######## block 1 ########
Figure 1. Selected gate families (block 1).
Scale: 3 px per µm.
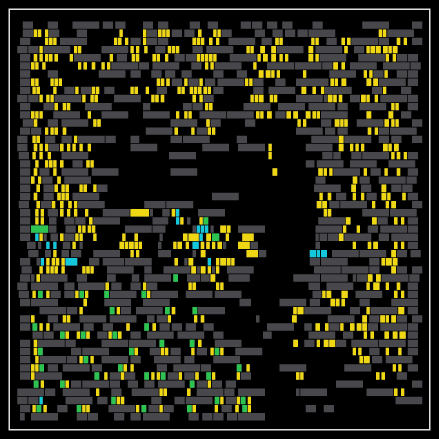

[src/rtl/cpu_parameters.sv]
// Shared CPU-wide parameters and the memory arbiter's state/grant types.
package cpu_parameters;

  localparam int unsigned XLEN   = 32;
  localparam int unsigned STRB_W = 4;

  typedef enum logic [1:0] {
    IDLE   = 2'd0,
    WAIT_I = 2'd1,
    WAIT_D = 2'd2
  } arb_state_t;

  typedef enum logic {
    GRANT_FETCH = 1'b0,
    GRANT_DATA  = 1'b1
  } grant_t;

endpackage

[src/rtl/mem_arb_timer.sv]
// Response watchdog: counts wait cycles and flags the cycle whose increment reaches timeout.
module mem_arb_timer #(
  parameter int unsigned timeout = 64
) (
  input  logic clk,
  input  logic rst_n,
  input  logic clear,
  input  logic enable,
  output logic expired
);

  localparam int unsigned CNT_W = (timeout < 2) ? 1 : $clog2(timeout + 1);

  logic [CNT_W-1:0] cnt;

  assign expired = enable && (cnt == CNT_W'(timeout - 1));

  always_ff @(posedge clk or negedge rst_n) begin
    if (!rst_n) begin
      cnt <= '0;
    end else if (clear) begin
      cnt <= '0;
    end else if (enable && !expired) begin
      cnt <= cnt + CNT_W'(1);
    end
  end

endmodule

[src/rtl/mem_arbiter.sv]
// Two-requester (fetch/data) arbiter onto a single memory port, one transaction in flight.
module mem_arbiter
  import cpu_parameters::*;
#(
  parameter int unsigned xlen    = XLEN,
  parameter int unsigned timeout = 64
) (
  input  logic              clk,
  input  logic              rst_n,
  input  logic              i_req_v,
  input  logic [xlen-1:0]   i_adr,
  output logic              i_ready,
  output logic [xlen-1:0]   i_resp,
  output logic              i_resp_v,
  output logic              i_resp_error,
  input  logic              d_r_v,
  input  logic              d_w_v,
  input  logic [xlen-1:0]   d_adr,
  input  logic [xlen-1:0]   d_data,
  input  logic [STRB_W-1:0] d_strobe,
  output logic              d_ready,
  output logic [xlen-1:0]   d_resp,
  output logic              d_resp_v,
  output logic              d_resp_error,
  output logic              m_r_v,
  output logic              m_w_v,
  output logic [xlen-1:0]   m_adr,
  output logic [xlen-1:0]   m_data,
  output logic [STRB_W-1:0] m_strobe,
  input  logic [xlen-1:0]   m_resp,
  input  logic              m_resp_v,
  input  logic              m_resp_error
);

  arb_state_t        state, state_nxt;
  grant_t            last_grant, last_grant_nxt;
  logic              m_r_v_nxt, m_w_v_nxt;
  logic [xlen-1:0]   m_adr_nxt, m_data_nxt;
  logic [STRB_W-1:0] m_strobe_nxt;
  logic [xlen-1:0]   i_resp_nxt, d_resp_nxt;
  logic              i_resp_v_nxt, i_resp_error_nxt;
  logic              d_resp_v_nxt, d_resp_error_nxt;
  logic              tmr_clear, tmr_enable, tmr_expired;
  logic              d_pend;

  assign d_pend     = d_r_v | d_w_v;
  assign tmr_enable = (state == WAIT_I) || (state == WAIT_D);

  mem_arb_timer #(.timeout(timeout)) u_timer (
    .clk     (clk),
    .rst_n   (rst_n),
    .clear   (tmr_clear),
    .enable  (tmr_enable),
    .expired (tmr_expired)
  );

  // Next-state, grant and response decode; readies are gated by rst_n so reset silences them at once.
  always_comb begin
    state_nxt        = state;
    last_grant_nxt   = last_grant;
    m_r_v_nxt        = 1'b0;
    m_w_v_nxt        = 1'b0;
    m_adr_nxt        = m_adr;
    m_data_nxt       = m_data;
    m_strobe_nxt     = m_strobe;
    i_resp_nxt       = i_resp;
    i_resp_v_nxt     = 1'b0;
    i_resp_error_nxt = 1'b0;
    d_resp_nxt       = d_resp;
    d_resp_v_nxt     = 1'b0;
    d_resp_error_nxt = 1'b0;
    i_ready          = 1'b0;
    d_ready          = 1'b0;
    tmr_clear        = 1'b0;

    unique case (state)
      IDLE: begin
        if (rst_n) begin
          if (d_pend && (!i_req_v || last_grant == GRANT_FETCH)) begin
            d_ready        = 1'b1;
            last_grant_nxt = GRANT_DATA;
            state_nxt      = WAIT_D;
            tmr_clear      = 1'b1;
            // A simultaneous read+write is issued as a write.
            m_w_v_nxt      = d_w_v;
            m_r_v_nxt      = !d_w_v;
            m_adr_nxt      = d_adr;
            m_data_nxt     = d_w_v ? d_data : '0;
            m_strobe_nxt   = d_w_v ? d_strobe : '0;
          end else if (i_req_v) begin
            i_ready        = 1'b1;
            last_grant_nxt = GRANT_FETCH;
            state_nxt      = WAIT_I;
            tmr_clear      = 1'b1;
            m_r_v_nxt      = 1'b1;
            m_adr_nxt      = i_adr;
            m_data_nxt     = '0;
            m_strobe_nxt   = '0;
          end
        end
      end
      WAIT_I: begin
        if (m_resp_v) begin
          i_resp_nxt       = m_resp;
          i_resp_v_nxt     = 1'b1;
          i_resp_error_nxt = m_resp_error;
          state_nxt        = IDLE;
        end else if (tmr_expired) begin
          i_resp_nxt       = '0;
          i_resp_v_nxt     = 1'b1;
          i_resp_error_nxt = 1'b1;
          state_nxt        = IDLE;
        end
      end
      WAIT_D: begin
        if (m_resp_v) begin
          d_resp_nxt       = m_resp;
          d_resp_v_nxt     = 1'b1;
          d_resp_error_nxt = m_resp_error;
          state_nxt        = IDLE;
        end else if (tmr_expired) begin
          d_resp_nxt       = '0;
          d_resp_v_nxt     = 1'b1;
          d_resp_error_nxt = 1'b1;
          state_nxt        = IDLE;
        end
      end
      default: state_nxt = IDLE;
    endcase
  end

  always_ff @(posedge clk or negedge rst_n) begin
    if (!rst_n) begin
      state        <= IDLE;
      last_grant   <= GRANT_FETCH;
      m_r_v        <= 1'b0;
      m_w_v        <= 1'b0;
      m_adr        <= '0;
      m_data       <= '0;
      m_strobe     <= '0;
      i_resp       <= '0;
      i_resp_v     <= 1'b0;
      i_resp_error <= 1'b0;
      d_resp       <= '0;
      d_resp_v     <= 1'b0;
      d_resp_error <= 1'b0;
    end else begin
      state        <= state_nxt;
      last_grant   <= last_grant_nxt;
      m_r_v        <= m_r_v_nxt;
      m_w_v        <= m_w_v_nxt;
      m_adr        <= m_adr_nxt;
      m_data       <= m_data_nxt;
      m_strobe     <= m_strobe_nxt;
      i_resp       <= i_resp_nxt;
      i_resp_v     <= i_resp_v_nxt;
      i_resp_error <= i_resp_error_nxt;
      d_resp       <= d_resp_nxt;
      d_resp_v     <= d_resp_v_nxt;
      d_resp_error <= d_resp_error_nxt;
    end
  end

endmodule
[config.mk]
export PLATFORM = sky130hd
export DESIGN_NAME = mem_arbiter
export DESIGN_NICKNAME = d
export VERILOG_FILES = /design/src/rtl/cpu_parameters.sv /design/src/rtl/mem_arb_timer.sv /design/src/rtl/mem_arbiter.sv
export SDC_FILE = /design/constraint.sdc
export NUM_CORES = 1
export LEC_CHECK = 0
export ABC_AREA = 1
export CORE_MARGIN = 2
export CORE_UTILIZATION = 35
export DETAILED_ROUTE_END_ITERATION = 8
export PLACE_DENSITY = 0.68
export RECOVER_POWER = 50
export SKIP_LAST_GASP = 1
export SYNTH_ARGS = -nofsm -noshare
export SYNTH_HDL_FRONTEND = slang
export SYNTH_SLANG_ARGS = --single-unit
[constraint.sdc]
create_clock -name clk -period 2.2 [get_ports clk]
set_input_delay 0.22 -clock clk [delete_from_list [all_inputs] [get_ports clk]]
set_output_delay 0.22 -clock clk [all_outputs]
set_load 0.02 [all_outputs]
######## block 2 ########
File: config.mk
export PLATFORM = sky130hd
export DESIGN_NAME = table_sched
export DESIGN_NICKNAME = d
export VERILOG_FILES = /design/src/rtl/table_sched.sv
export SDC_FILE = /design/constraint.sdc
export NUM_CORES = 1
export LEC_CHECK = 0
export ABC_AREA = 1
export CAP_MARGIN = 20
export CORE_MARGIN = 4
export CORE_UTILIZATION = 53
export DETAILED_ROUTE_END_ITERATION = 6
export HOLD_SLACK_MARGIN = 0.02
export PLACE_DENSITY_LB_ADDON = 0.3
export SLEW_MARGIN = 40
export SYNTH_ARGS = -nofsm -noshare
export SYNTH_HDL_FRONTEND = slang
export SYNTH_SLANG_ARGS = --single-unit
File: constraint.sdc
create_clock -name clk -period 6.9 [get_ports clk]
set_clock_uncertainty 0.15 [all_clocks]
set_input_delay 1.38 -clock clk [delete_from_list [all_inputs] [get_ports clk]]
set_output_delay 1.38 -clock clk [all_outputs]
set_load 0.02 [all_outputs]
File: src/rtl/table_sched.sv
`default_nettype none
// ============================================================================
// Module      : table_sched
// Description : Round-robin scheduler that shares one multiplication-table
//               engine among NREQ requesters. A granted requester's table
//               a*1 .. a*n is streamed on a valid/ready port. Each row carries
//               the requester id and the row index. Products are built by
//               repeated addition.
// Ports       : clk, rst_n           - clock, asynchronous active-low reset
//               req_valid/a/n        - per-requester request, operand, length
//               req_ack, done        - one-hot pulses: captured / finished
//               busy                 - engine is streaming a table
//               out_valid/ready      - row handshake
//               out_data/idx/id/last - product, multiplier, owner, final row
// Revision    : 1.0 - initial release
// ============================================================================
module table_sched #(
    parameter int NREQ = 4,
    parameter int W    = 10,
    parameter int IW   = $clog2(NREQ)
) (
    input  logic              clk,
    input  logic              rst_n,
    input  logic [NREQ-1:0]   req_valid,
    input  logic [NREQ*W-1:0] req_a,
    input  logic [NREQ*4-1:0] req_n,
    output logic [NREQ-1:0]   req_ack,
    output logic [NREQ-1:0]   done,
    output logic              busy,
    output logic              out_valid,
    input  logic              out_ready,
    output logic [W+3:0]      out_data,
    output logic [3:0]        out_idx,
    output logic [IW-1:0]     out_id,
    output logic              out_last
);

    typedef enum logic [0:0] {
        S_IDLE = 1'b0,
        S_RUN  = 1'b1
    } state_t;

    state_t          state_q;
    logic [IW-1:0]   ptr_q;
    logic [W-1:0]    a_q;
    logic [3:0]      n_q;
    logic [NREQ-1:0] req_ack_q;
    logic [NREQ-1:0] done_q;
    logic            busy_q;
    logic            out_valid_q;
    logic [W+3:0]    out_data_q;
    logic [3:0]      out_idx_q;
    logic [IW-1:0]   out_id_q;
    logic            out_last_q;

    logic            w_found;
    logic [IW-1:0]   w_win;
    logic [IW-1:0]   w_cand;
    logic [W-1:0]    w_win_a;
    logic [3:0]      w_win_n;

    // Rotating priority search starting at ptr. NREQ is a power of two,
    // so the IW-bit addition wraps exactly modulo NREQ.
    always_comb begin
        w_found = 1'b0;
        w_win   = ptr_q;
        w_cand  = ptr_q;
        w_win_a = '0;
        w_win_n = '0;
        for (int j = 0; j < NREQ; j++) begin
            w_cand = ptr_q + IW'(j);
            if (!w_found && req_valid[w_cand]) begin
                w_found = 1'b1;
                w_win   = w_cand;
            end
        end
        for (int k = 0; k < NREQ; k++) begin
            if (w_win == IW'(k)) begin
                w_win_a = req_a[k*W +: W];
                w_win_n = req_n[k*4 +: 4];
            end
        end
    end

    always_ff @(posedge clk or negedge rst_n) begin
        if (!rst_n) begin
            state_q     <= S_IDLE;
            ptr_q       <= '0;
            a_q         <= '0;
            n_q         <= '0;
            req_ack_q   <= '0;
            done_q      <= '0;
            busy_q      <= 1'b0;
            out_valid_q <= 1'b0;
            out_data_q  <= '0;
            out_idx_q   <= '0;
            out_id_q    <= '0;
            out_last_q  <= 1'b0;
        end else begin
            // ack and done are single-cycle pulses
            req_ack_q <= '0;
            done_q    <= '0;
            case (state_q)
                S_IDLE: begin
                    if (w_found) begin
                        req_ack_q[w_win] <= 1'b1;
                        ptr_q            <= w_win + IW'(1);
                        a_q              <= w_win_a;
                        n_q              <= w_win_n;
                        if (w_win_n != 4'd0) begin
                            // First row is a*1, presented together with the ack
                            state_q     <= S_RUN;
                            busy_q      <= 1'b1;
                            out_valid_q <= 1'b1;
                            out_data_q  <= {4'b0000, w_win_a};
                            out_idx_q   <= 4'd1;
                            out_id_q    <= w_win;
                            out_last_q  <= (w_win_n == 4'd1);
                        end else begin
                            // Empty table: finish in the same cycle as the ack
                            done_q[w_win] <= 1'b1;
                        end
                    end
                end
                S_RUN: begin
                    if (out_valid_q && out_ready) begin
                        if (out_idx_q < n_q) begin
                            out_data_q <= out_data_q + {4'b0000, a_q};
                            out_idx_q  <= out_idx_q + 4'd1;
                            out_last_q <= ((out_idx_q + 4'd1) == n_q);
                        end else begin
                            state_q          <= S_IDLE;
                            busy_q           <= 1'b0;
                            out_valid_q      <= 1'b0;
                            out_last_q       <= 1'b0;
                            done_q[out_id_q] <= 1'b1;
                        end
                    end
                end
                default: begin
                    state_q <= S_IDLE;
                end
            endcase
        end
    end

    assign req_ack   = req_ack_q;
    assign done      = done_q;
    assign busy      = busy_q;
    assign out_valid = out_valid_q;
    assign out_data  = out_data_q;
    assign out_idx   = out_idx_q;
    assign out_id    = out_id_q;
    assign out_last  = out_last_q;

endmodule
`default_nettype wire

Figure 2. Wiring by layer (block 2).
Scale: 4 px per µm. Only two layers are drawn.
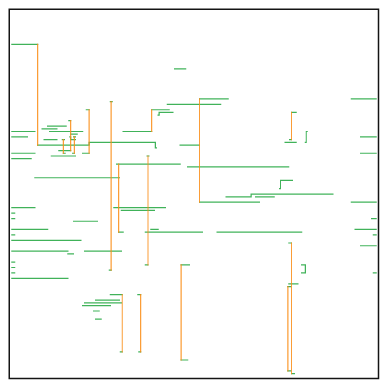
M4 -> orange  # wire length 282 µm
M3 -> green  # wire length 475 µm
sum of routed wire length over all layers: 10400 µm
global routing usage summed across all routing layers: 25.1%
final routed wire length divided by cell count: 13.7 µm

==> metrics.log, block 2 <==
[report] implementation figures
INFO  metric status = complete, no violations
INFO  metric worst_ep_arrival_time = 5.23 ns
INFO  metric min_delay_worst_endpoint = a_q[2]
INFO  metric r2r-start = ptr_q[0]
INFO  metric crit_path_frequent_cell = sky130_fd_sc_hd__nand2_1
INFO  metric post_synth_most_frequent_cells = sky130_fd_sc_hd__nand2_1 (232), sky130_fd_sc_hd__inv_1 (55), sky130_fd_sc_hd__nand3_1 (50)
INFO  metric combGateArea = 2210 µm²
INFO  metric cp_top_family = simple AND/OR/NAND/NOR gates
INFO  metric drv.max_cap_violation_count = 0
INFO  metric antenna-diode-count = 0
INFO  metric power = 2.74 mW
INFO  metric tritoncts.num_buffers = 5
INFO  metric ys_area = 3730 µm²
INFO  metric holdPathStages = 2
INFO  metric worstSetupPathDepth = 23
INFO  metric placed_cells_incl_taps = 750
INFO  metric fp-row-count = 30
INFO  metric globalRouteMet1Util = 28.2%
[block 2: final cells by class]
| type | count | share of cell area (%) |
|---|---|---|
| Sequential cell | 47 | 24.7 |
| Tap cell | 96 | 2.52 |
| Multi-Input combinational cell | 452 | 46.4 |
| Inverter | 61 | 4.91 |
| Clock inverter | 1 | 0.105 |
| Clock buffer | 6 | 1.73 |
| Timing Repair Buffer | 94 | 19.6 |
[block 2: sequential cells by signal, indices dropped and copies added (netlist names)]
signal and cells:
out_valid 1, n_q 4, out_id 2, out_data 14
req_ack 4, out_last 1, ptr_q 2, state_q 1
a_q 10, out_idx 4, done 4
[block 2: cell families after synthesis]
family          after synthesis  synth area share [%]
compound gates               66                  9.65
buf+inv                      82                  9.49
simple gates                361                  41.3
xor+xnor                      5                  1.17
fa+ha+maj                    20                  6.91
flops                        47                  31.5
[block 2: power breakdown]
part | switching [mW] | internal [mW]
Clock | 0.0945 | 0.0788
Combinational | 1.35 | 0.713
Sequential | 0.111 | 0.396
Total | 1.55 | 1.19
Figure 3. The metal 1 layer (block 1).
Scale: 3 px per µm. Supply wires on this layer in grey.
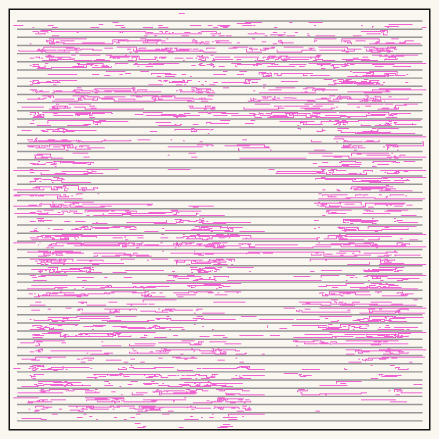
wire length on this layer = 8170 µm
share of all routed wire = 44%

Figure 4. Wiring by layer (block 1).
Scale: 3 px per µm. Only two layers are drawn.
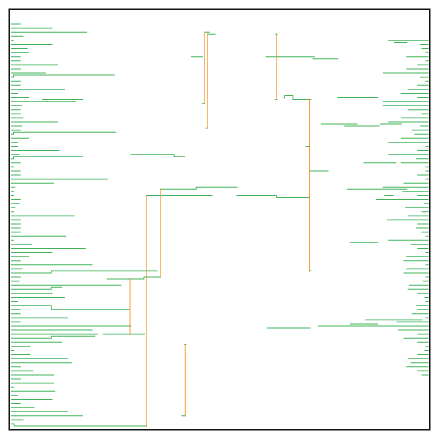
M4 -> orange  # wire length 282 µm
M3 -> green  # wire length 1910 µm

## Picture notes: Figure 1
nand cells -> yellow  # cells 506, where all over the die
aoi and oai cells -> green  # cells 40
nor cells -> cyan  # cells 17
combinational share of cell area: 24.3%
Post-Layout Cell Count: 1290
most numerous logic cell after layout: sky130_fd_sc_hd__nand2_1

==> metrics.log, block 1 <==
[report] implementation figures
INFO  metric routed_wirelength = 18700 µm
INFO  metric grt_overflow = 0
INFO  metric drt_pre_antenna_iters = 4
INFO  metric post_synth_num_cell_types = 26
INFO  metric io_pins = 279
INFO  metric synth.top_cells.by_area = sky130_fd_sc_hd__dfrtp_1 (57%), sky130_fd_sc_hd__nand2_1 (24%), sky130_fd_sc_hd__nand3_1 (5.8%)
INFO  metric critPathMaxStageDelay = 0.40 ns
INFO  metric max_clock_freq = 0.482 GHz
INFO  metric cts.sink_count = 148
INFO  metric ys_area = 6440 µm²
INFO  metric status = complete, no violations
INFO  metric die_h = 140 µm
INFO  metric ys_cells = 781
INFO  metric setup_repair_after_global_routing_missed_its_margin = false
INFO  metric post_cts_resize_count = 2
INFO  metric met3_wirelength = 1910 µm
INFO  metric fp.dieArea = 19500 µm²
INFO  metric cts.hold.buffers_added = 1
INFO  metric clk_root_buffer_cell = sky130_fd_sc_hd__clkbuf_16
INFO  metric insertion_delay = 0.42 ns
INFO  metric period_used_share = 94.3%
INFO  metric critPathRequiredTime = 1.98 ns
INFO  metric most_popular_library_cell_in_the_synthesized_design_by_count = sky130_fd_sc_hd__nand2_1
INFO  metric grt_start_max_net_pins = 122
INFO  metric num_vias = 5909
INFO  metric mostFrequentLayoutCells = sky130_fd_sc_hd__nand2_1 (416), sky130_fd_sc_hd__clkdlybuf4s50_1 (210), sky130_fd_sc_hd__dfrtp_1 (148)
INFO  metric first_global_vias = 5737
INFO  metric critPathLaunch = state[0]
-- block 1: through the flow --
step	std cells	area (µm²)	util (%)	power, mW
final	1290	9980	55.3	13.2
after global routing	1290	9980	55.3	14.1
after CTS	1290	9990	55.4	13.6
after detailed placement	1257	9410	52.2	10.7
after global placement	1257	9410	52.2	10.6
after floorplan	781	6440	-	7.59
-- block 1: kinds of logic after synthesis --
logic type,count (synthesis),share of synthesized area [%]
AND/OR/NAND/NOR,524,33.2
buffers and inverters,64,5.09
adder cells (fa/ha/maj),4,0.777
XOR/XNOR,1,0.136
flip-flops,148,57.5
AND-OR/OR-AND,40,3.32
-- block 1: critical path: cells and delay by family, from the launching register on --
family / cells / cell delay (ns)
simple gates: 2 / 0.31
flops: 1 / 0.40
fa+ha+maj: 1 / 0.24
buf+inv: 3 / 0.49
-- block 1: report_power, final --
group,switching (mW),internal (mW),total [mW]
clock,1.25,1.59,2.84
combinational,3.42,2.56,5.98
sequential,0.587,3.81,4.40
-- block 1: cell type report --
class                           instances  area, µm²
Inverter                               19       71.3
Tap cell                              229        287
Timing Repair Buffer                  293       2920
Clock buffer                           18        429
Sequential cell                       148       3700
Multi-Input combinational cell        569       2420
Fill cell                            1702       8050
Clock inverter                         14        143

==> gallery <==
Routing congestion.
Plate I
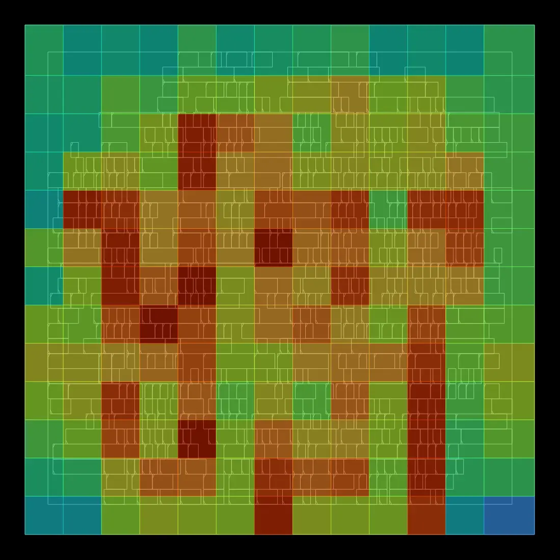
Plate II
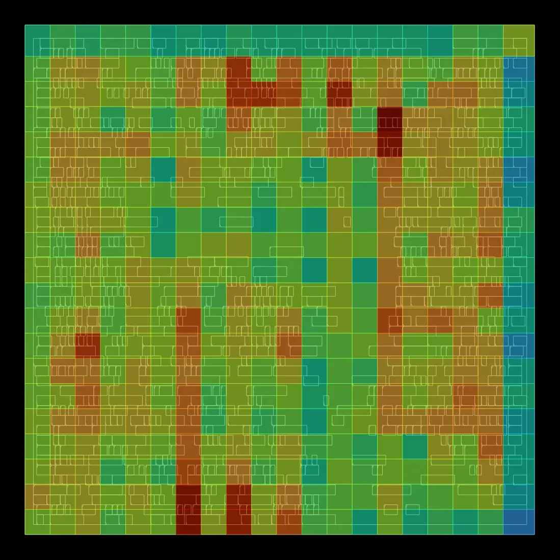
| from | picture |
|---|---|
| block 1 | Plate II |
| block 2 | Plate I |
- highest utilization: Plate I


######## block 3 ########
Figure 5. Close-up of the layout (block 3).
Window x 93 to 123, y 136 to 166 µm. Cells in grey, sequential cells in the stronger grey; small squares are vias.
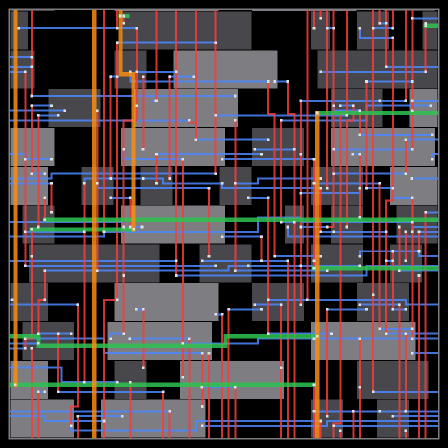

File: config.mk
export PLATFORM = sky130hd
export DESIGN_NAME = profile_counter_bank
export DESIGN_NICKNAME = d
export VERILOG_FILES = /design/src/rtl/profile_counter_pkg.sv /design/src/rtl/profile_counter_channel.sv /design/src/rtl/profile_counter_bank.sv
export SDC_FILE = /design/constraint.sdc
export NUM_CORES = 1
export LEC_CHECK = 0
export CAP_MARGIN = 0
export CELL_PAD_IN_SITES_DETAIL_PLACEMENT = 2
export CELL_PAD_IN_SITES_GLOBAL_PLACEMENT = 2
export CORE_UTILIZATION = 40
export DETAILED_ROUTE_END_ITERATION = 8
export GPL_ROUTABILITY_DRIVEN = 0
export PLACE_DENSITY_LB_ADDON = 0.1
export SETUP_SLACK_MARGIN = 0.02
export SLEW_MARGIN = 0
export SYNTH_ARGS = -nofsm -noshare
export SYNTH_HDL_FRONTEND = slang
export SYNTH_SLANG_ARGS = --single-unit
File: constraint.sdc
create_clock -name clock -period 4.6 [get_ports clock]
set_input_delay 1.38 -clock clock [delete_from_list [all_inputs] [get_ports clock]]
set_output_delay 1.38 -clock clock [all_outputs]
set_load 0.01 [all_outputs]
File: src/rtl/profile_counter_pkg.sv
// rtl/profile_counter_pkg.sv - shared constants and select-width helper for the profile counter bank
package profile_counter_pkg;

  localparam int DEFAULT_WIDTH  = 32;
  localparam int DEFAULT_NUM_CH = 4;

  // Select ports need at least one bit even for a single-channel bank.
  function automatic int sel_width(input int n);
    return (n <= 1) ? 1 : $clog2(n);
  endfunction

endpackage

File: src/rtl/profile_counter_channel.sv
// rtl/profile_counter_channel.sv - one up/down counter with sticky boundary flag and shadow register
module profile_counter_channel
  import profile_counter_pkg::*;
#(
  parameter int WIDTH = DEFAULT_WIDTH
) (
  input  logic             clock,
  input  logic             reset,
  input  logic             i_enable,
  input  logic             i_direction,
  input  logic             i_clear,
  input  logic             i_saturate,
  input  logic             i_freeze,
  input  logic             i_snap,
  output logic [WIDTH-1:0] o_shadow,
  output logic             o_overflow
);

  logic [WIDTH-1:0] r_count;
  logic [WIDTH-1:0] r_shadow;
  logic             r_overflow;

  logic [WIDTH-1:0] w_count_step;
  logic             w_at_bound;

  assign w_count_step = i_direction ? (r_count + WIDTH'(1)) : (r_count - WIDTH'(1));
  assign w_at_bound   = i_direction ? (r_count == {WIDTH{1'b1}}) : (r_count == '0);

  always_ff @(posedge clock) begin
    if (!reset) begin
      r_count    <= '0;
      r_shadow   <= '0;
      r_overflow <= 1'b0;
    end else begin
      // Shadow captures the pre-edge count, independent of clear/count this edge.
      if (i_snap) begin
        r_shadow <= r_count;
      end
      if (i_clear) begin
        r_count    <= '0;
        r_overflow <= 1'b0;
      end else if (!i_freeze && i_enable) begin
        if (w_at_bound) begin
          r_overflow <= 1'b1;
          if (!i_saturate) begin
            r_count <= w_count_step;
          end
        end else begin
          r_count <= w_count_step;
        end
      end
    end
  end

  assign o_shadow   = r_shadow;
  assign o_overflow = r_overflow;

endmodule

File: src/rtl/profile_counter_bank.sv
// rtl/profile_counter_bank.sv - bank of profiling counters with snapshot shadows and registered read port
module profile_counter_bank
  import profile_counter_pkg::*;
#(
  parameter  int NUM_CH = DEFAULT_NUM_CH,
  parameter  int WIDTH  = DEFAULT_WIDTH,
  localparam int SEL_W  = sel_width(NUM_CH)
) (
  input  logic              clock,
  input  logic              reset,
  input  logic [NUM_CH-1:0] enable,
  input  logic [NUM_CH-1:0] direction,
  input  logic [NUM_CH-1:0] clear,
  input  logic              saturate,
  input  logic              freeze,
  input  logic              snapStrobe,
  input  logic              readReq,
  input  logic [SEL_W-1:0]  readSel,
  output logic              readValid,
  output logic [WIDTH-1:0]  readValue,
  output logic [NUM_CH-1:0] overflow
);

  logic [WIDTH-1:0] w_shadow [NUM_CH];
  logic [WIDTH-1:0] w_sel_value;

  logic             r_read_valid;
  logic [WIDTH-1:0] r_read_value;

  for (genvar g = 0; g < NUM_CH; g++) begin : g_ch
    profile_counter_channel #(
      .WIDTH(WIDTH)
    ) u_channel (
      .clock      (clock),
      .reset      (reset),
      .i_enable   (enable[g]),
      .i_direction(direction[g]),
      .i_clear    (clear[g]),
      .i_saturate (saturate),
      .i_freeze   (freeze),
      .i_snap     (snapStrobe),
      .o_shadow   (w_shadow[g]),
      .o_overflow (overflow[g])
    );
  end

  // Out-of-range selects match no channel and read as zero.
  always_comb begin
    w_sel_value = '0;
    for (int i = 0; i < NUM_CH; i++) begin
      if (readSel == SEL_W'(i)) begin
        w_sel_value = w_shadow[i];
      end
    end
  end

  always_ff @(posedge clock) begin
    if (!reset) begin
      r_read_valid <= 1'b0;
      r_read_value <= '0;
    end else begin
      r_read_valid <= readReq;
      r_read_value <= readReq ? w_sel_value : '0;
    end
  end

  assign readValid = r_read_valid;
  assign readValue = r_read_value;

endmodule

######## block 4 ########
===== config.mk =====
export PLATFORM = sky130hd
export DESIGN_NAME = m_stopwatch_ctrl
export DESIGN_NICKNAME = d
export VERILOG_FILES = /design/src/rtl/m_stopwatch_ctrl_pkg.sv /design/src/rtl/m_stopwatch_ctrl_prescale.sv /design/src/rtl/m_stopwatch_ctrl.sv
export SDC_FILE = /design/constraint.sdc
export NUM_CORES = 1
export LEC_CHECK = 0
export CORE_MARGIN = 1
export CORE_UTILIZATION = 61
export CTS_BUF_LIST = sky130_fd_sc_hd__clkbuf_8
export CTS_CLUSTER_DIAMETER = 80
export CTS_CLUSTER_SIZE = 10
export DETAILED_ROUTE_END_ITERATION = 12
export GPL_TIMING_DRIVEN = 0
export HOLD_SLACK_MARGIN = 0.05
export PLACE_DENSITY = 0.93
export SLEW_MARGIN = 20
export SYNTH_ARGS = -nofsm -noshare
export SYNTH_HDL_FRONTEND = slang
export SYNTH_SLANG_ARGS = --single-unit
export TNS_END_PERCENT = 10

===== constraint.sdc =====
create_clock -name clk -period 2.36 [get_ports clk]
set_clock_uncertainty 0.1 [all_clocks]
set_input_delay 0.59 -clock clk [delete_from_list [all_inputs] [get_ports clk]]
set_output_delay 0.59 -clock clk [all_outputs]
set_load 0.05 [all_outputs]

===== src/rtl/m_stopwatch_ctrl_pkg.sv =====
// Shared definitions for the timer family: stopwatch state encoding and default timing.
package m_stopwatch_ctrl_pkg;

  typedef enum logic [1:0] {
    ST_IDLE  = 2'd0,
    ST_RUN   = 2'd1,
    ST_LAP   = 2'd2,
    ST_PAUSE = 2'd3
  } sw_state_e;

  localparam int unsigned SW_DIV_DEFAULT     = 32'd5000000;
  localparam int unsigned SW_SEC_MAX_DEFAULT = 32'd999;

  function automatic logic sw_counting(input sw_state_e st);
    return (st == ST_RUN) || (st == ST_LAP);
  endfunction

endpackage


===== src/rtl/m_stopwatch_ctrl_prescale.sv =====
// Enabled modulo-DIV prescaler; holds its phase while disabled, zeroed only by reset or clr.
module m_prescale_en
  import m_stopwatch_ctrl_pkg::*;
#(
  parameter int unsigned DIV = SW_DIV_DEFAULT
) (
  input  logic clk,
  input  logic rst_n,
  input  logic en,
  input  logic clr,
  output logic tc
);

  localparam int unsigned W    = (DIV > 32'd1) ? $clog2(DIV) : 32'd1;
  localparam logic [W-1:0] LAST = W'(DIV - 32'd1);
  localparam logic [W-1:0] ONE  = W'(32'd1);

  logic [W-1:0] cnt_r;

  // phase counter, frozen when disabled
  always_ff @(posedge clk or negedge rst_n) begin
    if (!rst_n) begin
      cnt_r <= '0;
    end else if (clr) begin
      cnt_r <= '0;
    end else if (en) begin
      if (cnt_r == LAST) begin
        cnt_r <= '0;
      end else begin
        cnt_r <= cnt_r + ONE;
      end
    end else begin
      cnt_r <= cnt_r;
    end
  end

  assign tc = en & (cnt_r == LAST);

endmodule


===== src/rtl/m_stopwatch_ctrl.sv =====
// Stopwatch controller: start/stop, lap freeze and clear over a tenths/seconds counter.
module m_stopwatch_ctrl
  import m_stopwatch_ctrl_pkg::*;
#(
  parameter int unsigned DIV     = SW_DIV_DEFAULT,
  parameter int unsigned SEC_MAX = SW_SEC_MAX_DEFAULT
) (
  input  logic       clk,
  input  logic       rst_n,
  input  logic       btn_ss,
  input  logic       btn_lap,
  input  logic       btn_clr,
  output logic       tick,
  output logic       running,
  output logic       lap_active,
  output logic       ovf,
  output logic [3:0] disp_tenths,
  output logic [9:0] disp_sec
);

  localparam logic [9:0] SEC_LAST = 10'(SEC_MAX);

  sw_state_e  state_r;
  logic       ss_q_r, lap_q_r, clr_q_r, armed_r;
  logic       ev_ss_s, ev_lap_s, ev_clr_s;
  logic       cnt_en_s, tc_s, clr_take_s;
  logic [3:0] tenths_r, snap_tenths_r, disp_tenths_r;
  logic [9:0] sec_r, snap_sec_r, disp_sec_r;
  logic       tick_r, running_r, lap_active_r, ovf_r;

  // button history; armed_r masks the first sample so a button held through reset never fires
  always_ff @(posedge clk or negedge rst_n) begin
    if (!rst_n) begin
      ss_q_r  <= 1'b0;
      lap_q_r <= 1'b0;
      clr_q_r <= 1'b0;
      armed_r <= 1'b0;
    end else begin
      ss_q_r  <= btn_ss;
      lap_q_r <= btn_lap;
      clr_q_r <= btn_clr;
      armed_r <= 1'b1;
    end
  end

  assign ev_ss_s    = armed_r & btn_ss  & ~ss_q_r;
  assign ev_lap_s   = armed_r & btn_lap & ~lap_q_r;
  assign ev_clr_s   = armed_r & btn_clr & ~clr_q_r;
  assign cnt_en_s   = sw_counting(state_r);
  assign clr_take_s = (state_r == ST_PAUSE) & ev_clr_s & ~ev_ss_s;

  m_prescale_en #(.DIV(DIV)) u_prescale (
    .clk   (clk),
    .rst_n (rst_n),
    .en    (cnt_en_s),
    .clr   (clr_take_s),
    .tc    (tc_s)
  );

  // control FSM; start/stop outranks lap, lap outranks clear
  always_ff @(posedge clk or negedge rst_n) begin
    if (!rst_n) begin
      state_r       <= ST_IDLE;
      running_r     <= 1'b0;
      lap_active_r  <= 1'b0;
      snap_tenths_r <= 4'd0;
      snap_sec_r    <= 10'd0;
    end else begin
      case (state_r)
        ST_IDLE: begin
          if (ev_ss_s) begin
            state_r   <= ST_RUN;
            running_r <= 1'b1;
          end
        end
        ST_RUN: begin
          if (ev_ss_s) begin
            state_r   <= ST_PAUSE;
            running_r <= 1'b0;
          end else if (ev_lap_s) begin
            state_r       <= ST_LAP;
            lap_active_r  <= 1'b1;
            snap_tenths_r <= tenths_r;
            snap_sec_r    <= sec_r;
          end
        end
        ST_LAP: begin
          if (ev_ss_s) begin
            state_r      <= ST_PAUSE;
            running_r    <= 1'b0;
            lap_active_r <= 1'b0;
          end else if (ev_lap_s) begin
            state_r      <= ST_RUN;
            lap_active_r <= 1'b0;
          end
        end
        ST_PAUSE: begin
          if (ev_ss_s) begin
            state_r   <= ST_RUN;
            running_r <= 1'b1;
          end else if (ev_clr_s) begin
            state_r <= ST_IDLE;
          end
        end
        default: begin
          state_r      <= ST_IDLE;
          running_r    <= 1'b0;
          lap_active_r <= 1'b0;
        end
      endcase
    end
  end

  // live tenths/seconds counter with sticky wrap flag
  always_ff @(posedge clk or negedge rst_n) begin
    if (!rst_n) begin
      tenths_r <= 4'd0;
      sec_r    <= 10'd0;
      ovf_r    <= 1'b0;
    end else if (clr_take_s) begin
      tenths_r <= 4'd0;
      sec_r    <= 10'd0;
      ovf_r    <= 1'b0;
    end else if (tc_s) begin
      if (tenths_r == 4'd9) begin
        tenths_r <= 4'd0;
        if (sec_r == SEC_LAST) begin
          sec_r <= 10'd0;
          ovf_r <= 1'b1;
        end else begin
          sec_r <= sec_r + 10'd1;
        end
      end else begin
        tenths_r <= tenths_r + 4'd1;
      end
    end
  end

  // registered tick and display mux
  always_ff @(posedge clk or negedge rst_n) begin
    if (!rst_n) begin
      tick_r        <= 1'b0;
      disp_tenths_r <= 4'd0;
      disp_sec_r    <= 10'd0;
    end else begin
      tick_r <= tc_s;
      if (state_r == ST_LAP) begin
        disp_tenths_r <= snap_tenths_r;
        disp_sec_r    <= snap_sec_r;
      end else begin
        disp_tenths_r <= tenths_r;
        disp_sec_r    <= sec_r;
      end
    end
  end

  assign tick        = tick_r;
  assign running     = running_r;
  assign lap_active  = lap_active_r;
  assign ovf         = ovf_r;
  assign disp_tenths = disp_tenths_r;
  assign disp_sec    = disp_sec_r;

endmodule


######## block 5 ########
**src/rtl/clkgen_reconfig_pkg.sv**
```systemverilog
// Shared types and constants for the DCM_CLKGEN reconfiguration sequencer.
// State encoding, serial command codes and frame helpers live here.
package clkgen_reconfig_pkg;

    typedef enum logic [2:0] {
        S_IDLE,
        S_LOAD_D,
        S_GAP_D,
        S_LOAD_M,
        S_GAP_M,
        S_GO,
        S_WAIT_DONE
    } state_t;

    localparam logic [1:0] CMD_LOADD = 2'b10;
    localparam logic [1:0] CMD_LOADM = 2'b11;
    localparam int         FRAME_LEN = 10;

    // The DCM takes M-1 / D-1, so 256 wraps to 8'hFF and 1 to 8'h00.
    function automatic logic [7:0] frame_val(input logic [8:0] v);
        return 8'(v - 9'd1);
    endfunction

    function automatic logic in_range(input logic [8:0] v,
                                      input logic [8:0] lo);
        return (v >= lo) && (v <= 9'd256);
    endfunction

endpackage

```
**src/rtl/clkgen_prog_shifter.sv**
```systemverilog
// 10-bit PROGDATA serializer: two command bits first, then the value LSB first.
// Zeros are shifted in, so data_bit is 0 once the frame has gone out.
module clkgen_prog_shifter
    import clkgen_reconfig_pkg::*;
(
    input  logic       clk,
    input  logic       reset,
    input  logic       load,
    input  logic [1:0] cmd,
    input  logic [7:0] value,
    output logic       data_bit,
    output logic       enable,
    output logic       last
);

    logic [9:0] sr;
    logic [3:0] cnt;

    always_ff @(posedge clk) begin
        if (reset) begin
            sr     <= '0;
            cnt    <= '0;
            enable <= 1'b0;
        end else if (load) begin
            sr     <= {value, cmd[0], cmd[1]};
            cnt    <= '0;
            enable <= 1'b1;
        end else if (enable) begin
            sr  <= {1'b0, sr[9:1]};
            cnt <= cnt + 4'd1;
            if (last) begin
                enable <= 1'b0;
            end
        end
    end

    assign data_bit = sr[0];
    assign last     = enable && (cnt == 4'(FRAME_LEN - 1));

endmodule

```
**src/rtl/clkgen_reconfig.sv**
```systemverilog
// DCM_CLKGEN dynamic reconfiguration sequencer: LOADD, LOADM, GO, then
// waits for PROGDONE with a timeout. PROGCLK is the same net as clk_i.
module clkgen_reconfig
    import clkgen_reconfig_pkg::*;
#(
    parameter logic [15:0] TIMEOUT_CYCLES = 16'd50000,
    parameter int          GAP_CYCLES     = 2
) (
    input  logic       clk_i,
    input  logic       reset_i,
    input  logic [8:0] mul_i,
    input  logic [8:0] div_i,
    input  logic       load_i,
    output logic       prog_en_o,
    output logic       prog_data_o,
    input  logic       prog_done_i,
    output logic       busy_o,
    output logic       done_o,
    output logic       error_o,
    output logic [8:0] mul_o,
    output logic [8:0] div_o
);

    state_t      state;
    logic [8:0]  mul_q;
    logic [8:0]  div_q;
    logic [7:0]  gap_cnt;
    logic [15:0] wait_cnt;

    logic        sh_load;
    logic [1:0]  sh_cmd;
    logic [7:0]  sh_value;
    logic        sh_bit;
    logic        sh_en;
    logic        sh_last;
    logic        frame_end;
    logic        gap_end;
    logic        req_ok;

    assign req_ok    = in_range(mul_i, 9'd2) && in_range(div_i, 9'd1);
    assign gap_end   = (gap_cnt == 8'(GAP_CYCLES - 1));
    assign frame_end = sh_en && sh_last;

    // Frames are launched on the same edge the FSM enters LOAD_D / LOAD_M.
    always_comb begin
        sh_load  = 1'b0;
        sh_cmd   = CMD_LOADD;
        sh_value = frame_val(div_i);
        if (state == S_IDLE && load_i && req_ok) begin
            sh_load = 1'b1;
        end else if (state == S_GAP_D && gap_end) begin
            sh_load  = 1'b1;
            sh_cmd   = CMD_LOADM;
            sh_value = frame_val(mul_q);
        end
    end

    clkgen_prog_shifter u_shifter (
        .clk      (clk_i),
        .reset    (reset_i),
        .load     (sh_load),
        .cmd      (sh_cmd),
        .value    (sh_value),
        .data_bit (sh_bit),
        .enable   (sh_en),
        .last     (sh_last)
    );

    assign prog_data_o = sh_bit;

    always_ff @(posedge clk_i) begin
        if (reset_i) begin
            state     <= S_IDLE;
            prog_en_o <= 1'b0;
            busy_o    <= 1'b0;
            done_o    <= 1'b0;
            error_o   <= 1'b0;
            mul_o     <= 9'd2;
            div_o     <= 9'd2;
            mul_q     <= 9'd2;
            div_q     <= 9'd2;
            gap_cnt   <= '0;
            wait_cnt  <= '0;
        end else begin
            done_o <= 1'b0;
            unique case (state)
                S_IDLE: begin
                    if (load_i && !req_ok) begin
                        error_o <= 1'b1;
                        done_o  <= 1'b1;
                    end else if (load_i) begin
                        mul_q     <= mul_i;
                        div_q     <= div_i;
                        error_o   <= 1'b0;
                        busy_o    <= 1'b1;
                        prog_en_o <= 1'b1;
                        state     <= S_LOAD_D;
                    end
                end
                S_LOAD_D: begin
                    if (frame_end) begin
                        prog_en_o <= 1'b0;
                        gap_cnt   <= '0;
                        state     <= S_GAP_D;
                    end
                end
                S_GAP_D: begin
                    if (gap_end) begin
                        prog_en_o <= 1'b1;
                        state     <= S_LOAD_M;
                    end else begin
                        gap_cnt <= gap_cnt + 8'd1;
                    end
                end
                S_LOAD_M: begin
                    if (frame_end) begin
                        prog_en_o <= 1'b0;
                        gap_cnt   <= '0;
                        state     <= S_GAP_M;
                    end
                end
                S_GAP_M: begin
                    if (gap_end) begin
                        prog_en_o <= 1'b1;
                        state     <= S_GO;
                    end else begin
                        gap_cnt <= gap_cnt + 8'd1;
                    end
                end
                S_GO: begin
                    prog_en_o <= 1'b0;
                    wait_cnt  <= '0;
                    state     <= S_WAIT_DONE;
                end
                S_WAIT_DONE: begin
                    if (prog_done_i) begin
                        mul_o  <= mul_q;
                        div_o  <= div_q;
                        done_o <= 1'b1;
                        busy_o <= 1'b0;
                        state  <= S_IDLE;
                    end else if (wait_cnt == TIMEOUT_CYCLES - 16'd1) begin
                        error_o <= 1'b1;
                        done_o  <= 1'b1;
                        busy_o  <= 1'b0;
                        state   <= S_IDLE;
                    end else begin
                        wait_cnt <= wait_cnt + 16'd1;
                    end
                end
                default: state <= S_IDLE;
            endcase
        end
    end

endmodule

```
**config.mk**
```make
export PLATFORM = sky130hd
export DESIGN_NAME = clkgen_reconfig
export DESIGN_NICKNAME = d
export VERILOG_FILES = /design/src/rtl/clkgen_reconfig_pkg.sv /design/src/rtl/clkgen_prog_shifter.sv /design/src/rtl/clkgen_reconfig.sv
export SDC_FILE = /design/constraint.sdc
export NUM_CORES = 1
export LEC_CHECK = 0
export ABC_AREA = 1
export CAP_MARGIN = 0
export CORE_ASPECT_RATIO = 0.8
export CORE_MARGIN = 3
export CORE_UTILIZATION = 50
export DETAILED_ROUTE_END_ITERATION = 12
export GPL_ROUTABILITY_DRIVEN = 0
export PLACE_DENSITY_LB_ADDON = 0.08
export SYNTH_ARGS = -nofsm -noshare
export SYNTH_HDL_FRONTEND = slang
export SYNTH_HIERARCHICAL = 1
export SYNTH_SLANG_ARGS = --single-unit
```
**constraint.sdc**
```tcl
create_clock -name clk_i -period 3 [get_ports clk_i]
set_input_delay 0.3 -clock clk_i [delete_from_list [all_inputs] [get_ports clk_i]]
set_output_delay 0.3 -clock clk_i [all_outputs]
set_load 0.01 [all_outputs]
```
######## block 6 ########
**config.mk**
```make
export PLATFORM = sky130hd
export DESIGN_NAME = mpy_simd_ctrl_flat
export DESIGN_NICKNAME = d
export VERILOG_FILES = /design/src/rtl/mpy_simd_pkg.sv /design/src/rtl/mpy_simd_ctrl_if.sv /design/src/rtl/mpy_simd_ctrl.sv /design/src/flat_wrapper.sv
export SDC_FILE = /design/constraint.sdc
export NUM_CORES = 1
export LEC_CHECK = 0
export CAP_MARGIN = 20
export CORE_ASPECT_RATIO = 1.2
export CORE_MARGIN = 2
export CORE_UTILIZATION = 40
export DETAILED_ROUTE_END_ITERATION = 10
export PLACE_DENSITY = 0.8
export SLEW_MARGIN = 30
export SYNTH_ARGS = -nofsm -noshare
export SYNTH_HDL_FRONTEND = slang
export SYNTH_SLANG_ARGS = --single-unit
```
**constraint.sdc**
```tcl
create_clock -name clk -period 2 [get_ports clk]
set_input_delay 0.2 -clock clk [delete_from_list [all_inputs] [get_ports clk]]
set_output_delay 0.2 -clock clk [all_outputs]
set_load 0.1 [all_outputs]
```
**src/rtl/mpy_simd_pkg.sv**
```systemverilog
// Shared definitions for the SIMD multiplier sequencer: mode codes, FSM states
// and the product / HI-LO widths.
package mpy_simd_pkg;

  localparam logic [1:0] SIMD8  = 2'b01;
  localparam logic [1:0] SIMD16 = 2'b10;
  localparam logic [1:0] SIMD32 = 2'b00;

  localparam int unsigned ProdW = 64;
  localparam int unsigned HiLoW = 32;

  typedef enum logic [1:0] {
    StIdle = 2'd0,
    StExec = 2'd1,
    StDone = 2'd2
  } mpy_state_e;

endpackage

```
**src/rtl/mpy_simd_ctrl_if.sv**
```systemverilog
// Operand/product bus between the sequencer (master) and the SIMD multiplier
// (slave) that sits beside it in the execute stage.
interface mpy_simd_ctrl_if;
  import mpy_simd_pkg::*;

  logic [1:0]       mpy_sel;
  logic [HiLoW-1:0] mpy_s;
  logic [HiLoW-1:0] mpy_t;
  logic [ProdW-1:0] mpy_prdct;

  modport master (
    output mpy_sel,
    output mpy_s,
    output mpy_t,
    input  mpy_prdct
  );

  modport slave (
    input  mpy_sel,
    input  mpy_s,
    input  mpy_t,
    output mpy_prdct
  );

endinterface

```
**src/rtl/mpy_simd_ctrl.sv**
```systemverilog
// Multi-cycle sequencer for the SIMD multiplier: holds operands for LAT cycles,
// captures the product into HI/LO, handles MTHI/MTLO and the HI/LO hazard stall.
module mpy_simd_ctrl
  import mpy_simd_pkg::*;
#(
  parameter int unsigned LAT = 2
) (
  input  logic             clk,
  input  logic             reset,
  input  logic             start,
  input  logic             abort,
  input  logic [1:0]       simd_sel,
  input  logic [HiLoW-1:0] s_in,
  input  logic [HiLoW-1:0] t_in,
  mpy_simd_ctrl_if.master  mpy,
  input  logic             mthi,
  input  logic             mtlo,
  input  logic [HiLoW-1:0] wd,
  input  logic             rd_hilo,
  output logic [HiLoW-1:0] hi,
  output logic [HiLoW-1:0] lo,
  output logic             busy,
  output logic             done,
  output logic             stall
);

  localparam logic [3:0] LatCnt = 4'(LAT);

  mpy_state_e       state_q, state_d;
  logic [3:0]       cnt_q, cnt_d;
  logic [1:0]       sel_q, sel_d;
  logic [HiLoW-1:0] s_q, s_d;
  logic [HiLoW-1:0] t_q, t_d;
  logic [HiLoW-1:0] hi_q, hi_d;
  logic [HiLoW-1:0] lo_q, lo_d;
  logic             accept;

  always_comb begin
    state_d = state_q;
    cnt_d   = cnt_q;
    sel_d   = sel_q;
    s_d     = s_q;
    t_d     = t_q;
    hi_d    = hi_q;
    lo_d    = lo_q;
    accept  = (state_q != StExec) && start && !abort;

    // MT writes land first so a product captured later simply overwrites them.
    if (state_q != StExec) begin
      if (mthi) hi_d = wd;
      if (mtlo) lo_d = wd;
    end

    case (state_q)
      StIdle, StDone: begin
        if (accept) begin
          sel_d   = simd_sel;
          s_d     = s_in;
          t_d     = t_in;
          cnt_d   = LatCnt;
          state_d = StExec;
        end else begin
          state_d = StIdle;
        end
      end
      StExec: begin
        if (abort) begin
          cnt_d   = '0;
          state_d = StIdle;
        end else if (cnt_q == 4'd1) begin
          hi_d    = mpy.mpy_prdct[ProdW-1:HiLoW];
          lo_d    = mpy.mpy_prdct[HiLoW-1:0];
          cnt_d   = '0;
          state_d = StDone;
        end else begin
          cnt_d = cnt_q - 4'd1;
        end
      end
      default: begin
        cnt_d   = '0;
        state_d = StIdle;
      end
    endcase
  end

  always_ff @(posedge clk or negedge reset) begin
    if (!reset) begin
      state_q <= StIdle;
      cnt_q   <= '0;
      sel_q   <= '0;
      s_q     <= '0;
      t_q     <= '0;
      hi_q    <= '0;
      lo_q    <= '0;
    end else begin
      state_q <= state_d;
      cnt_q   <= cnt_d;
      sel_q   <= sel_d;
      s_q     <= s_d;
      t_q     <= t_d;
      hi_q    <= hi_d;
      lo_q    <= lo_d;
    end
  end

  assign mpy.mpy_sel = sel_q;
  assign mpy.mpy_s   = s_q;
  assign mpy.mpy_t   = t_q;

  assign hi    = hi_q;
  assign lo    = lo_q;
  assign busy  = (state_q == StExec);
  assign done  = (state_q == StDone);
  assign stall = busy & (rd_hilo | mthi | mtlo | start);

endmodule

```
**src/flat_wrapper.sv**
```systemverilog
// flat-port wrapper written by rule: the top's interface ports become plain ports
module mpy_simd_ctrl_flat import mpy_simd_pkg::*;
#(
  parameter int unsigned LAT = 2
)
  (clk, reset, start, abort, simd_sel, s_in, t_in, mthi, mtlo, wd, rd_hilo, hi, lo, busy, done, stall, mpy_mpy_sel, mpy_mpy_s, mpy_mpy_t, mpy_mpy_prdct);
  mpy_simd_ctrl_if mpy_i ();
  input  logic clk;
  input  logic reset;
  input  logic start;
  input  logic abort;
  input  logic [1:0] simd_sel;
  input  logic [HiLoW-1:0] s_in;
  input  logic [HiLoW-1:0] t_in;
  input  logic mthi;
  input  logic mtlo;
  input  logic [HiLoW-1:0] wd;
  input  logic rd_hilo;
  output logic [HiLoW-1:0] hi;
  output logic [HiLoW-1:0] lo;
  output logic busy;
  output logic done;
  output logic stall;
  output wire logic [$bits(mpy_i.mpy_sel)-1:0] mpy_mpy_sel;
  output wire logic [$bits(mpy_i.mpy_s)-1:0] mpy_mpy_s;
  output wire logic [$bits(mpy_i.mpy_t)-1:0] mpy_mpy_t;
  input wire logic [$bits(mpy_i.mpy_prdct)-1:0] mpy_mpy_prdct;
  assign mpy_mpy_sel = mpy_i.mpy_sel;
  assign mpy_mpy_s = mpy_i.mpy_s;
  assign mpy_mpy_t = mpy_i.mpy_t;
  assign mpy_i.mpy_prdct = mpy_mpy_prdct;
  mpy_simd_ctrl #(.LAT(LAT)) u_core (.clk(clk), .reset(reset), .start(start), .abort(abort), .simd_sel(simd_sel), .s_in(s_in), .t_in(t_in), .mpy(mpy_i), .mthi(mthi), .mtlo(mtlo), .wd(wd), .rd_hilo(rd_hilo), .hi(hi), .lo(lo), .busy(busy), .done(done), .stall(stall));
endmodule
```
Figure 6. Routing congestion (block 4).
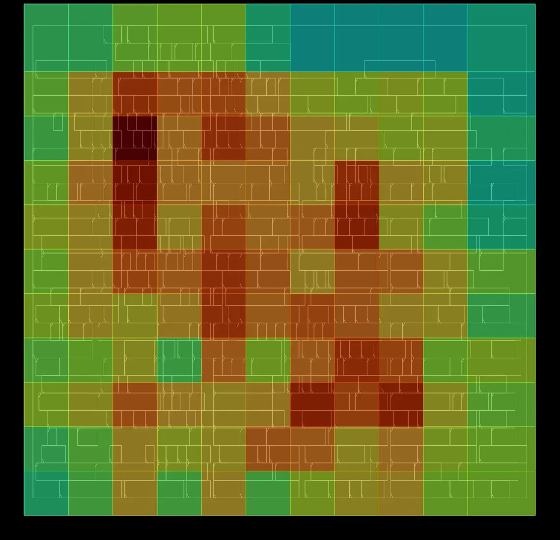
met3 GRT Util: 5.94%
met2 usage in global routing: 45.8%

==> metrics.log, block 4 <==
[report] implementation figures
INFO  metric critPathLaunch = u_prescale.cnt_r[7]
INFO  metric nClkBuffers = 9
INFO  metric num-fill-cells = 350
INFO  metric worst-slew-pin-transition = 0.597 ns
INFO  metric worstSetupPathType = flop to flop
INFO  metric synth_to_final_area_change = 18.5%
INFO  metric antenna_found_initial = 0
INFO  metric cts.sink_count = 75
INFO  metric worst_ep_arrival_time = 2.48 ns
INFO  metric final_hold_viol_count = 0
INFO  metric combGateArea = 1800 µm²
INFO  metric clk_root_buffer_cell = sky130_fd_sc_hd__clkbuf_8
INFO  metric regToRegEndpoint = sec_r[7]
INFO  metric first_global_vias = 2888
INFO  metric well_tap_count = 72
INFO  metric finalSetupTns = 0 ns
INFO  metric status = complete, no violations
INFO  metric max_clock_freq = 0.431 GHz
INFO  metric power = 4.96 mW
INFO  metric post_synth_num_cell_types = 53
INFO  metric post_layout_nonfiller_instances = 475
INFO  metric startpoint_type = flop
## block 4: layer usage
layer  up-vias  share of wire [%]
met2       144                 49
met4         0                2.5
met3        29                6.3
met5         -                  0
met1      1466                 42
li1       1391                  -
## block 4: repair_timing
| action | in CTS | in global routing |
|---|---|---|
| hold endpoints to repair | 0 | 0 |
| hold buffers | 0 | 0 |
| buffers inserted | 3 | 4 |
| resized | 15 | 15 |
| pin swaps | 1 | 7 |
| setup endpoints to repair | 27 | 35 |
## block 4: state kept, by name, indices dropped and copies added (netlist names)
register,flops
u_prescale.cnt_r,23
disp_sec,10
sec_r,10
snap_sec_r,10
disp_tenths,4
snap_tenths_r,4
tenths_r,4
state_r,2
armed_r,1
clr_q_r,1
lap_active,1
lap_q_r,1
ovf,1
running,1
ss_q_r,1
tick,1
## block 4: report_power, final
group	internal [mW]	leakage, nW	switching, mW	total (mW)
clock	0.486	0.0984	0.482	0.968
combinational	0.757	0.789	1.23	1.99
sequential	1.64	0.944	0.369	2.01
total	2.88	1.83	2.08	4.96
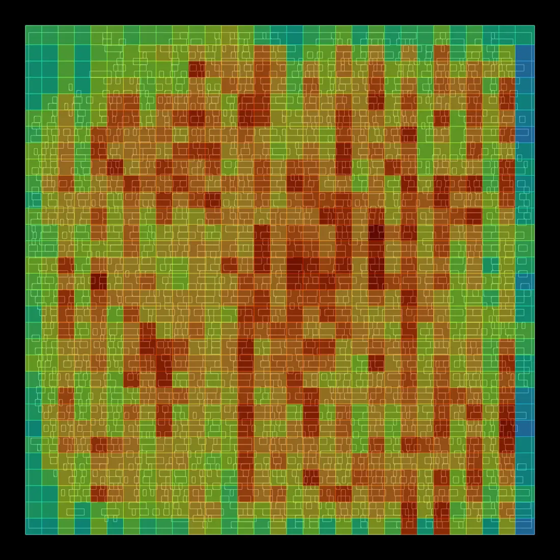
Figure 7: block 3, routing congestion.
utilization after layout: 48.5%
met3 GRT Util: 3.85%
met2 usage in global routing: 52.5%
final routed wire length divided by cell count: 24.9 µm

Figure 8. The metal 1 layer (block 3).
Scale: 1.5 px per µm. Supply wires on this layer in grey.
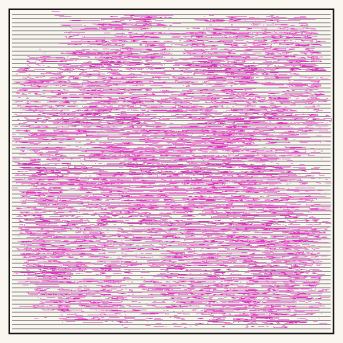
longest straight run = 66.2 µm
share of all routed wire = 45%
nets with wire on the layer = 2239

Notes on Figure 5 above:
M2 -> red
M4 -> orange
M3 -> green
M1 -> blue
netlist names of flops here include = g_ch.u_channel.o_shadow (10), g_ch.u_channel.r_count (1)
cells with their middle in the window = 40
sequential cells in the window = 11
most frequent = mux2i_1 (11), nor2b_1 (11), dfxtp_1 (11)

==> metrics.log, block 3 <==
[report] implementation figures
INFO  metric chipWidth = 215 µm
INFO  metric status = complete, no violations
INFO  metric whs = 0.472 ns
INFO  metric layout_top_cell_excl_fill_tap = sky130_fd_sc_hd__dfxtp_1
INFO  metric largestClassByArea = multi-input combinational cells
INFO  metric syn-instance-count = 2027
INFO  metric power.clock.fraction = 47.9%
INFO  metric library_cell_contributing_the_largest_single_delay_on_the_critical_path = sky130_fd_sc_hd__clkdlybuf4s50_1
INFO  metric mostFrequentLayoutCells = sky130_fd_sc_hd__dfxtp_1 (293), sky130_fd_sc_hd__mux2i_1 (203), sky130_fd_sc_hd__nor2_1 (187)
INFO  metric comb_cells = 1601
INFO  metric powerSeq = 2.68 mW
INFO  metric tritoncts.num_buffers = 38
INFO  metric placed_cells_incl_taps = 2713
INFO  metric powerDensity = 332 nW/µm²
INFO  metric postPlaceCellArea = 20100 µm²
INFO  metric dpl.hpwl = 51100 µm
INFO  metric inverters_excl_clock = 33
INFO  metric finalSetupTns = 0 ns
INFO  metric gr-usage-all-layers = 29.9%
INFO  metric r2r-start = g_ch[2].u_channel.r_count[0]
INFO  metric fp_util = 40.8%
-- block 3: layer usage --
| layer | vias to the layer above | GRT usage (%) |
|---|---|---|
| li1 | 7683 | - |
| met1 | 8445 | 38.2 |
| met2 | 283 | 52.5 |
| met3 | 105 | 3.85 |
| met4 | 2 | 8.53 |
| met5 | - | 0 |
-- block 3: Yosys cell counts, drive strengths merged, types with 5 or more instances --
cell / number
dfxtp: 293
mux2i: 203
nor2: 187
nor2b: 178
a21oi: 124
ha: 120
nand2: 110
o21ai: 77
clkbuf: 65
xnor2: 62
a21o: 61
nand4: 47
nand3: 42
nor4: 41
xor2: 38
buf: 35
inv: 33
mux4: 32
o21a: 22
nand2b: 21
a211oi: 20
a31oi: 20
nor3: 20
and3: 16
o211ai: 14
or3: 13
o21bai: 11
a22o: 8
o22ai: 8
or4: 7
a2111oi: 6
a311o: 6
o2111ai: 5
o211a: 5
o221ai: 5
o31a: 5
o31ai: 5
or2: 5
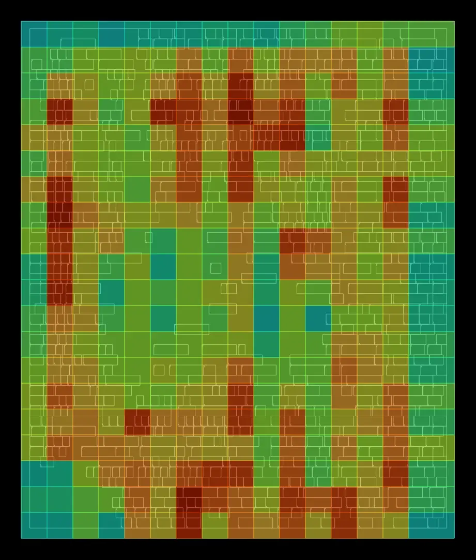
Figure 9: block 6, routing congestion.
final routed wire length divided by cell count: 19.4 µm
global route hottest layer: met2

Figure 10. Wiring by layer (block 6).
Scale: 3 px per µm. Only two layers are drawn.
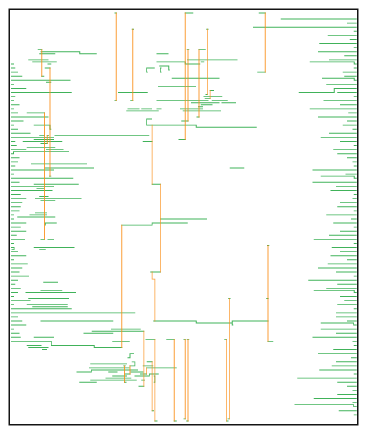
M4 -> orange  # wire length 635 µm
M3 -> green  # wire length 1970 µm
number of vias after detailed routing: 5810
global routing usage summed across all routing layers: 24.4%
sum of routed wire length over all layers: 20400 µm

==> metrics.log, block 6 <==
[report] implementation figures
INFO  metric cts.reportedPaths.clkPinSlew = 0.06 ns
INFO  metric register_share_of_the_cell_area = 35.4%
INFO  metric fp.dieArea = 16000 µm²
INFO  metric dpl.hpwl = 14300 µm
INFO  metric placeableCoreArea = 14800 µm²
INFO  metric cts_max_level = 4
INFO  metric synth_area = 5990 µm²
INFO  metric sequentialPowerShare = 25.2%
INFO  metric fp-row-count = 49
INFO  metric status = complete, no violations
INFO  metric worstSetupPathType = flop to flop
INFO  metric critPathRequiredTime = 2.28 ns
INFO  metric synth_to_final_area_change = 60.6%
INFO  metric period_used_share = 95.4%
INFO  metric clock_tree_area_fraction = 6.73%
INFO  metric drc_violation_count_after_routing = 0
INFO  metric insertion_delay = 0.41 ns
INFO  metric maxSlewViolCount = 0
INFO  metric tritoncts_clock_tree = built
INFO  metric clock_tree.buffer_depth = 2
INFO  metric layout-drive-gt1-share = 30.7%
## block 6: critical path: cells and delay by family, from the launching register on
family                   cells  cell delay [ns]
buffers and inverters        2             0.37
adder cells (fa/ha/maj)      1             0.15
AND-OR/OR-AND                1             0.07
flip-flops                   1             0.40
AND/OR/NAND/NOR              2             0.77
## block 6: metrics by stage
stage	std cells	area [µm²]	util [%]	total power, mW	hold slack (ns)
after detailed placement	1016	8930	60.2	12.0	0.176
after floorplan	550	5990	-	9.91	-0.0956
after CTS	1048	9590	64.6	15.5	0.310
after global routing	1048	9610	64.8	15.9	0.336
final	1048	9610	64.8	15.4	0.310
after global placement	1016	8930	60.2	11.9	0.164
## block 6: repair_timing
item,in CTS,in global routing
hold endpoints to repair,45,0
gates resized,0,4
endpoints found under the setup margin,0,24
hold buffers,1,0
## block 6: logic make-up (layout without fill, tap and decap cells)
| family | Yosys count | in the layout | synth area share (%) |
|---|---|---|---|
| AND/OR/NAND/NOR | 144 | 144 | 12.3 |
| AND-OR/OR-AND | 136 | 136 | 13.0 |
| adder cells (fa/ha/maj) | 2 | 2 | 0.418 |
| multiplexers | 66 | 66 | 12.4 |
| buffers and inverters | 66 | 360 | 4.97 |
| flip-flops | 136 | 136 | 56.9 |
Figure 11. Wiring by layer (block 5).
Scale: 3 px per µm. Only two layers are drawn.
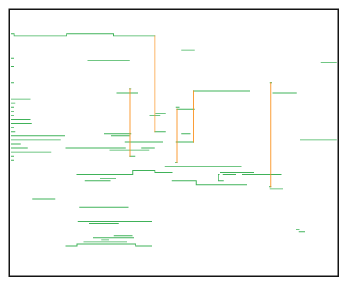
M4 -> orange  # wire length 124 µm
M3 -> green  # wire length 553 µm
final routed wire length divided by cell count: 13.7 µm
number of vias after detailed routing: 4047

==> metrics.log, block 5 <==
[report] implementation figures
INFO  metric placed_cells_incl_taps = 765
INFO  metric i_o_buffers = 44
INFO  metric fp.dieArea = 9660 µm²
INFO  metric powerDensity = 584 nW/µm²
INFO  metric top_cell_area_share = 38.6%
INFO  metric status = complete, no violations
INFO  metric synth_to_final_area_change = 16.5%
INFO  metric max_clock_freq = 0.450 GHz
INFO  metric ff2ff_path_depth = 10
INFO  metric total_of_plain_and_repair_buffers_excluding_clock_buffers = 51
INFO  metric drt_pre_antenna_iters = 6
INFO  metric synth-xor-area-share = 3.29%
INFO  metric synth.mux.area_fraction = 0.235%
INFO  metric timing.critical_path.to_type = flop
INFO  metric grt_start_max_net_pins = 36
INFO  metric global_route.usage.met3 = 4.81%
INFO  metric post_synth_most_frequent_cells = sky130_fd_sc_hd__nand2_1 (151), sky130_fd_sc_hd__dfxtp_1 (82), sky130_fd_sc_hd__nor2_1 (77)
INFO  metric worstSetupPathType = flop to flop
INFO  metric grt_overflow = 0
INFO  metric timing.final.ws_setup = 0.780 ns
INFO  metric postPlaceCellArea = 4770 µm²
INFO  metric switching_share = 37.6%
INFO  metric power.clock.fraction = 27.8%
INFO  metric max_clock_skew = 0.0113 ns
INFO  metric non_filler_cell_area_final = 4960 µm²
INFO  metric worst-slew-pin-transition = 0.780 ns
INFO  metric tool_warnings = 30
INFO  metric critPathRequiredTime = 3.28 ns
INFO  metric avgViaCountPerCell = 5.18
block 5: worst max-delay path: stages (launching register included):
cell	delay, ns
sky130_fd_sc_hd__dfxtp_1	0.41
sky130_fd_sc_hd__ha_1	0.19
sky130_fd_sc_hd__nand3_1	0.08
sky130_fd_sc_hd__nor2_1	0.25
sky130_fd_sc_hd__nand2_1	0.29
sky130_fd_sc_hd__nand2_1	0.47
sky130_fd_sc_hd__inv_2	0.17
sky130_fd_sc_hd__nand3_1	0.11
sky130_fd_sc_hd__nand3_1	0.08
sky130_fd_sc_hd__nand2_1	0.06
sky130_fd_sc_hd__inv_1	0.03
block 5: power by group through the flow:
stage | sequential, mW | combinational (mW) | clock [mW]
2_1_floorplan | 1.27 | 0.605 | 0
3_3_place_gp | 1.28 | 0.812 | 0
3_5_place_dp | 1.28 | 0.826 | 0
4_1_cts | 1.26 | 0.830 | 0.822
5_1_grt | 1.27 | 0.940 | 0.865
6_report | 1.26 | 0.834 | 0.805
block 5: per-layer routing:
metal  routed length [µm]  vias up
li1                     -     2113
met4                  123        0
met1                 5410     1812
met2                 4590      112
met3                  553       10
met5                    0        -

######## block 7 ########
Figure 12. Wiring by layer (block 7).
Scale: 3 px per µm. Only two layers are drawn.
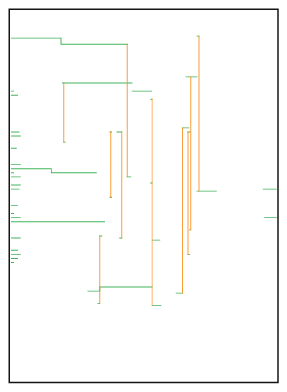

$ cat src/rtl/tryte_to_bin_seq.sv
// tryte_to_bin_seq
//   Serial balanced-ternary to two's-complement converter. One word of TRITS
//   trits is accepted, then folded most-significant trit first (acc = 3*acc + t),
//   one trit per clock. The result is held in DONE until the consumer takes it.
//
// Ports
//   clk        rising-edge clock
//   rst_n      asynchronous active-low reset
//   in_valid   in_tryte holds a word to convert
//   in_ready   block accepts a word this cycle (IDLE only)
//   in_tryte   trit k at [2k+1:2k]; 11=-1, 00=0, 01=+1, 10=invalid
//   out_valid  out_value/out_err hold a result (DONE only)
//   out_ready  consumer takes the result this cycle
//   out_value  signed integer sum(trit_k * 3^k); 0 when out_err
//   out_err    some input trit was the invalid code 2'b10
module tryte_to_bin_seq #(
    parameter int TRITS = 9,
    parameter int OUT_W = 16
) (
    input  logic                 clk,
    input  logic                 rst_n,
    input  logic                 in_valid,
    output logic                 in_ready,
    input  logic [2*TRITS-1:0]   in_tryte,
    output logic                 out_valid,
    input  logic                 out_ready,
    output logic [OUT_W-1:0]     out_value,
    output logic                 out_err
);

    // Bits needed for +/-(3^t-1)/2 including the sign bit.
    function automatic int need_bits(input int t);
        longint m;
        int     b;
        m = 1;
        for (int i = 0; i < t; i++) m = m * 3;
        m = (m - 1) / 2;
        b = 1;
        while (((64'sd1 <<< (b - 1)) - 1) < m) b++;
        return b;
    endfunction

    localparam int NEED = need_bits(TRITS);
    localparam int CW   = $clog2(TRITS + 1);

    generate
        if (OUT_W < NEED) begin : g_width_chk
            $error("tryte_to_bin_seq: OUT_W too small for TRITS");
        end
    endgenerate

    typedef enum logic [1:0] {IDLE, CONV, DONE} state_t;

    state_t                   state, state_nx;
    logic [2*TRITS-1:0]       sr;
    logic signed [OUT_W-1:0]  acc;
    logic                     err;
    logic [CW-1:0]            cnt;

    logic [1:0]               msb;
    logic signed [OUT_W-1:0]  trit_v;
    logic signed [OUT_W-1:0]  acc_nx;
    logic                     err_nx;
    logic                     last;

    assign msb      = sr[2*TRITS-1 -: 2];
    assign last     = (cnt == CW'(1));
    assign in_ready = (state == IDLE);
    assign out_valid = (state == DONE);

    // Invalid code contributes 0; it only raises the error flag.
    always_comb begin
        trit_v = '0;
        case (msb)
            2'b01:   trit_v = OUT_W'(1);
            2'b11:   trit_v = '1;
            default: trit_v = '0;
        endcase
    end

    assign acc_nx = (acc <<< 1) + acc + trit_v;
    assign err_nx = err | (msb == 2'b10);

    always_ff @(posedge clk or negedge rst_n) begin
        if (!rst_n) state <= IDLE;
        else        state <= state_nx;
    end

    always_comb begin
        state_nx = state;
        case (state)
            IDLE:    if (in_valid)  state_nx = CONV;
            CONV:    if (last)      state_nx = DONE;
            DONE:    if (out_ready) state_nx = IDLE;
            default:                state_nx = IDLE;
        endcase
    end

    always_ff @(posedge clk or negedge rst_n) begin
        if (!rst_n) begin
            sr        <= '0;
            acc       <= '0;
            err       <= 1'b0;
            cnt       <= '0;
            out_value <= '0;
            out_err   <= 1'b0;
        end else begin
            case (state)
                IDLE: if (in_valid) begin
                    sr  <= in_tryte;
                    acc <= '0;
                    err <= 1'b0;
                    cnt <= CW'(TRITS);
                end
                CONV: begin
                    acc <= acc_nx;
                    err <= err_nx;
                    sr  <= sr << 2;
                    cnt <= cnt - CW'(1);
                    // Result registers only move on the final trit, so they
                    // hold through DONE and the following IDLE.
                    if (last) begin
                        out_value <= err_nx ? '0 : acc_nx;
                        out_err   <= err_nx;
                    end
                end
                default: ;
            endcase
        end
    end

endmodule

$ cat config.mk
export PLATFORM = sky130hd
export DESIGN_NAME = tryte_to_bin_seq
export DESIGN_NICKNAME = d
export VERILOG_FILES = /design/src/rtl/tryte_to_bin_seq.sv
export SDC_FILE = /design/constraint.sdc
export NUM_CORES = 1
export LEC_CHECK = 0
export ABC_AREA = 1
export CAP_MARGIN = 5
export CELL_PAD_IN_SITES_DETAIL_PLACEMENT = 1
export CELL_PAD_IN_SITES_GLOBAL_PLACEMENT = 2
export CORE_ASPECT_RATIO = 1.4
export CORE_UTILIZATION = 33
export DETAILED_ROUTE_END_ITERATION = 12
export GPL_TIMING_DRIVEN = 0
export PLACE_DENSITY = 0.89
export SYNTH_ARGS = -nofsm -noshare
export SYNTH_HDL_FRONTEND = slang
export SYNTH_SLANG_ARGS = --single-unit
$ cat constraint.sdc
create_clock -name clk -period 3.1 [get_ports clk]
set_input_delay 0.62 -clock clk [delete_from_list [all_inputs] [get_ports clk]]
set_output_delay 0.62 -clock clk [all_outputs]
set_load 0.02 [all_outputs]
######## block 8 ########
## config.mk

```make
export PLATFORM = sky130hd
export DESIGN_NAME = vend_credit_reg
export DESIGN_NICKNAME = d
export VERILOG_FILES = /design/src/rtl/vend_credit_reg.sv
export SDC_FILE = /design/constraint.sdc
export NUM_CORES = 1
export LEC_CHECK = 0
export CAP_MARGIN = 5
export CORE_AREA = 2 2 97 52
export CTS_CLUSTER_SIZE = 8
export DETAILED_ROUTE_END_ITERATION = 12
export DIE_AREA = 0 0 99 54
export PLACE_DENSITY = 0.92
export SYNTH_ARGS = -nofsm -noshare
export SYNTH_HDL_FRONTEND = slang
export SYNTH_SLANG_ARGS = --single-unit
export TNS_END_PERCENT = 100
```

## constraint.sdc

```tcl
create_clock -name clk -period 8 [get_ports clk]
set_input_delay 0.8 -clock clk [delete_from_list [all_inputs] [get_ports clk]]
set_output_delay 0.8 -clock clk [all_outputs]
set_load 0.01 [all_outputs]
```

## src/rtl/vend_credit_reg.sv

```systemverilog
// Customer credit balance register for the vending machine: load, coin add,
// purchase deduct with saturation/insufficient-funds flags, and refund payout.
module vend_credit_reg #(
    parameter int WIDTH       = 8,
    parameter int MAX_CREDIT  = 200,
    parameter int CHANGE_UNIT = 5
) (
    input  logic             clk,
    input  logic             clear_n,
    input  logic             load,
    input  logic [WIDTH-1:0] d,
    input  logic             add_en,
    input  logic [WIDTH-1:0] add_val,
    input  logic             sub_en,
    input  logic [WIDTH-1:0] sub_val,
    input  logic             refund_req,
    input  logic             change_ack,
    output logic [WIDTH-1:0] q,
    output logic             busy,
    output logic             change_valid,
    output logic [WIDTH-1:0] change_amt,
    output logic             sat,
    output logic             err,
    output logic             done
);

    typedef enum logic {
        IDLE,
        DISPENSE
    } state_t;

    localparam logic [WIDTH-1:0] MAX_Q  = WIDTH'(MAX_CREDIT);
    localparam logic [WIDTH:0]   MAX_W  = (WIDTH+1)'(MAX_CREDIT);
    localparam logic [WIDTH-1:0] UNIT_Q = WIDTH'(CHANGE_UNIT);

    state_t           state_q, state_d;
    logic [WIDTH-1:0] q_q, q_d;
    logic             sat_q, sat_d;
    logic             err_q, err_d;
    logic             done_q, done_d;

    logic [WIDTH:0]   sum_w;
    logic [WIDTH:0]   diff_w;
    logic             short_funds;
    logic             last_beat;

    always_ff @(posedge clk) begin
        if (!clear_n) begin
            state_q <= IDLE;
        end else begin
            state_q <= state_d;
        end
    end

    always_ff @(posedge clk) begin
        if (!clear_n) begin
            q_q    <= '0;
            sat_q  <= 1'b0;
            err_q  <= 1'b0;
            done_q <= 1'b0;
        end else begin
            q_q    <= q_d;
            sat_q  <= sat_d;
            err_q  <= err_d;
            done_q <= done_d;
        end
    end

    // One extra bit so coin + balance can never wrap before the clamp.
    always_comb begin
        sum_w       = {1'b0, q_q} + (add_en ? {1'b0, add_val} : '0);
        short_funds = sub_en && ({1'b0, sub_val} > sum_w);
        diff_w      = sum_w - (sub_en ? {1'b0, sub_val} : '0);
        last_beat   = change_ack && (q_q <= UNIT_Q);
    end

    always_comb begin
        state_d = state_q;
        case (state_q)
            IDLE:     if (!load && refund_req && (q_q != '0)) state_d = DISPENSE;
            DISPENSE: if (last_beat) state_d = IDLE;
            default:  state_d = IDLE;
        endcase
    end

    always_comb begin
        busy         = (state_q == DISPENSE);
        change_valid = (state_q == DISPENSE);
        change_amt   = '0;
        if (state_q == DISPENSE) begin
            change_amt = (q_q < UNIT_Q) ? q_q : UNIT_Q;
        end
    end

    always_comb begin
        q_d    = q_q;
        sat_d  = 1'b0;
        err_d  = 1'b0;
        done_d = 1'b0;
        case (state_q)
            IDLE: begin
                if (load) begin
                    q_d   = (d > MAX_Q) ? MAX_Q : d;
                    sat_d = (d > MAX_Q);
                end else if (refund_req) begin
                    err_d = (q_q == '0);
                end else if (short_funds) begin
                    // Purchase rejected but the coin is still credited.
                    err_d = 1'b1;
                    q_d   = (sum_w > MAX_W) ? MAX_Q : sum_w[WIDTH-1:0];
                    sat_d = (sum_w > MAX_W);
                end else begin
                    q_d   = (diff_w > MAX_W) ? MAX_Q : diff_w[WIDTH-1:0];
                    sat_d = (diff_w > MAX_W);
                end
            end
            DISPENSE: begin
                err_d = load || add_en || sub_en || refund_req;
                if (change_ack) begin
                    q_d    = q_q - change_amt;
                    done_d = last_beat;
                end
            end
            default: begin
                q_d = q_q;
            end
        endcase
    end

    assign q    = q_q;
    assign sat  = sat_q;
    assign err  = err_q;
    assign done = done_q;

endmodule

```

######## block 9 ########
<file path="config.mk">
export PLATFORM = sky130hd
export DESIGN_NAME = onehot_sweep_decoder
export DESIGN_NICKNAME = d
export VERILOG_FILES = /design/src/rtl/max16_pkg.sv /design/src/rtl/decoder5x32.sv /design/src/rtl/onehot_sweep_decoder.sv
export SDC_FILE = /design/constraint.sdc
export NUM_CORES = 1
export LEC_CHECK = 0
export ABC_AREA = 1
export CAP_MARGIN = 40
export CORE_MARGIN = 2
export CORE_UTILIZATION = 49
export CTS_BUF_LIST = sky130_fd_sc_hd__clkbuf_16
export CTS_CLUSTER_SIZE = 16
export DETAILED_ROUTE_END_ITERATION = 7
export GPL_TIMING_DRIVEN = 0
export HOLD_SLACK_MARGIN = 0.12
export MAX_ROUTING_LAYER = met4
export PLACE_DENSITY = 0.77
export SLEW_MARGIN = 20
export SYNTH_ARGS = -nofsm -noshare
export SYNTH_HDL_FRONTEND = slang
export SYNTH_SLANG_ARGS = --single-unit
export TNS_END_PERCENT = 50
</file>
<file path="constraint.sdc">
create_clock -name clk -period 1.68 [get_ports clk]
set_input_delay 0.42 -clock clk [delete_from_list [all_inputs] [get_ports clk]]
set_output_delay 0.42 -clock clk [all_outputs]
set_load 0.02 [all_outputs]
</file>
<file path="src/rtl/max16_pkg.sv">
// Shared definitions for the max16 lane-select datapath: widths, FSM states
// and the wrapping index increment.
package max16_pkg;

    localparam int IDX_W = 5;
    localparam int OUT_W = 1 << IDX_W;

    typedef enum logic {
        IDLE = 1'b0,
        EMIT = 1'b1
    } state_t;

    function automatic logic [IDX_W-1:0] next_idx(input logic [IDX_W-1:0] idx);
        return idx + IDX_W'(1);
    endfunction

endpackage

</file>
<file path="src/rtl/decoder5x32.sv">
// Purely combinational 5-to-32 one-hot decoder; exact inverse of encoder32x5.
module decoder5x32
    import max16_pkg::*;
(
    input  logic [IDX_W-1:0] i_idx,
    output logic [OUT_W-1:0] o_onehot
);

    assign o_onehot = OUT_W'(1) << i_idx;

endmodule

</file>
<file path="src/rtl/onehot_sweep_decoder.sv">
// Streaming index/range to one-hot decoder: accepts single or sweep requests
// and emits one registered one-hot select word per handshake beat.
module onehot_sweep_decoder
    import max16_pkg::*;
(
    input  logic             clk,
    input  logic             rst,
    input  logic             in_valid,
    output logic             in_ready,
    input  logic             in_mode,
    input  logic [IDX_W-1:0] in_idx,
    input  logic [IDX_W-1:0] in_last_idx,
    output logic             out_valid,
    input  logic             out_ready,
    output logic [OUT_W-1:0] out_onehot,
    output logic [IDX_W-1:0] out_idx,
    output logic             out_last,
    output logic             busy
);

    state_t           r_state;
    logic [IDX_W-1:0] r_cur;
    logic [IDX_W-1:0] r_end;
    logic [IDX_W-1:0] r_out_idx;
    logic [OUT_W-1:0] r_out_onehot;
    logic             r_out_valid;
    logic             r_out_last;

    logic             w_accept;
    logic             w_handshake;
    logic             w_advance;
    logic             w_load;
    logic [IDX_W-1:0] w_cur_nxt;
    logic [IDX_W-1:0] w_end_nxt;
    logic [OUT_W-1:0] w_onehot_nxt;

    // Ready during the final beat lets a new request follow with no bubble.
    assign in_ready    = (r_state == IDLE) | (out_ready & r_out_last);
    assign w_accept    = in_valid & in_ready;
    assign w_handshake = r_out_valid & out_ready;
    assign w_advance   = w_handshake & ~r_out_last;
    assign w_load      = w_accept | w_advance;

    always_comb begin
        w_cur_nxt = next_idx(r_cur);
        w_end_nxt = r_end;
        if (w_accept) begin
            w_cur_nxt = in_idx;
            w_end_nxt = in_mode ? in_last_idx : in_idx;
        end
    end

    decoder5x32 u_dec (
        .i_idx    (w_cur_nxt),
        .o_onehot (w_onehot_nxt)
    );

    // Outputs are loaded from the next index so the beat appears right after accept.
    always_ff @(posedge clk or posedge rst) begin
        if (rst) begin
            r_state      <= IDLE;
            r_cur        <= '0;
            r_end        <= '0;
            r_out_valid  <= 1'b0;
            r_out_onehot <= '0;
            r_out_idx    <= '0;
            r_out_last   <= 1'b0;
        end else if (w_load) begin
            r_state      <= EMIT;
            r_cur        <= w_cur_nxt;
            r_end        <= w_end_nxt;
            r_out_valid  <= 1'b1;
            r_out_onehot <= w_onehot_nxt;
            r_out_idx    <= w_cur_nxt;
            r_out_last   <= (w_cur_nxt == w_end_nxt);
        end else if (w_handshake) begin
            r_state      <= IDLE;
            r_out_valid  <= 1'b0;
            r_out_onehot <= '0;
            r_out_last   <= 1'b0;
        end
    end

    assign out_valid  = r_out_valid;
    assign out_onehot = r_out_onehot;
    assign out_idx    = r_out_idx;
    assign out_last   = r_out_last;
    assign busy       = (r_state != IDLE);

endmodule

</file>
######## block 10 ########
<file path="config.mk">
export PLATFORM = sky130hd
export DESIGN_NAME = noc_flit_channel_demuxer
export DESIGN_NICKNAME = d
export VERILOG_FILES = /design/src/rtl/noc_flit_channel_demuxer_pkg.sv /design/src/rtl/noc_flit_channel_demuxer_checker.sv /design/src/rtl/noc_flit_channel_fifo.sv /design/src/rtl/noc_flit_channel_demuxer.sv
export SDC_FILE = /design/constraint.sdc
export NUM_CORES = 1
export LEC_CHECK = 0
export CORE_MARGIN = 2
export CORE_UTILIZATION = 60
export CTS_CLUSTER_DIAMETER = 30
export DETAILED_ROUTE_END_ITERATION = 8
export PLACE_DENSITY = 0.83
export SETUP_SLACK_MARGIN = 0.4
export SLEW_MARGIN = 20
export SYNTH_ARGS = -nofsm -noshare
export SYNTH_HDL_FRONTEND = slang
export SYNTH_SLANG_ARGS = --single-unit
</file>
<file path="constraint.sdc">
create_clock -name clk -period 6.06 [get_ports clk]
set_input_delay 0.606 -clock clk [delete_from_list [all_inputs] [get_ports clk]]
set_output_delay 0.606 -clock clk [all_outputs]
set_load 0.02 [all_outputs]
</file>
<file path="src/rtl/noc_flit_channel_demuxer_pkg.sv">
// NoC configuration and flit types shared by the flit channel demuxer slice.
package noc_flit_channel_demuxer_pkg;

  localparam int FLIT_WIDTH = 16;

  typedef logic [FLIT_WIDTH-1:0] noc_flit_t;

  typedef struct packed {
    int virtual_channels;
    int router_ports;
  } noc_config_t;

  localparam noc_config_t NOC_DEFAULT_CONFIG = '{virtual_channels: 32'sd2, router_ports: 32'sd5};

endpackage

</file>
<file path="src/rtl/noc_flit_channel_demuxer_checker.sv">
// Protocol and stability assertions for the flit channel demuxer.
module noc_flit_channel_demuxer_checker #(
  parameter int CHANNELS   = 2,
  parameter int FLIT_WIDTH = 16
) (
  input logic                                 clk,
  input logic                                 rst_n,
  input logic [CHANNELS-1:0]                  i_valid,
  input logic [CHANNELS-1:0]                  push,
  input logic [CHANNELS-1:0]                  full,
  input logic [CHANNELS-1:0]                  o_valid,
  input logic [CHANNELS-1:0]                  o_ready,
  input logic [CHANNELS-1:0][FLIT_WIDTH-1:0]  o_flit
);

  a_valid_onehot0: assert property (@(posedge clk) disable iff (!rst_n) $onehot0(i_valid));

  for (genvar c = 0; c < CHANNELS; c++) begin : g_ch
    a_no_push_full: assert property (@(posedge clk) disable iff (!rst_n) !(push[c] && full[c]));
    a_flit_stable: assert property (@(posedge clk) disable iff (!rst_n)
      (o_valid[c] && !o_ready[c]) |=> $stable(o_flit[c]));
  end

endmodule

</file>
<file path="src/rtl/noc_flit_channel_fifo.sv">
// Single virtual-channel FIFO with explicit pointer wrap (any DEPTH >= 2).
module noc_flit_channel_fifo #(
  parameter int WIDTH = 16,
  parameter int DEPTH = 4,
  localparam int CW = $clog2(DEPTH + 1),
  localparam int PW = $clog2(DEPTH)
) (
  input  logic             clk,
  input  logic             rst_n,
  input  logic             i_push,
  input  logic [WIDTH-1:0] i_data,
  output logic             o_full,
  output logic             o_empty,
  input  logic             i_pop,
  output logic [WIDTH-1:0] o_data,
  output logic [CW-1:0]    o_count
);

  logic [WIDTH-1:0] mem_r [DEPTH];
  logic [PW-1:0]    wr_ptr_r;
  logic [PW-1:0]    rd_ptr_r;
  logic [CW-1:0]    count_r;
  logic             push_s;
  logic             pop_s;

  function automatic logic [PW-1:0] next_ptr(input logic [PW-1:0] ptr);
    if (ptr == PW'(DEPTH - 1)) begin
      return {PW{1'b0}};
    end else begin
      return ptr + PW'(1);
    end
  endfunction

  assign o_full  = (count_r == CW'(DEPTH));
  assign o_empty = (count_r == {CW{1'b0}});
  // A full FIFO never accepts, even when it pops in the same cycle.
  assign push_s  = i_push & ~o_full;
  assign pop_s   = i_pop & ~o_empty;
  assign o_count = count_r;
  assign o_data  = o_empty ? {WIDTH{1'b0}} : mem_r[rd_ptr_r];

  // Storage is not reset; the head is masked while empty.
  always_ff @(posedge clk) begin
    if (push_s) begin
      mem_r[wr_ptr_r] <= i_data;
    end
  end

  // Pointer and occupancy state.
  always_ff @(posedge clk or negedge rst_n) begin
    if (!rst_n) begin
      wr_ptr_r <= {PW{1'b0}};
      rd_ptr_r <= {PW{1'b0}};
      count_r  <= {CW{1'b0}};
    end else begin
      if (push_s) begin
        wr_ptr_r <= next_ptr(wr_ptr_r);
      end
      if (pop_s) begin
        rd_ptr_r <= next_ptr(rd_ptr_r);
      end
      case ({push_s, pop_s})
        2'b10:   count_r <= count_r + CW'(1);
        2'b01:   count_r <= count_r - CW'(1);
        default: count_r <= count_r;
      endcase
    end
  end

endmodule

</file>
<file path="src/rtl/noc_flit_channel_demuxer.sv">
// Steers flits from the shared link into per-virtual-channel FIFOs with isolated ready.
module noc_flit_channel_demuxer
  import noc_flit_channel_demuxer_pkg::*;
#(
  parameter noc_config_t CONFIG = NOC_DEFAULT_CONFIG,
  parameter int DEPTH = 4,
  localparam int CHANNELS = CONFIG.virtual_channels,
  localparam int CW = $clog2(DEPTH + 1)
) (
  input  logic                                clk,
  input  logic                                rst_n,
  input  logic [CHANNELS-1:0]                 i_valid,
  output logic [CHANNELS-1:0]                 i_ready,
  input  logic [FLIT_WIDTH-1:0]               i_flit,
  output logic [CHANNELS-1:0]                 o_valid,
  input  logic [CHANNELS-1:0]                 o_ready,
  output logic [CHANNELS-1:0][FLIT_WIDTH-1:0] o_flit,
  output logic [CHANNELS-1:0][CW-1:0]         o_count
);

  logic [CHANNELS-1:0] push_s;
  logic [CHANNELS-1:0] pop_s;
  logic [CHANNELS-1:0] full_s;
  logic [CHANNELS-1:0] empty_s;

  // Ready depends only on registered occupancy, never on o_ready.
  assign i_ready = ~full_s;
  assign o_valid = ~empty_s;

  for (genvar c = 0; c < CHANNELS; c++) begin : g_ch
    assign push_s[c] = i_valid[c] & ~full_s[c];
    assign pop_s[c]  = ~empty_s[c] & o_ready[c];

    noc_flit_channel_fifo #(
      .WIDTH (FLIT_WIDTH),
      .DEPTH (DEPTH)
    ) u_fifo (
      .clk     (clk),
      .rst_n   (rst_n),
      .i_push  (push_s[c]),
      .i_data  (i_flit),
      .o_full  (full_s[c]),
      .o_empty (empty_s[c]),
      .i_pop   (pop_s[c]),
      .o_data  (o_flit[c]),
      .o_count (o_count[c])
    );
  end

  noc_flit_channel_demuxer_checker #(
    .CHANNELS   (CHANNELS),
    .FLIT_WIDTH (FLIT_WIDTH)
  ) u_checker (
    .clk     (clk),
    .rst_n   (rst_n),
    .i_valid (i_valid),
    .push    (push_s),
    .full    (full_s),
    .o_valid (o_valid),
    .o_ready (o_ready),
    .o_flit  (o_flit)
  );

endmodule

</file>
Figure 13. The metal 1 layer (block 7).
Scale: 3 px per µm. Supply wires on this layer in grey.
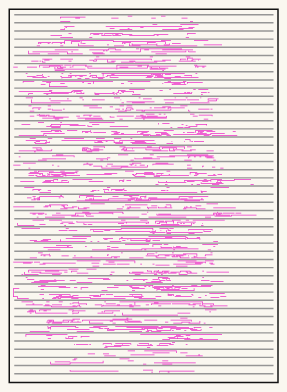
nets with wire on the layer = 499
main direction = horizontal
longest straight run = 30.8 µm
wire length on this layer = 3900 µm
share of all routed wire = 40%
number of vias after detailed routing: 3032
sum of routed wire length over all layers: 9750 µm
GR Layer Usage met1: 22.6%

Notes on Figure 12 above:
M3 -> green  # wire length 228 µm
M4 -> orange  # wire length 411 µm
final routed wire length divided by cell count: 15.5 µm
global routing usage summed across all routing layers: 20.4%

==> metrics.log, block 7 <==
[report] implementation figures
INFO  metric status = complete, no violations
INFO  metric dpl.hpwl = 7300 µm
INFO  metric synth_compound_gate_area_share = 8.67%
INFO  metric worst-slew-pin-transition = 0.705 ns
INFO  metric flop_cell = sky130_fd_sc_hd__dfrtp_1
INFO  metric post_cts_setup_bufs = 2
INFO  metric syn-instance-count = 433
INFO  metric placed_cells_incl_taps = 612
INFO  metric synthesis.yosys.warnings = 0
INFO  metric max_slew_margin = 53.0%
INFO  metric floorplan.nets = 487
INFO  metric cp_max_fo = 5
INFO  metric avgViaCountPerCell = 4.81
INFO  metric most_popular_library_cell_in_the_synthesized_design_by_count = sky130_fd_sc_hd__nand2_1
INFO  metric post_synth_num_cell_types = 29
INFO  metric ff2ff_path_depth = 13
INFO  metric critPathLaunch = sr[17]
INFO  metric clock_tree.buffer_depth = 2
INFO  metric whs = 0.340 ns
INFO  metric r2r-start = sr[17]
INFO  metric num-fill-cells = 1288
INFO  metric drv.max_cap_violation_count = 0
INFO  metric synth.top_cells.by_area = sky130_fd_sc_hd__dfrtp_1 (41%), sky130_fd_sc_hd__nand2_1 (18%), sky130_fd_sc_hd__fa_1 (8.6%)
INFO  metric fp_util = 33.9%
INFO  metric fp.dieArea = 11000 µm²
INFO  metric tritoncts_clock_tree = built
==> block 7: metal layers <==
layer / share of wire (%) / up-vias / track usage (%)
li1: - / 1484 / -
met1: 40 / 1476 / 22.6
met2: 53 / 49 / 36.6
met3: 2.3 / 23 / 3.25
met4: 4.2 / 0 / 11.2
met5: 0 / - / 0
==> block 7: final cells by class <==
| cell class | count | area, µm² | area share, % |
|---|---|---|---|
| clock inverter | 7 | 70.1 | 1.59 |
| timing repair buffer | 43 | 443 | 10.0 |
| multi-input combinational | 314 | 1800 | 40.6 |
| tap | 138 | 173 | 3.91 |
| sequential | 58 | 1450 | 32.8 |
| inverter | 53 | 204 | 4.61 |
| clock buffer | 9 | 225 | 5.09 |
| buffer | 8 | 58.8 | 1.33 |
==> block 7: worst max-delay path, delay by kind of cell, from the launching register on <==
kind / cells / cell delay [ns]
and+or+nand+nor: 9 / 0.98
adders and majority gates: 2 / 1.00
DFF: 1 / 0.44
buffers and inverters: 2 / 0.35
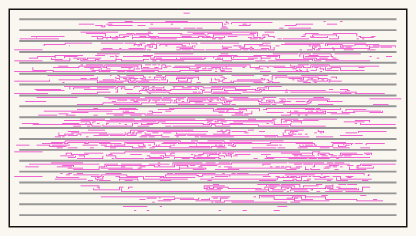
Figure 14: block 8, the metal 1 layer.
Scale: 4 px per µm. Supply wires on this layer in grey.
main direction = horizontal
share of all routed wire = 48%
nets with wire on the layer = 404
longest straight run = 43.7 µm
wire length on this layer = 3850 µm

==> metrics.log, block 8 <==
[report] implementation figures
INFO  metric status = complete, no violations
INFO  metric post_synth_num_cell_types = 73
INFO  metric drt_pre_antenna_iters = 5
INFO  metric clk_root_buffer_cell = sky130_fd_sc_hd__clkbuf_8
INFO  metric finalSetupTns = 0 ns
INFO  metric tritoncts.num_buffers = 3
INFO  metric timing.hold.worst.start = q[7]
INFO  metric drv.max_cap_violation_count = 0
INFO  metric flop_cell = sky130_fd_sc_hd__dfxtp_1
INFO  metric clock_tree.buffer_depth = 2
INFO  metric final_util = 64.0%
INFO  metric cp_max_fo = 9
INFO  metric met2RoutedLength = 2840 µm
INFO  metric critical_path.cell_chain = clkdlybuf4s50_1 -> and2_1 -> ha_1 -> inv_1 -> fa_1 -> nor2b_1 -> o21ai_0 -> nand2b_1 -> xnor2_1 -> inv_1 -> ha_1 -> o211ai_1 -> o2111ai_1 -> or2_1 -> xnor2_1 -> xnor2_1 -> o311ai_1 -> o22ai_1
INFO  metric routed_wirelength = 8000 µm
INFO  metric grt_overflow = 0
INFO  metric grt_start_max_net_pins = 17
INFO  metric syn-mean-instance-area = 7.49 µm²
INFO  metric regToRegEndpoint = q[0]
INFO  metric final_hold_viol_count = 0
INFO  metric most_popular_library_cell_in_the_synthesized_design_by_count = sky130_fd_sc_hd__ha_1
INFO  metric met3_wirelength = 1230 µm
INFO  metric post_cts_resize_count = 0
INFO  metric uppermost_metal_layer_occupied_by_signal_nets = met4
INFO  metric post_synth_most_frequent_cells = sky130_fd_sc_hd__ha_1 (28), sky130_fd_sc_hd__nand2_1 (27), sky130_fd_sc_hd__inv_1 (26)
INFO  metric critPathRequiredTime = 8.09 ns
INFO  metric holdPathStages = 2
INFO  metric cts.hold.buffers_added = 0
-- block 8: worst max-delay path: cells and delay by family --
family                     cells  cell delay, ns
AOI/OAI and AO/OA              5            1.26
adders and majority gates      3            0.96
xor gates and xnor gates       3            0.66
and+or+nand+nor                4            0.82
buffers and inverters          3            0.81
-- block 8: worst max-delay path by stage --
stage	endpoint	slack [ns]
after floorplan	q[0]	3.88
after global placement	q[7]	2.91
after detailed placement	q[4]	2.66
after CTS	q[4]	2.91
after global routing	q[0]	2.58
final	q[0]	2.77
-- block 8: cells by family after synthesis --
logic type	Yosys count
fa+ha+maj	32
flops	12
compound gates	116
other cells	2
xor+xnor	16
buf+inv	44
simple gates	108
-- block 8: layout make-up --
type	count	area (µm²)
repair buffers	46	460
multi-input cells	281	2040
well taps	60	75.1
inverters	26	97.6
clock buffers	3	41.3
flip-flops and latches	12	240
fillers	400	1660
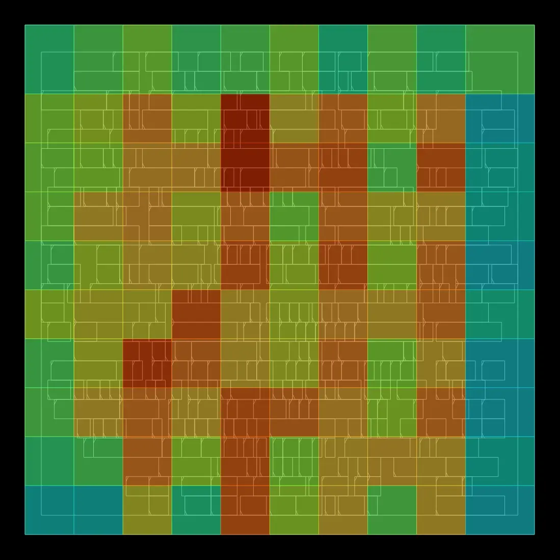
Figure 15: block 9, routing congestion.
met3 GRT Util: 5.06%
met2 usage in global routing: 39.1%
global route hottest layer: met2
final routed wire length divided by cell count: 14.5 µm

==> metrics.log, block 9 <==
[report] implementation figures
INFO  metric status = complete, no violations
INFO  metric i_o_buffers = 54
INFO  metric layout-drive-gt1-share = 24.9%
INFO  metric worstSetupPathType = flop to output port
INFO  metric chipWidth = 71.8 µm
INFO  metric dr.first_iter.drc_count = 135
INFO  metric synth.mux.area_fraction = 0%
INFO  metric maxSlewViolCount = 0
INFO  metric hold_path.class = input pin to asynchronous set/reset pin
INFO  metric yosys.area.top_type = sky130_fd_sc_hd__dfrtp_1
INFO  metric ys_area = 2250 µm²
INFO  metric synth_to_final_area_change = 47.2%
INFO  metric syn-instance-count = 274
INFO  metric critical_path.cell_chain = clkdlybuf4s50_1
INFO  metric seqCellArea = 1100 µm²
INFO  metric drc_violation_count_after_routing = 0
INFO  metric post_cts_resize_count = 22
INFO  metric placeableCoreArea = 4380 µm²
INFO  metric worst-slew-pin-transition = 0.484 ns
INFO  metric antenna-diode-count = 0
INFO  metric combGateArea = 1070 µm²
INFO  metric most_popular_library_cell_in_the_synthesized_design_by_count = sky130_fd_sc_hd__nand2_1
INFO  metric tool_warnings = 26
==> block 9: per-layer routing <==
| metal | vias to the layer above | part of all wire [%] | GRT usage (%) | wire [µm] |
|---|---|---|---|---|
| met4 | 0 | 1.0 | 6.50 | 61 |
| met5 | - | 0 | - | 0 |
| met2 | 68 | 48 | 39.1 | 2810 |
| li1 | 1022 | - | - | - |
| met3 | 7 | 5.3 | 5.06 | 308 |
| met1 | 1010 | 46 | 31.2 | 2650 |
==> block 9: path summary, 6_finish.rpt <==
path | end | from | depth (start not counted)
max in group asynchronous | out_onehot[3] | rst | 3
worst max-delay path | out_onehot[29] | out_onehot[29] | 1
worst min-delay path | out_valid | rst | 2
min in group clk | out_valid | in_valid | 3
worst max register to register | out_last | out_last | 11
worst min register to register | out_onehot[6] | out_onehot[6] | 2
==> block 9: metrics by stage <==
stage	hold slack (ns)	util [%]	setup WS [ns]	area (µm²)	instances
finish	0.401	75.7	0.0216	3320	401
global route	0.419	75.7	-0.0262	3320	401
CTS	0.410	71.3	0.00262	3130	393
detailed placement	0.468	65.7	-0.520	2880	381
global placement	0.468	65.2	-0.699	2860	380
floorplan	0.464	-	0.134	2250	274
Figure 16. Close-up of the layout (block 10).
Window x 36 to 66, y 56 to 86 µm. Cells in grey, sequential cells in the stronger grey; small squares are vias.
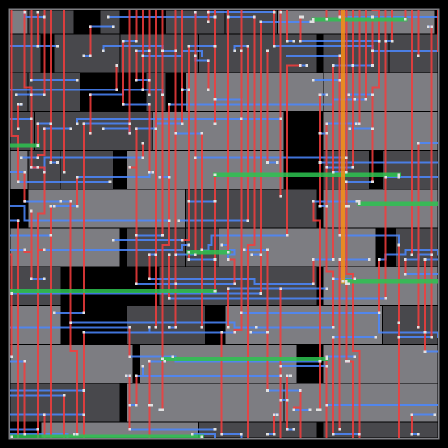
M4 -> orange
M1 -> blue
M3 -> green
M2 -> red
cells with their middle in the window = 40
netlist names of flops here include = g_ch.u_fifo.mem_r (15), g_ch.u_fifo.rd_ptr_r (2)
most frequent = edfxtp_1 (15), ha_1 (3), clkdlybuf4s50_1 (3)
sequential cells in the window = 17

==> metrics.log, block 10 <==
[report] implementation figures
INFO  metric grt_start_max_net_pins = 20
INFO  metric report.final.setup_viol = 0
INFO  metric largestClassByArea = sequential cells
INFO  metric max_clock_freq = 0.302 GHz
INFO  metric drv.max_cap_violation_count = 0
INFO  metric max_clock_skew = 0.00739 ns
INFO  metric simple_gate_share = 5.95%
INFO  metric busiest_layer = met2
INFO  metric placeableCoreArea = 9240 µm²
INFO  metric global_route.usage.met2 = 39.8%
INFO  metric ys_area = 5740 µm²
INFO  metric ys_sh_adder = 3.31%
INFO  metric syn-mean-instance-area = 20.3 µm²
INFO  metric uppermost_metal_layer_occupied_by_signal_nets = met4
INFO  metric fp.dieArea = 10400 µm²
INFO  metric worst_ep_arrival_time = 2.71 ns
INFO  metric antenna_found_initial = 0
INFO  metric largest_register_ffs = 128
INFO  metric hold_path.class = flop to flop
INFO  metric routedLengthMet1 = 4300 µm
INFO  metric drc_violation_count_after_routing = 0
INFO  metric fp_util = 62.1%
INFO  metric setup_repair_after_global_routing_missed_its_margin = false
INFO  metric io_pins = 64
INFO  metric status = complete, no violations
INFO  metric timing.hold.worst.start = g_ch[1].u_fifo.o_count[2]
==> block 10: cell families (layout without fill, tap and decap cells) <==
group | count (synthesis) | in the layout
flip-flops | 142 | 142
adder cells (fa/ha/maj) | 14 | 14
multiplexers | 41 | 41
AND-OR/OR-AND | 1 | 1
buffers and inverters | 24 | 106
XOR/XNOR | 6 | 6
AND/OR/NAND/NOR | 55 | 55
==> block 10: worst max-delay path, cell delays in order, from the launching register on <==
cell and delay [ns]:
sky130_fd_sc_hd__dfrtp_2 0.79, sky130_fd_sc_hd__mux4_2 0.64, sky130_fd_sc_hd__and2_1 0.22, sky130_fd_sc_hd__clkdlybuf4s50_1 0.55
==> block 10: through the flow <==
step | util [%] | area, µm² | instances | hold WS, ns
floorplan | - | 5740 | 283 | 0.310
global placement | 69.9 | 6460 | 463 | 0.487
detailed placement | 69.9 | 6460 | 463 | 0.493
CTS | 76.4 | 7060 | 494 | 0.499
global route | 76.5 | 7060 | 494 | 0.510
finish | 76.5 | 7060 | 494 | 0.497

######## block 11 ########
Figure 17. Close-up of the layout (block 11).
Window x 109 to 139, y 158 to 188 µm. Cells in grey, sequential cells in the stronger grey; small squares are vias.
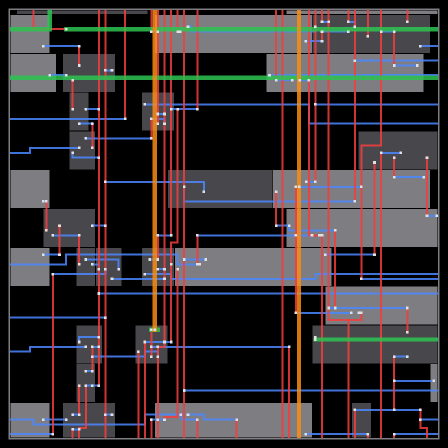

File: config.mk
export PLATFORM = sky130hd
export DESIGN_NAME = scytale_decryption
export DESIGN_NICKNAME = d
export VERILOG_FILES = /design/src/rtl/scytale_decryption.sv
export SDC_FILE = /design/constraint.sdc
export NUM_CORES = 1
export LEC_CHECK = 0
export CORE_UTILIZATION = 35
export CTS_BUF_LIST = sky130_fd_sc_hd__clkbuf_8 sky130_fd_sc_hd__clkbuf_16
export DETAILED_ROUTE_END_ITERATION = 12
export GPL_ROUTABILITY_DRIVEN = 0
export PLACE_DENSITY_LB_ADDON = 0.12
export SYNTH_ARGS = -nofsm -noshare
export SYNTH_HDL_FRONTEND = slang
export SYNTH_SLANG_ARGS = --single-unit
File: constraint.sdc
create_clock -name clk -period 6.4 [get_ports clk]
set_clock_uncertainty 0.1 [all_clocks]
set_input_delay 0.96 -clock clk [delete_from_list [all_inputs] [get_ports clk]]
set_output_delay 0.96 -clock clk [all_outputs]
set_load 0.1 [all_outputs]
File: src/rtl/scytale_decryption.sv
// ============================================================================
// Module   : scytale_decryption
// Purpose  : Scytale decryption stage. Collects ciphertext characters into a
//            local buffer until the start-decryption token arrives, then
//            streams the plaintext out one character per cycle, reordered by
//            the scytale key (N columns x M rows). When N*M does not equal the
//            message length the characters are passed through in received
//            order.
// Ports    : clk      - clock, rising edge
//            rst_n    - synchronous active-low reset
//            data_i   - ciphertext character
//            valid_i  - data_i qualifier (ignored while busy)
//            key      - key[15:8] = N (columns), key[7:0] = M (rows)
//            data_o   - plaintext character, 0 when valid_o is low
//            valid_o  - data_o qualifier
//            busy     - high from the token edge until the message is drained
// Revision : 1.0 - initial release
// ============================================================================
`default_nettype none
`timescale 1ns/1ps

module scytale_decryption #(
  parameter int                   D_WIDTH                = 8,
  parameter int                   KEY_WIDTH              = 16,
  parameter int                   MAX_NOF_CHARS          = 50,
  parameter logic [D_WIDTH-1:0]   START_DECRYPTION_TOKEN = 8'hFA
) (
  input  logic                  clk,
  input  logic                  rst_n,
  input  logic [D_WIDTH-1:0]    data_i,
  input  logic                  valid_i,
  input  logic [KEY_WIDTH-1:0]  key,
  output logic [D_WIDTH-1:0]    data_o,
  output logic                  valid_o,
  output logic                  busy
);

  localparam int             CW      = $clog2(MAX_NOF_CHARS + 1);
  localparam int             HW      = KEY_WIDTH / 2;
  localparam logic [CW-1:0]  MAX_CNT = CW'(MAX_NOF_CHARS);
  localparam logic [CW-1:0]  ONE     = CW'(1);

  typedef enum logic [1:0] {
    IDLE  = 2'd0,
    SETUP = 2'd1,
    OUT   = 2'd2,
    DONE  = 2'd3
  } state_t;

  state_t state, state_nxt;

  // Character buffer; contents are don't-care after reset, so no reset.
  logic [D_WIDTH-1:0] char_mem [MAX_NOF_CHARS];

  logic [CW-1:0] cnt;        // write count while collecting
  logic [CW-1:0] len;        // message length latched at the token
  logic [CW-1:0] idx;        // read pointer of the next character to emit
  logic [CW-1:0] out_cnt;    // index k of the next character to emit
  logic [HW-1:0] n_cols;     // latched N
  logic [HW-1:0] m_rows;     // latched M
  logic [HW-1:0] row;        // i = k div N
  logic [HW-1:0] col;        // j = k mod N
  logic          match;      // N*M == L, scytale order in use

  logic [KEY_WIDTH-1:0] prod;
  logic                 match_now;
  logic                 store_char;
  logic                 token_start;
  logic                 emitting;
  logic                 last_out;

  // Full-width product of the two key halves, compared to zero-extended L.
  assign prod      = {{HW{1'b0}}, key[KEY_WIDTH-1:HW]} * {{HW{1'b0}}, key[HW-1:0]};
  assign match_now = (prod == {{(KEY_WIDTH-CW){1'b0}}, cnt});

  assign store_char  = (state == IDLE) && valid_i &&
                       (data_i != START_DECRYPTION_TOKEN) && (cnt != MAX_CNT);
  assign token_start = (state == IDLE) && valid_i &&
                       (data_i == START_DECRYPTION_TOKEN) && (cnt != '0);

  // SETUP already loads the first character so that valid_o rises one edge
  // after the token edge; OUT loads the remaining ones.
  assign emitting = (state == SETUP) || (state == OUT);
  assign last_out = (out_cnt == (len - ONE));

  // --------------------------------------------------------------------------
  // State register
  // --------------------------------------------------------------------------
  always_ff @(posedge clk) begin
    if (!rst_n) begin
      state <= IDLE;
    end else begin
      state <= state_nxt;
    end
  end

  // --------------------------------------------------------------------------
  // Next-state logic
  // --------------------------------------------------------------------------
  always_comb begin
    state_nxt = state;
    case (state)
      IDLE:       if (token_start) state_nxt = SETUP;
      SETUP, OUT: state_nxt = last_out ? DONE : OUT;
      DONE:       state_nxt = IDLE;
      default:    state_nxt = IDLE;
    endcase
  end

  // --------------------------------------------------------------------------
  // Reset-controlled outputs and write counter
  // --------------------------------------------------------------------------
  always_ff @(posedge clk) begin
    if (!rst_n) begin
      data_o  <= '0;
      valid_o <= 1'b0;
      busy    <= 1'b0;
      cnt     <= '0;
    end else begin
      case (state)
        IDLE: begin
          data_o  <= '0;
          valid_o <= 1'b0;
          if (store_char) begin
            cnt <= cnt + ONE;
          end
          if (token_start) begin
            busy <= 1'b1;
          end
        end
        SETUP, OUT: begin
          data_o  <= char_mem[idx];
          valid_o <= 1'b1;
        end
        DONE: begin
          data_o  <= '0;
          valid_o <= 1'b0;
          busy    <= 1'b0;
          cnt     <= '0;
        end
        default: begin
          data_o  <= '0;
          valid_o <= 1'b0;
        end
      endcase
    end
  end

  // --------------------------------------------------------------------------
  // Buffer write port
  // --------------------------------------------------------------------------
  always_ff @(posedge clk) begin
    if (rst_n && store_char) begin
      char_mem[cnt] <= data_i;
    end
  end

  // --------------------------------------------------------------------------
  // Message context and read-pointer walk
  // --------------------------------------------------------------------------
  // The key and length are frozen at the token edge, so later key changes do
  // not affect the message being drained. The walk pointers are cleared at
  // that same edge, which lets SETUP already read buf[0].
  always_ff @(posedge clk) begin
    if (token_start) begin
      n_cols  <= key[KEY_WIDTH-1:HW];
      m_rows  <= key[HW-1:0];
      len     <= cnt;
      match   <= match_now;
      row     <= '0;
      col     <= '0;
      idx     <= '0;
      out_cnt <= '0;
    end else if (emitting && !last_out) begin
      out_cnt <= out_cnt + ONE;
      if (match) begin
        // Walk c[j*M + i] without a multiplier: along a row the pointer
        // steps by M; at the end of a row it restarts at the next row index.
        if (col == (n_cols - HW'(1))) begin
          col <= '0;
          row <= row + HW'(1);
          idx <= CW'(row + HW'(1));
        end else begin
          col <= col + HW'(1);
          idx <= idx + CW'(m_rows);
        end
      end else begin
        idx <= idx + ONE;
      end
    end
  end

endmodule

`default_nettype wire
######## block 12 ########
`src/rtl/bus_rr_arbiter_pkg.sv`:
```
// Shared constants, default widths and clog2 helper for the round-robin bus.
// No logic; no latency; no backpressure.
package bus_rr_arbiter_pkg;

    localparam logic ENABLE_      = 1'b0;
    localparam logic DISABLE_     = 1'b1;
    localparam logic READ         = 1'b1;
    localparam logic WRITE        = 1'b0;
    localparam logic RESET_ENABLE = 1'b1;

    localparam int DEF_NUM_M   = 4;
    localparam int DEF_NUM_S   = 8;
    localparam int DEF_ADDR_W  = 30;
    localparam int DEF_DATA_W  = 32;
    localparam int DEF_TIMEOUT = 255;
    localparam int WDOG_W      = 10;

    function automatic int clog2(input int n);
        int r;
        r = 0;
        for (int v = n - 1; v > 0; v = v >> 1)
            r++;
        return r;
    endfunction

endpackage

```
`src/rtl/bus_rr_pick.sv`:
```
// Rotating-priority encoder: first requester after own, wrapping; own itself ranks last.
// Latency: combinational. Backpressure: none.
// Requests are active-high here; vld is set when any master requests.
module bus_rr_pick
    import bus_rr_arbiter_pkg::*;
#(
    parameter int NUM_M = DEF_NUM_M,
    localparam int OWN_W = (NUM_M > 1) ? clog2(NUM_M) : 1
) (
    input  logic [NUM_M-1:0] req,
    input  logic [OWN_W-1:0] own,
    output logic [OWN_W-1:0] nxt,
    output logic             vld
);

    // Scan from the farthest offset down so the nearest requester wins.
    always_comb begin
        nxt = own;
        vld = 1'b0;
        for (int d = NUM_M; d >= 1; d--) begin
            if (req[(int'(own) + d) % NUM_M]) begin
                nxt = OWN_W'((int'(own) + d) % NUM_M);
                vld = 1'b1;
            end
        end
    end

endmodule

```
`src/rtl/bus_rr_arbiter.sv`:
```
// N-master round-robin shared-bus controller with address decode and read-return mux; optional watchdog via BUS_TIMEOUT_EN.
// Latency: grant registered (1 cycle), decode/return combinational. Backpressure: masters wait on m_rdy_; a hung slave stalls unless the watchdog is built.
module bus_rr_arbiter
    import bus_rr_arbiter_pkg::*;
#(
    parameter int NUM_M   = DEF_NUM_M,
    parameter int NUM_S   = DEF_NUM_S,
    parameter int ADDR_W  = DEF_ADDR_W,
    parameter int DATA_W  = DEF_DATA_W,
    parameter int TIMEOUT = DEF_TIMEOUT
) (
    input  logic                      clk,
    input  logic                      reset,
    input  logic [NUM_M-1:0]          m_req_,
    output logic [NUM_M-1:0]          m_grnt_,
    input  logic [NUM_M*ADDR_W-1:0]   m_addr,
    input  logic [NUM_M-1:0]          m_as_,
    input  logic [NUM_M-1:0]          m_rw,
    input  logic [NUM_M*DATA_W-1:0]   m_wr_data,
    output logic [DATA_W-1:0]         m_rd_data,
    output logic                      m_rdy_,
    output logic                      m_err,
    output logic [ADDR_W-1:0]         s_addr,
    output logic                      s_as_,
    output logic                      s_rw,
    output logic [DATA_W-1:0]         s_wr_data,
    output logic [NUM_S-1:0]          s_cs_,
    input  logic [NUM_S*DATA_W-1:0]   s_rd_data,
    input  logic [NUM_S-1:0]          s_rdy_
);

    localparam int OWN_W = (NUM_M > 1) ? clog2(NUM_M) : 1;
    localparam int SEL_W = clog2(NUM_S);

    if (TIMEOUT < 2 || TIMEOUT > 1023) begin : g_bad_timeout
        $error("bus_rr_arbiter: TIMEOUT out of range");
    end

    logic [OWN_W-1:0]  own;
    logic [OWN_W-1:0]  own_nxt;
    logic [OWN_W-1:0]  pick_own;
    logic              pick_vld;
    logic [SEL_W-1:0]  sel;
    logic              rdy_sel;
    logic [DATA_W-1:0] rd_sel;
    logic              wd_hit;

    bus_rr_pick #(.NUM_M(NUM_M)) u_pick (
        .req (~m_req_),
        .own (own),
        .nxt (pick_own),
        .vld (pick_vld)
    );

    // The owner keeps the bus while requesting; the grant parks when nobody asks.
    always_comb begin
        own_nxt = own;
        if (m_req_[own] != ENABLE_ && pick_vld)
            own_nxt = pick_own;
    end

    always_ff @(posedge clk) begin
        if (reset == RESET_ENABLE) begin
            own     <= '0;
            m_grnt_ <= ~NUM_M'(1);
        end else begin
            own     <= own_nxt;
            m_grnt_ <= ~(NUM_M'(1) << own_nxt);
        end
    end

    assign s_addr    = m_addr[int'(own)*ADDR_W +: ADDR_W];
    assign s_wr_data = m_wr_data[int'(own)*DATA_W +: DATA_W];
    assign s_as_     = m_as_[own];
    assign s_rw      = m_rw[own];

    assign sel     = s_addr[ADDR_W-1 -: SEL_W];
    assign rdy_sel = s_rdy_[sel];
    assign rd_sel  = s_rd_data[int'(sel)*DATA_W +: DATA_W];

`ifdef BUS_TIMEOUT_EN
    logic [WDOG_W-1:0] wd_cnt;

    // Fires only while the slave is still silent, so a genuine ready always wins.
    assign wd_hit = (s_as_ == ENABLE_) && (rdy_sel == DISABLE_) &&
                    (wd_cnt == WDOG_W'(TIMEOUT));

    always_ff @(posedge clk) begin
        if (reset == RESET_ENABLE)
            wd_cnt <= '0;
        else if (s_as_ == DISABLE_ || rdy_sel == ENABLE_ || own_nxt != own || wd_hit)
            wd_cnt <= '0;
        else
            wd_cnt <= wd_cnt + 1'b1;
    end
`else
    assign wd_hit = 1'b0;
`endif

    always_comb begin
        s_cs_     = '1;
        m_rd_data = '0;
        m_rdy_    = DISABLE_;
        if (s_as_ == ENABLE_) begin
            s_cs_[sel] = ENABLE_;
            if (wd_hit) begin
                m_rdy_ = ENABLE_;
            end else begin
                m_rd_data = rd_sel;
                m_rdy_    = rdy_sel;
            end
        end
    end

    assign m_err = wd_hit;

endmodule

```
`config.mk`:
```
export PLATFORM = sky130hd
export DESIGN_NAME = bus_rr_arbiter
export DESIGN_NICKNAME = d
export VERILOG_FILES = /design/src/rtl/bus_rr_arbiter_pkg.sv /design/src/rtl/bus_rr_pick.sv /design/src/rtl/bus_rr_arbiter.sv
export SDC_FILE = /design/constraint.sdc
export NUM_CORES = 1
export LEC_CHECK = 0
export CAP_MARGIN = 20
export CORE_AREA = 2 2 251 253
export CTS_CLUSTER_SIZE = 40
export DETAILED_ROUTE_END_ITERATION = 7
export DIE_AREA = 0 0 253 255
export PLACE_DENSITY = 0.42
export REMOVE_ABC_BUFFERS = 1
export SKIP_CTS_REPAIR_TIMING = 1
export SLEW_MARGIN = 20
export SYNTH_ARGS = -nofsm -noshare
export SYNTH_HDL_FRONTEND = slang
export SYNTH_HIERARCHICAL = 1
export SYNTH_SLANG_ARGS = --single-unit
```
`constraint.sdc`:
```
create_clock -name clk -period 2.4 [get_ports clk]
set_input_delay 0.6 -clock clk [delete_from_list [all_inputs] [get_ports clk]]
set_output_delay 0.6 -clock clk [all_outputs]
set_load 0.02 [all_outputs]
```
Figure 18. Wiring by layer (block 11).
Scale: 1.5 px per µm. Only two layers are drawn.
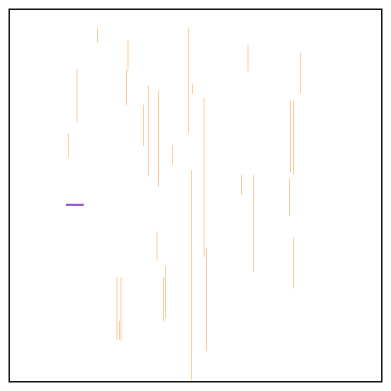
M5 -> purple  # wire length 10.1 µm
M4 -> orange  # wire length 1120 µm
final routed wire length divided by cell count: 23.3 µm
number of vias after detailed routing: 11195
sum of routed wire length over all layers: 50200 µm
global routing usage summed across all routing layers: 16.9%

Figure 19. The metal 1 layer (block 11).
Scale: 1.5 px per µm. Supply wires on this layer in grey.
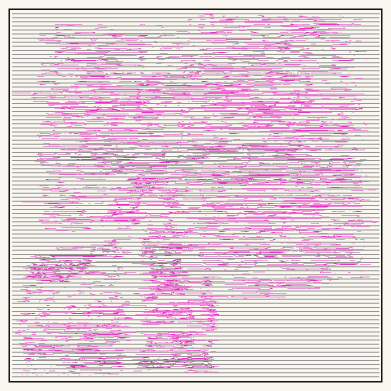
longest straight run = 89.7 µm
nets with wire on the layer = 1393
main direction = horizontal
share of all routed wire = 45%
GR Layer Usage met1: 23.2%

## Picture notes: Figure 17
M4 -> orange
M1 -> blue
M2 -> red
M3 -> green
most frequent = edfxtp_1 (7)
netlist names of flops here include = char_mem (7)
sequential cells in the window = 7
cells with their middle in the window = 24

==> metrics.log, block 11 <==
[report] implementation figures
INFO  metric antenna-diode-count = 0
INFO  metric register_share_of_the_cell_area = 57.0%
INFO  metric worstSetupPathType = input pin to flop
INFO  metric regToRegEndpoint = data_o[5]
INFO  metric yosys.area.top_type = sky130_fd_sc_hd__edfxtp_1
INFO  metric violations = design-rule violations
INFO  metric global_route.usage.met3 = 3.40%
INFO  metric post_cts_setup_bufs = 0
INFO  metric whs = 0.396 ns
INFO  metric top_register_by_number_of_flip_flops = char_mem
INFO  metric synth.top_cells.by_area = sky130_fd_sc_hd__edfxtp_1 (60%), sky130_fd_sc_hd__mux4_2 (13%), sky130_fd_sc_hd__dfxtp_1 (4.8%)
INFO  metric drt_pre_antenna_iters = 8
INFO  metric holdPathStages = 2
INFO  metric drc_violation_count_after_routing = 4
INFO  metric avgViaCountPerCell = 5.20
INFO  metric dpl.hpwl = 32300 µm
INFO  metric hold_path.class = flop to flop
INFO  metric total_of_plain_and_repair_buffers_excluding_clock_buffers = 56
INFO  metric grt_start_max_net_pins = 51
INFO  metric grt_pass1_wl = 75700 µm
INFO  metric period_used_share = 85.3%
INFO  metric post_synth_num_cell_types = 61
INFO  metric synth.mux.area_fraction = 13.9%
INFO  metric maxSlewViolCount = 0
INFO  metric met3_wirelength = 2390 µm
INFO  metric synth_compound_gate_area_share = 4.29%
INFO  metric status = finished with violations
==> block 11: where the power goes <==
part | internal [mW] | switching (mW)
combinational | 0.957 | 0.956
clock | 1.63 | 1.22
sequential | 3.41 | 0.261
==> block 11: cells in the final DEF (no fill, tap or decap), types with 22 or more instances in the layout <==
master                              n
sky130_fd_sc_hd__clkdlybuf4s50_1   28
sky130_fd_sc_hd__clkbuf_16         53
sky130_fd_sc_hd__a21oi_1           33
sky130_fd_sc_hd__ha_1              52
sky130_fd_sc_hd__edfxtp_1         421
sky130_fd_sc_hd__mux2i_1           22
sky130_fd_sc_hd__fa_1              37
sky130_fd_sc_hd__xnor2_1           26
sky130_fd_sc_hd__dfxtp_1           46
sky130_fd_sc_hd__and2_1            36
sky130_fd_sc_hd__nand3_1           24
sky130_fd_sc_hd__mux4_2           120
sky130_fd_sc_hd__nand2_1           68
sky130_fd_sc_hd__nor2_1            77
sky130_fd_sc_hd__inv_1             93
==> block 11: how the worst max path moves through the flow <==
stage	startpoint	to	slack (ns)	depth (start not counted)
CTS	key[7]	match	0.92	16
global placement	key[7]	match	0.43	16
floorplan	key[7]	match	1.35	15
detailed placement	key[7]	match	0.31	16
finish	key[7]	match	0.94	16
global route	key[7]	match	0.67	16
Figure 20. Wiring by layer (block 12).
Scale: 1.5 px per µm. Only two layers are drawn.
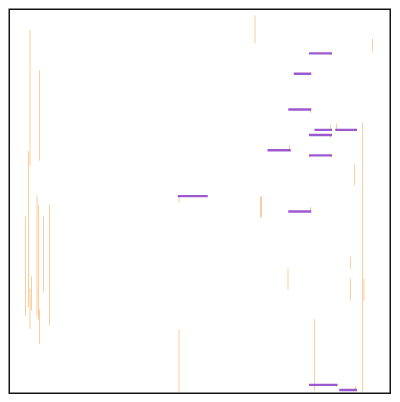
M4 -> orange  # wire length 1100 µm
M5 -> purple  # wire length 162 µm
sum of routed wire length over all layers: 47700 µm
global routing usage summed across all routing layers: 13.1%
number of vias after detailed routing: 7258
final routed wire length divided by cell count: 24.6 µm

Figure 21. Clock network drawn from the DEF (block 12).
Scale: 1.5 px per µm.
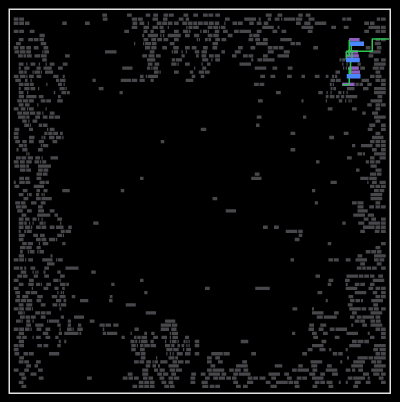
flip-flops -> purple  # count 6
clock-net drivers -> blue  # count 3
clock wires -> green  # length 113 µm
flops lie = upper right

==> metrics.log, block 12 <==
[report] implementation figures
INFO  metric setup_repair_after_global_routing_missed_its_margin = true
INFO  metric final-nonclk-buf-share = 59.0%
INFO  metric total_of_plain_and_repair_buffers_excluding_clock_buffers = 733
INFO  metric crit_path_frequent_cell = sky130_fd_sc_hd__buf_12
INFO  metric setup.worst_path.end = m_rd_data[15]
INFO  metric synth.mux.area_fraction = 53.8%
INFO  metric timing.final.ws_setup = -0.803 ns
INFO  metric sequentialPowerShare = 2.4%
INFO  metric critical_path.cell_chain = mux2i_4 -> mux2_4 -> clkinv_8 -> buf_12 -> buf_12 -> buf_12 -> mux2i_4 -> a32oi_2 -> o2111a_1 -> buf_6
INFO  metric comb_area_share = 30.8%
INFO  metric report.final.setup_viol = 46
INFO  metric avgViaCountPerCell = 3.75
INFO  metric pwr.group.clock = 0.263 mW
INFO  metric synth-xor-area-share = 0%
INFO  metric status = finished with violations
INFO  metric non_filler_cell_area_final = 12700 µm²
INFO  metric timing.critical_path.to_type = output port
INFO  metric minimum_period_implied_by_the_final_worst_setup_slack = 3.20 ns
INFO  metric synth_to_final_area_change = 204%
INFO  metric mostFrequentLayoutCells = sky130_fd_sc_hd__clkdlybuf4s50_1 (509), sky130_fd_sc_hd__nand2_1 (106), sky130_fd_sc_hd__buf_4 (77)
INFO  metric yosys.stat.seqShare = 2.88%
INFO  metric most_popular_library_cell_in_the_synthesized_design_by_count = sky130_fd_sc_hd__nand2_1
INFO  metric largestClassByArea = buffers
INFO  metric ir_drop_worst_vdd = 0.000206 V
INFO  metric critPathRequiredTime = 1.80 ns
INFO  metric violations = negative setup slack
INFO  metric fp_util = 6.71%
INFO  metric period_used_share = 133%
==> block 12: layer usage <==
layer  vias to the layer above  GRT usage [%]  wire (µm)
li1                       3218              -          -
met5                         -              0        161
met1                      3491           13.0      16200
met4                        24           2.42       1100
met2                       453           26.6      26000
met3                        72           4.24       4330
==> block 12: worst min-delay path by stage <==
stage,slack (ns),depth (start not counted),endpoint,from
2_1_floorplan,0.67,1,m_grnt_[0],reset
6_report,0.93,3,m_grnt_[2],own[0]
3_5_place_dp,1.14,3,m_grnt_[1],own[1]
3_3_place_gp,1.12,3,own[0],own[0]
5_1_grt,1.03,3,m_grnt_[2],own[0]
4_1_cts,1.03,2,m_grnt_[0],reset
==> block 12: flip-flops by register name, indices dropped and copies added (netlist names) <==
| name | count |
|---|---|
| m_grnt_ | 4 |
| own | 2 |
==> block 12: stage by stage <==
stage	hold slack, ns	worst slack (ns)	util, %	std cells
finish	0.928	-0.803	20.4	1938
global placement	1.12	-1.78	19.0	1898
floorplan	0.669	-3.78	-	399
CTS	1.03	-1.81	19.1	1901
global route	1.03	-0.831	20.4	1937
detailed placement	1.14	-1.80	19.0	1898

==> screenshots <==
Selected gate families.
Scale: 2 px per µm.
image #1
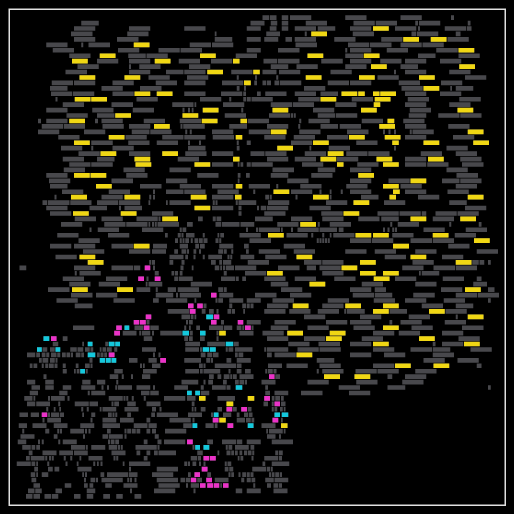
image #2
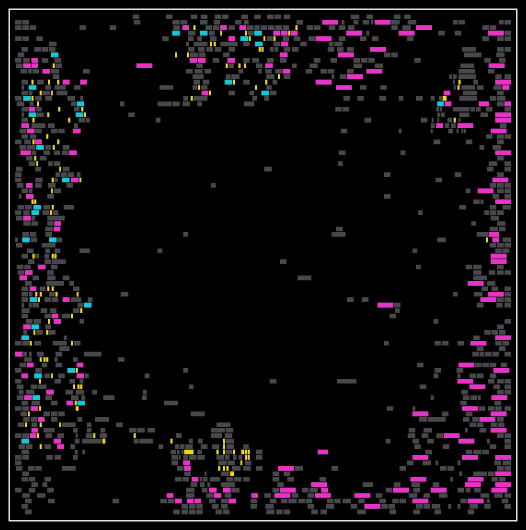
For block 11, see image #1.
For block 12, see image #2.

Key to image #2:
non-inverting ao/oa cells -> cyan  # cells 29
mux cells -> magenta  # cells 142, where all over the die
nand cells -> yellow  # cells 112



==> layout pictures side by side <==
Routing congestion.
(a)
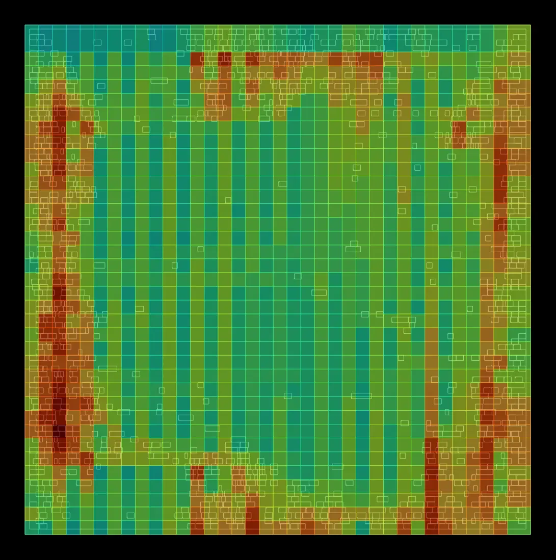
(b)
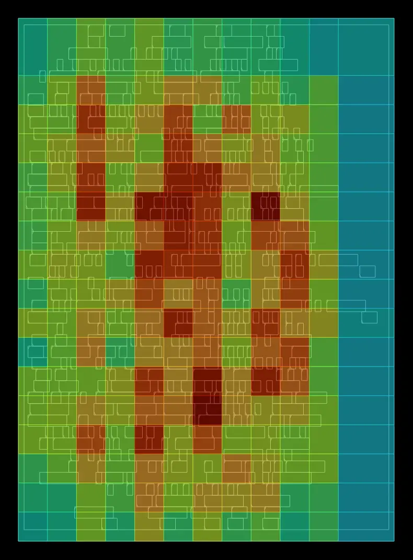
(c)
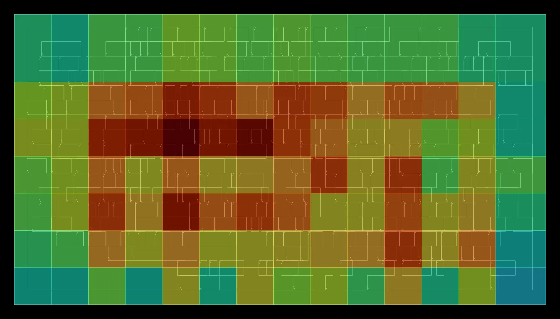
(d)
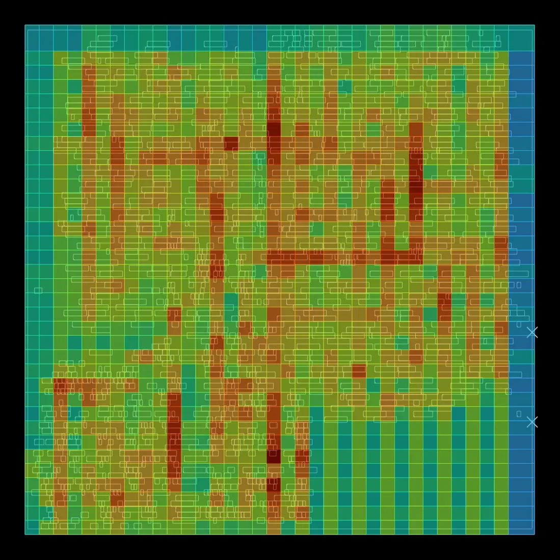
(e)
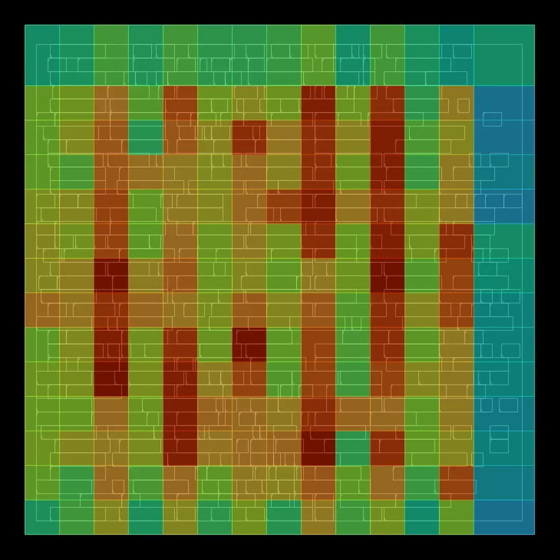
(f)
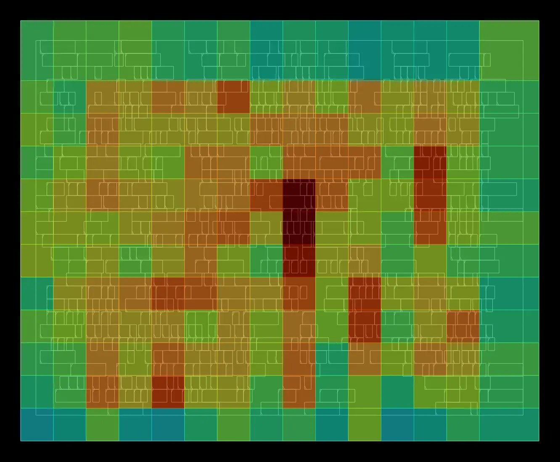
- lowest utilization: (a)
- highest utilization: (e)
(e): block 10
(f): block 5
(c): block 8
(a): block 12
(d): block 11
(b): block 7


==> gallery <==
The metal 1 layer.
picture 1
Scale: 4 px per µm. Supply wires on this layer in grey.
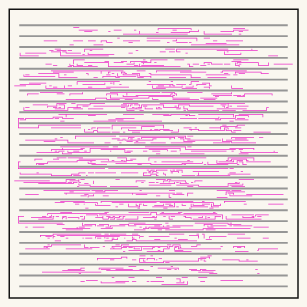
picture 2
Scale: 1.5 px per µm. Supply wires on this layer in grey.
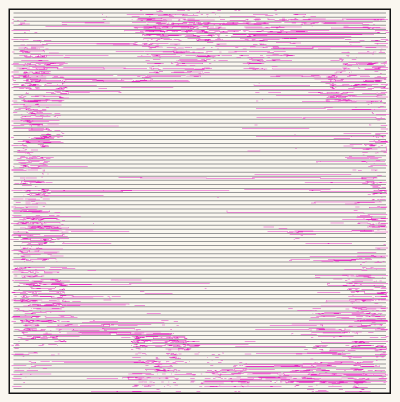
picture 3
Scale: 3 px per µm. Supply wires on this layer in grey.
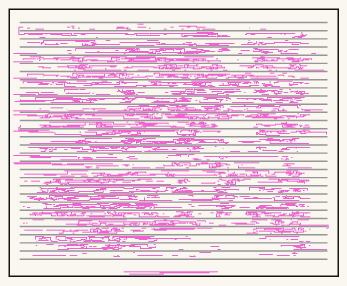
picture 4
Scale: 4 px per µm. Supply wires on this layer in grey.
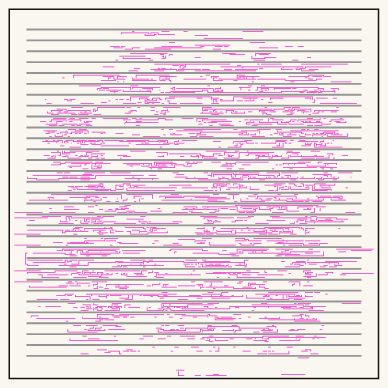
picture 5
Scale: 4 px per µm. Supply wires on this layer in grey.
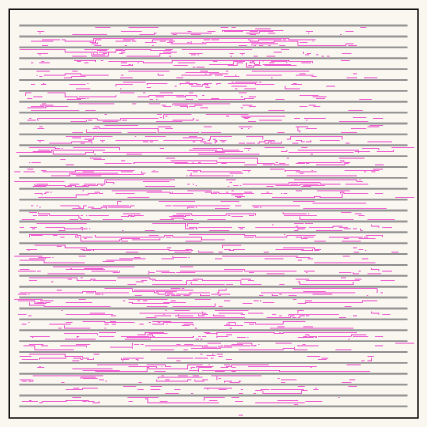
picture 6
Scale: 3 px per µm. Supply wires on this layer in grey.
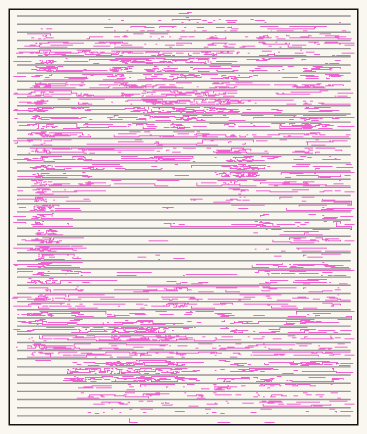
Block 10 is picture 5.
Block 9 is picture 1.
Block 5 is picture 3.
Block 2 is picture 4.
Block 12 is picture 2.
Block 6 is picture 6.

No activity file was given, so power comes from the tool's default toggle rates.
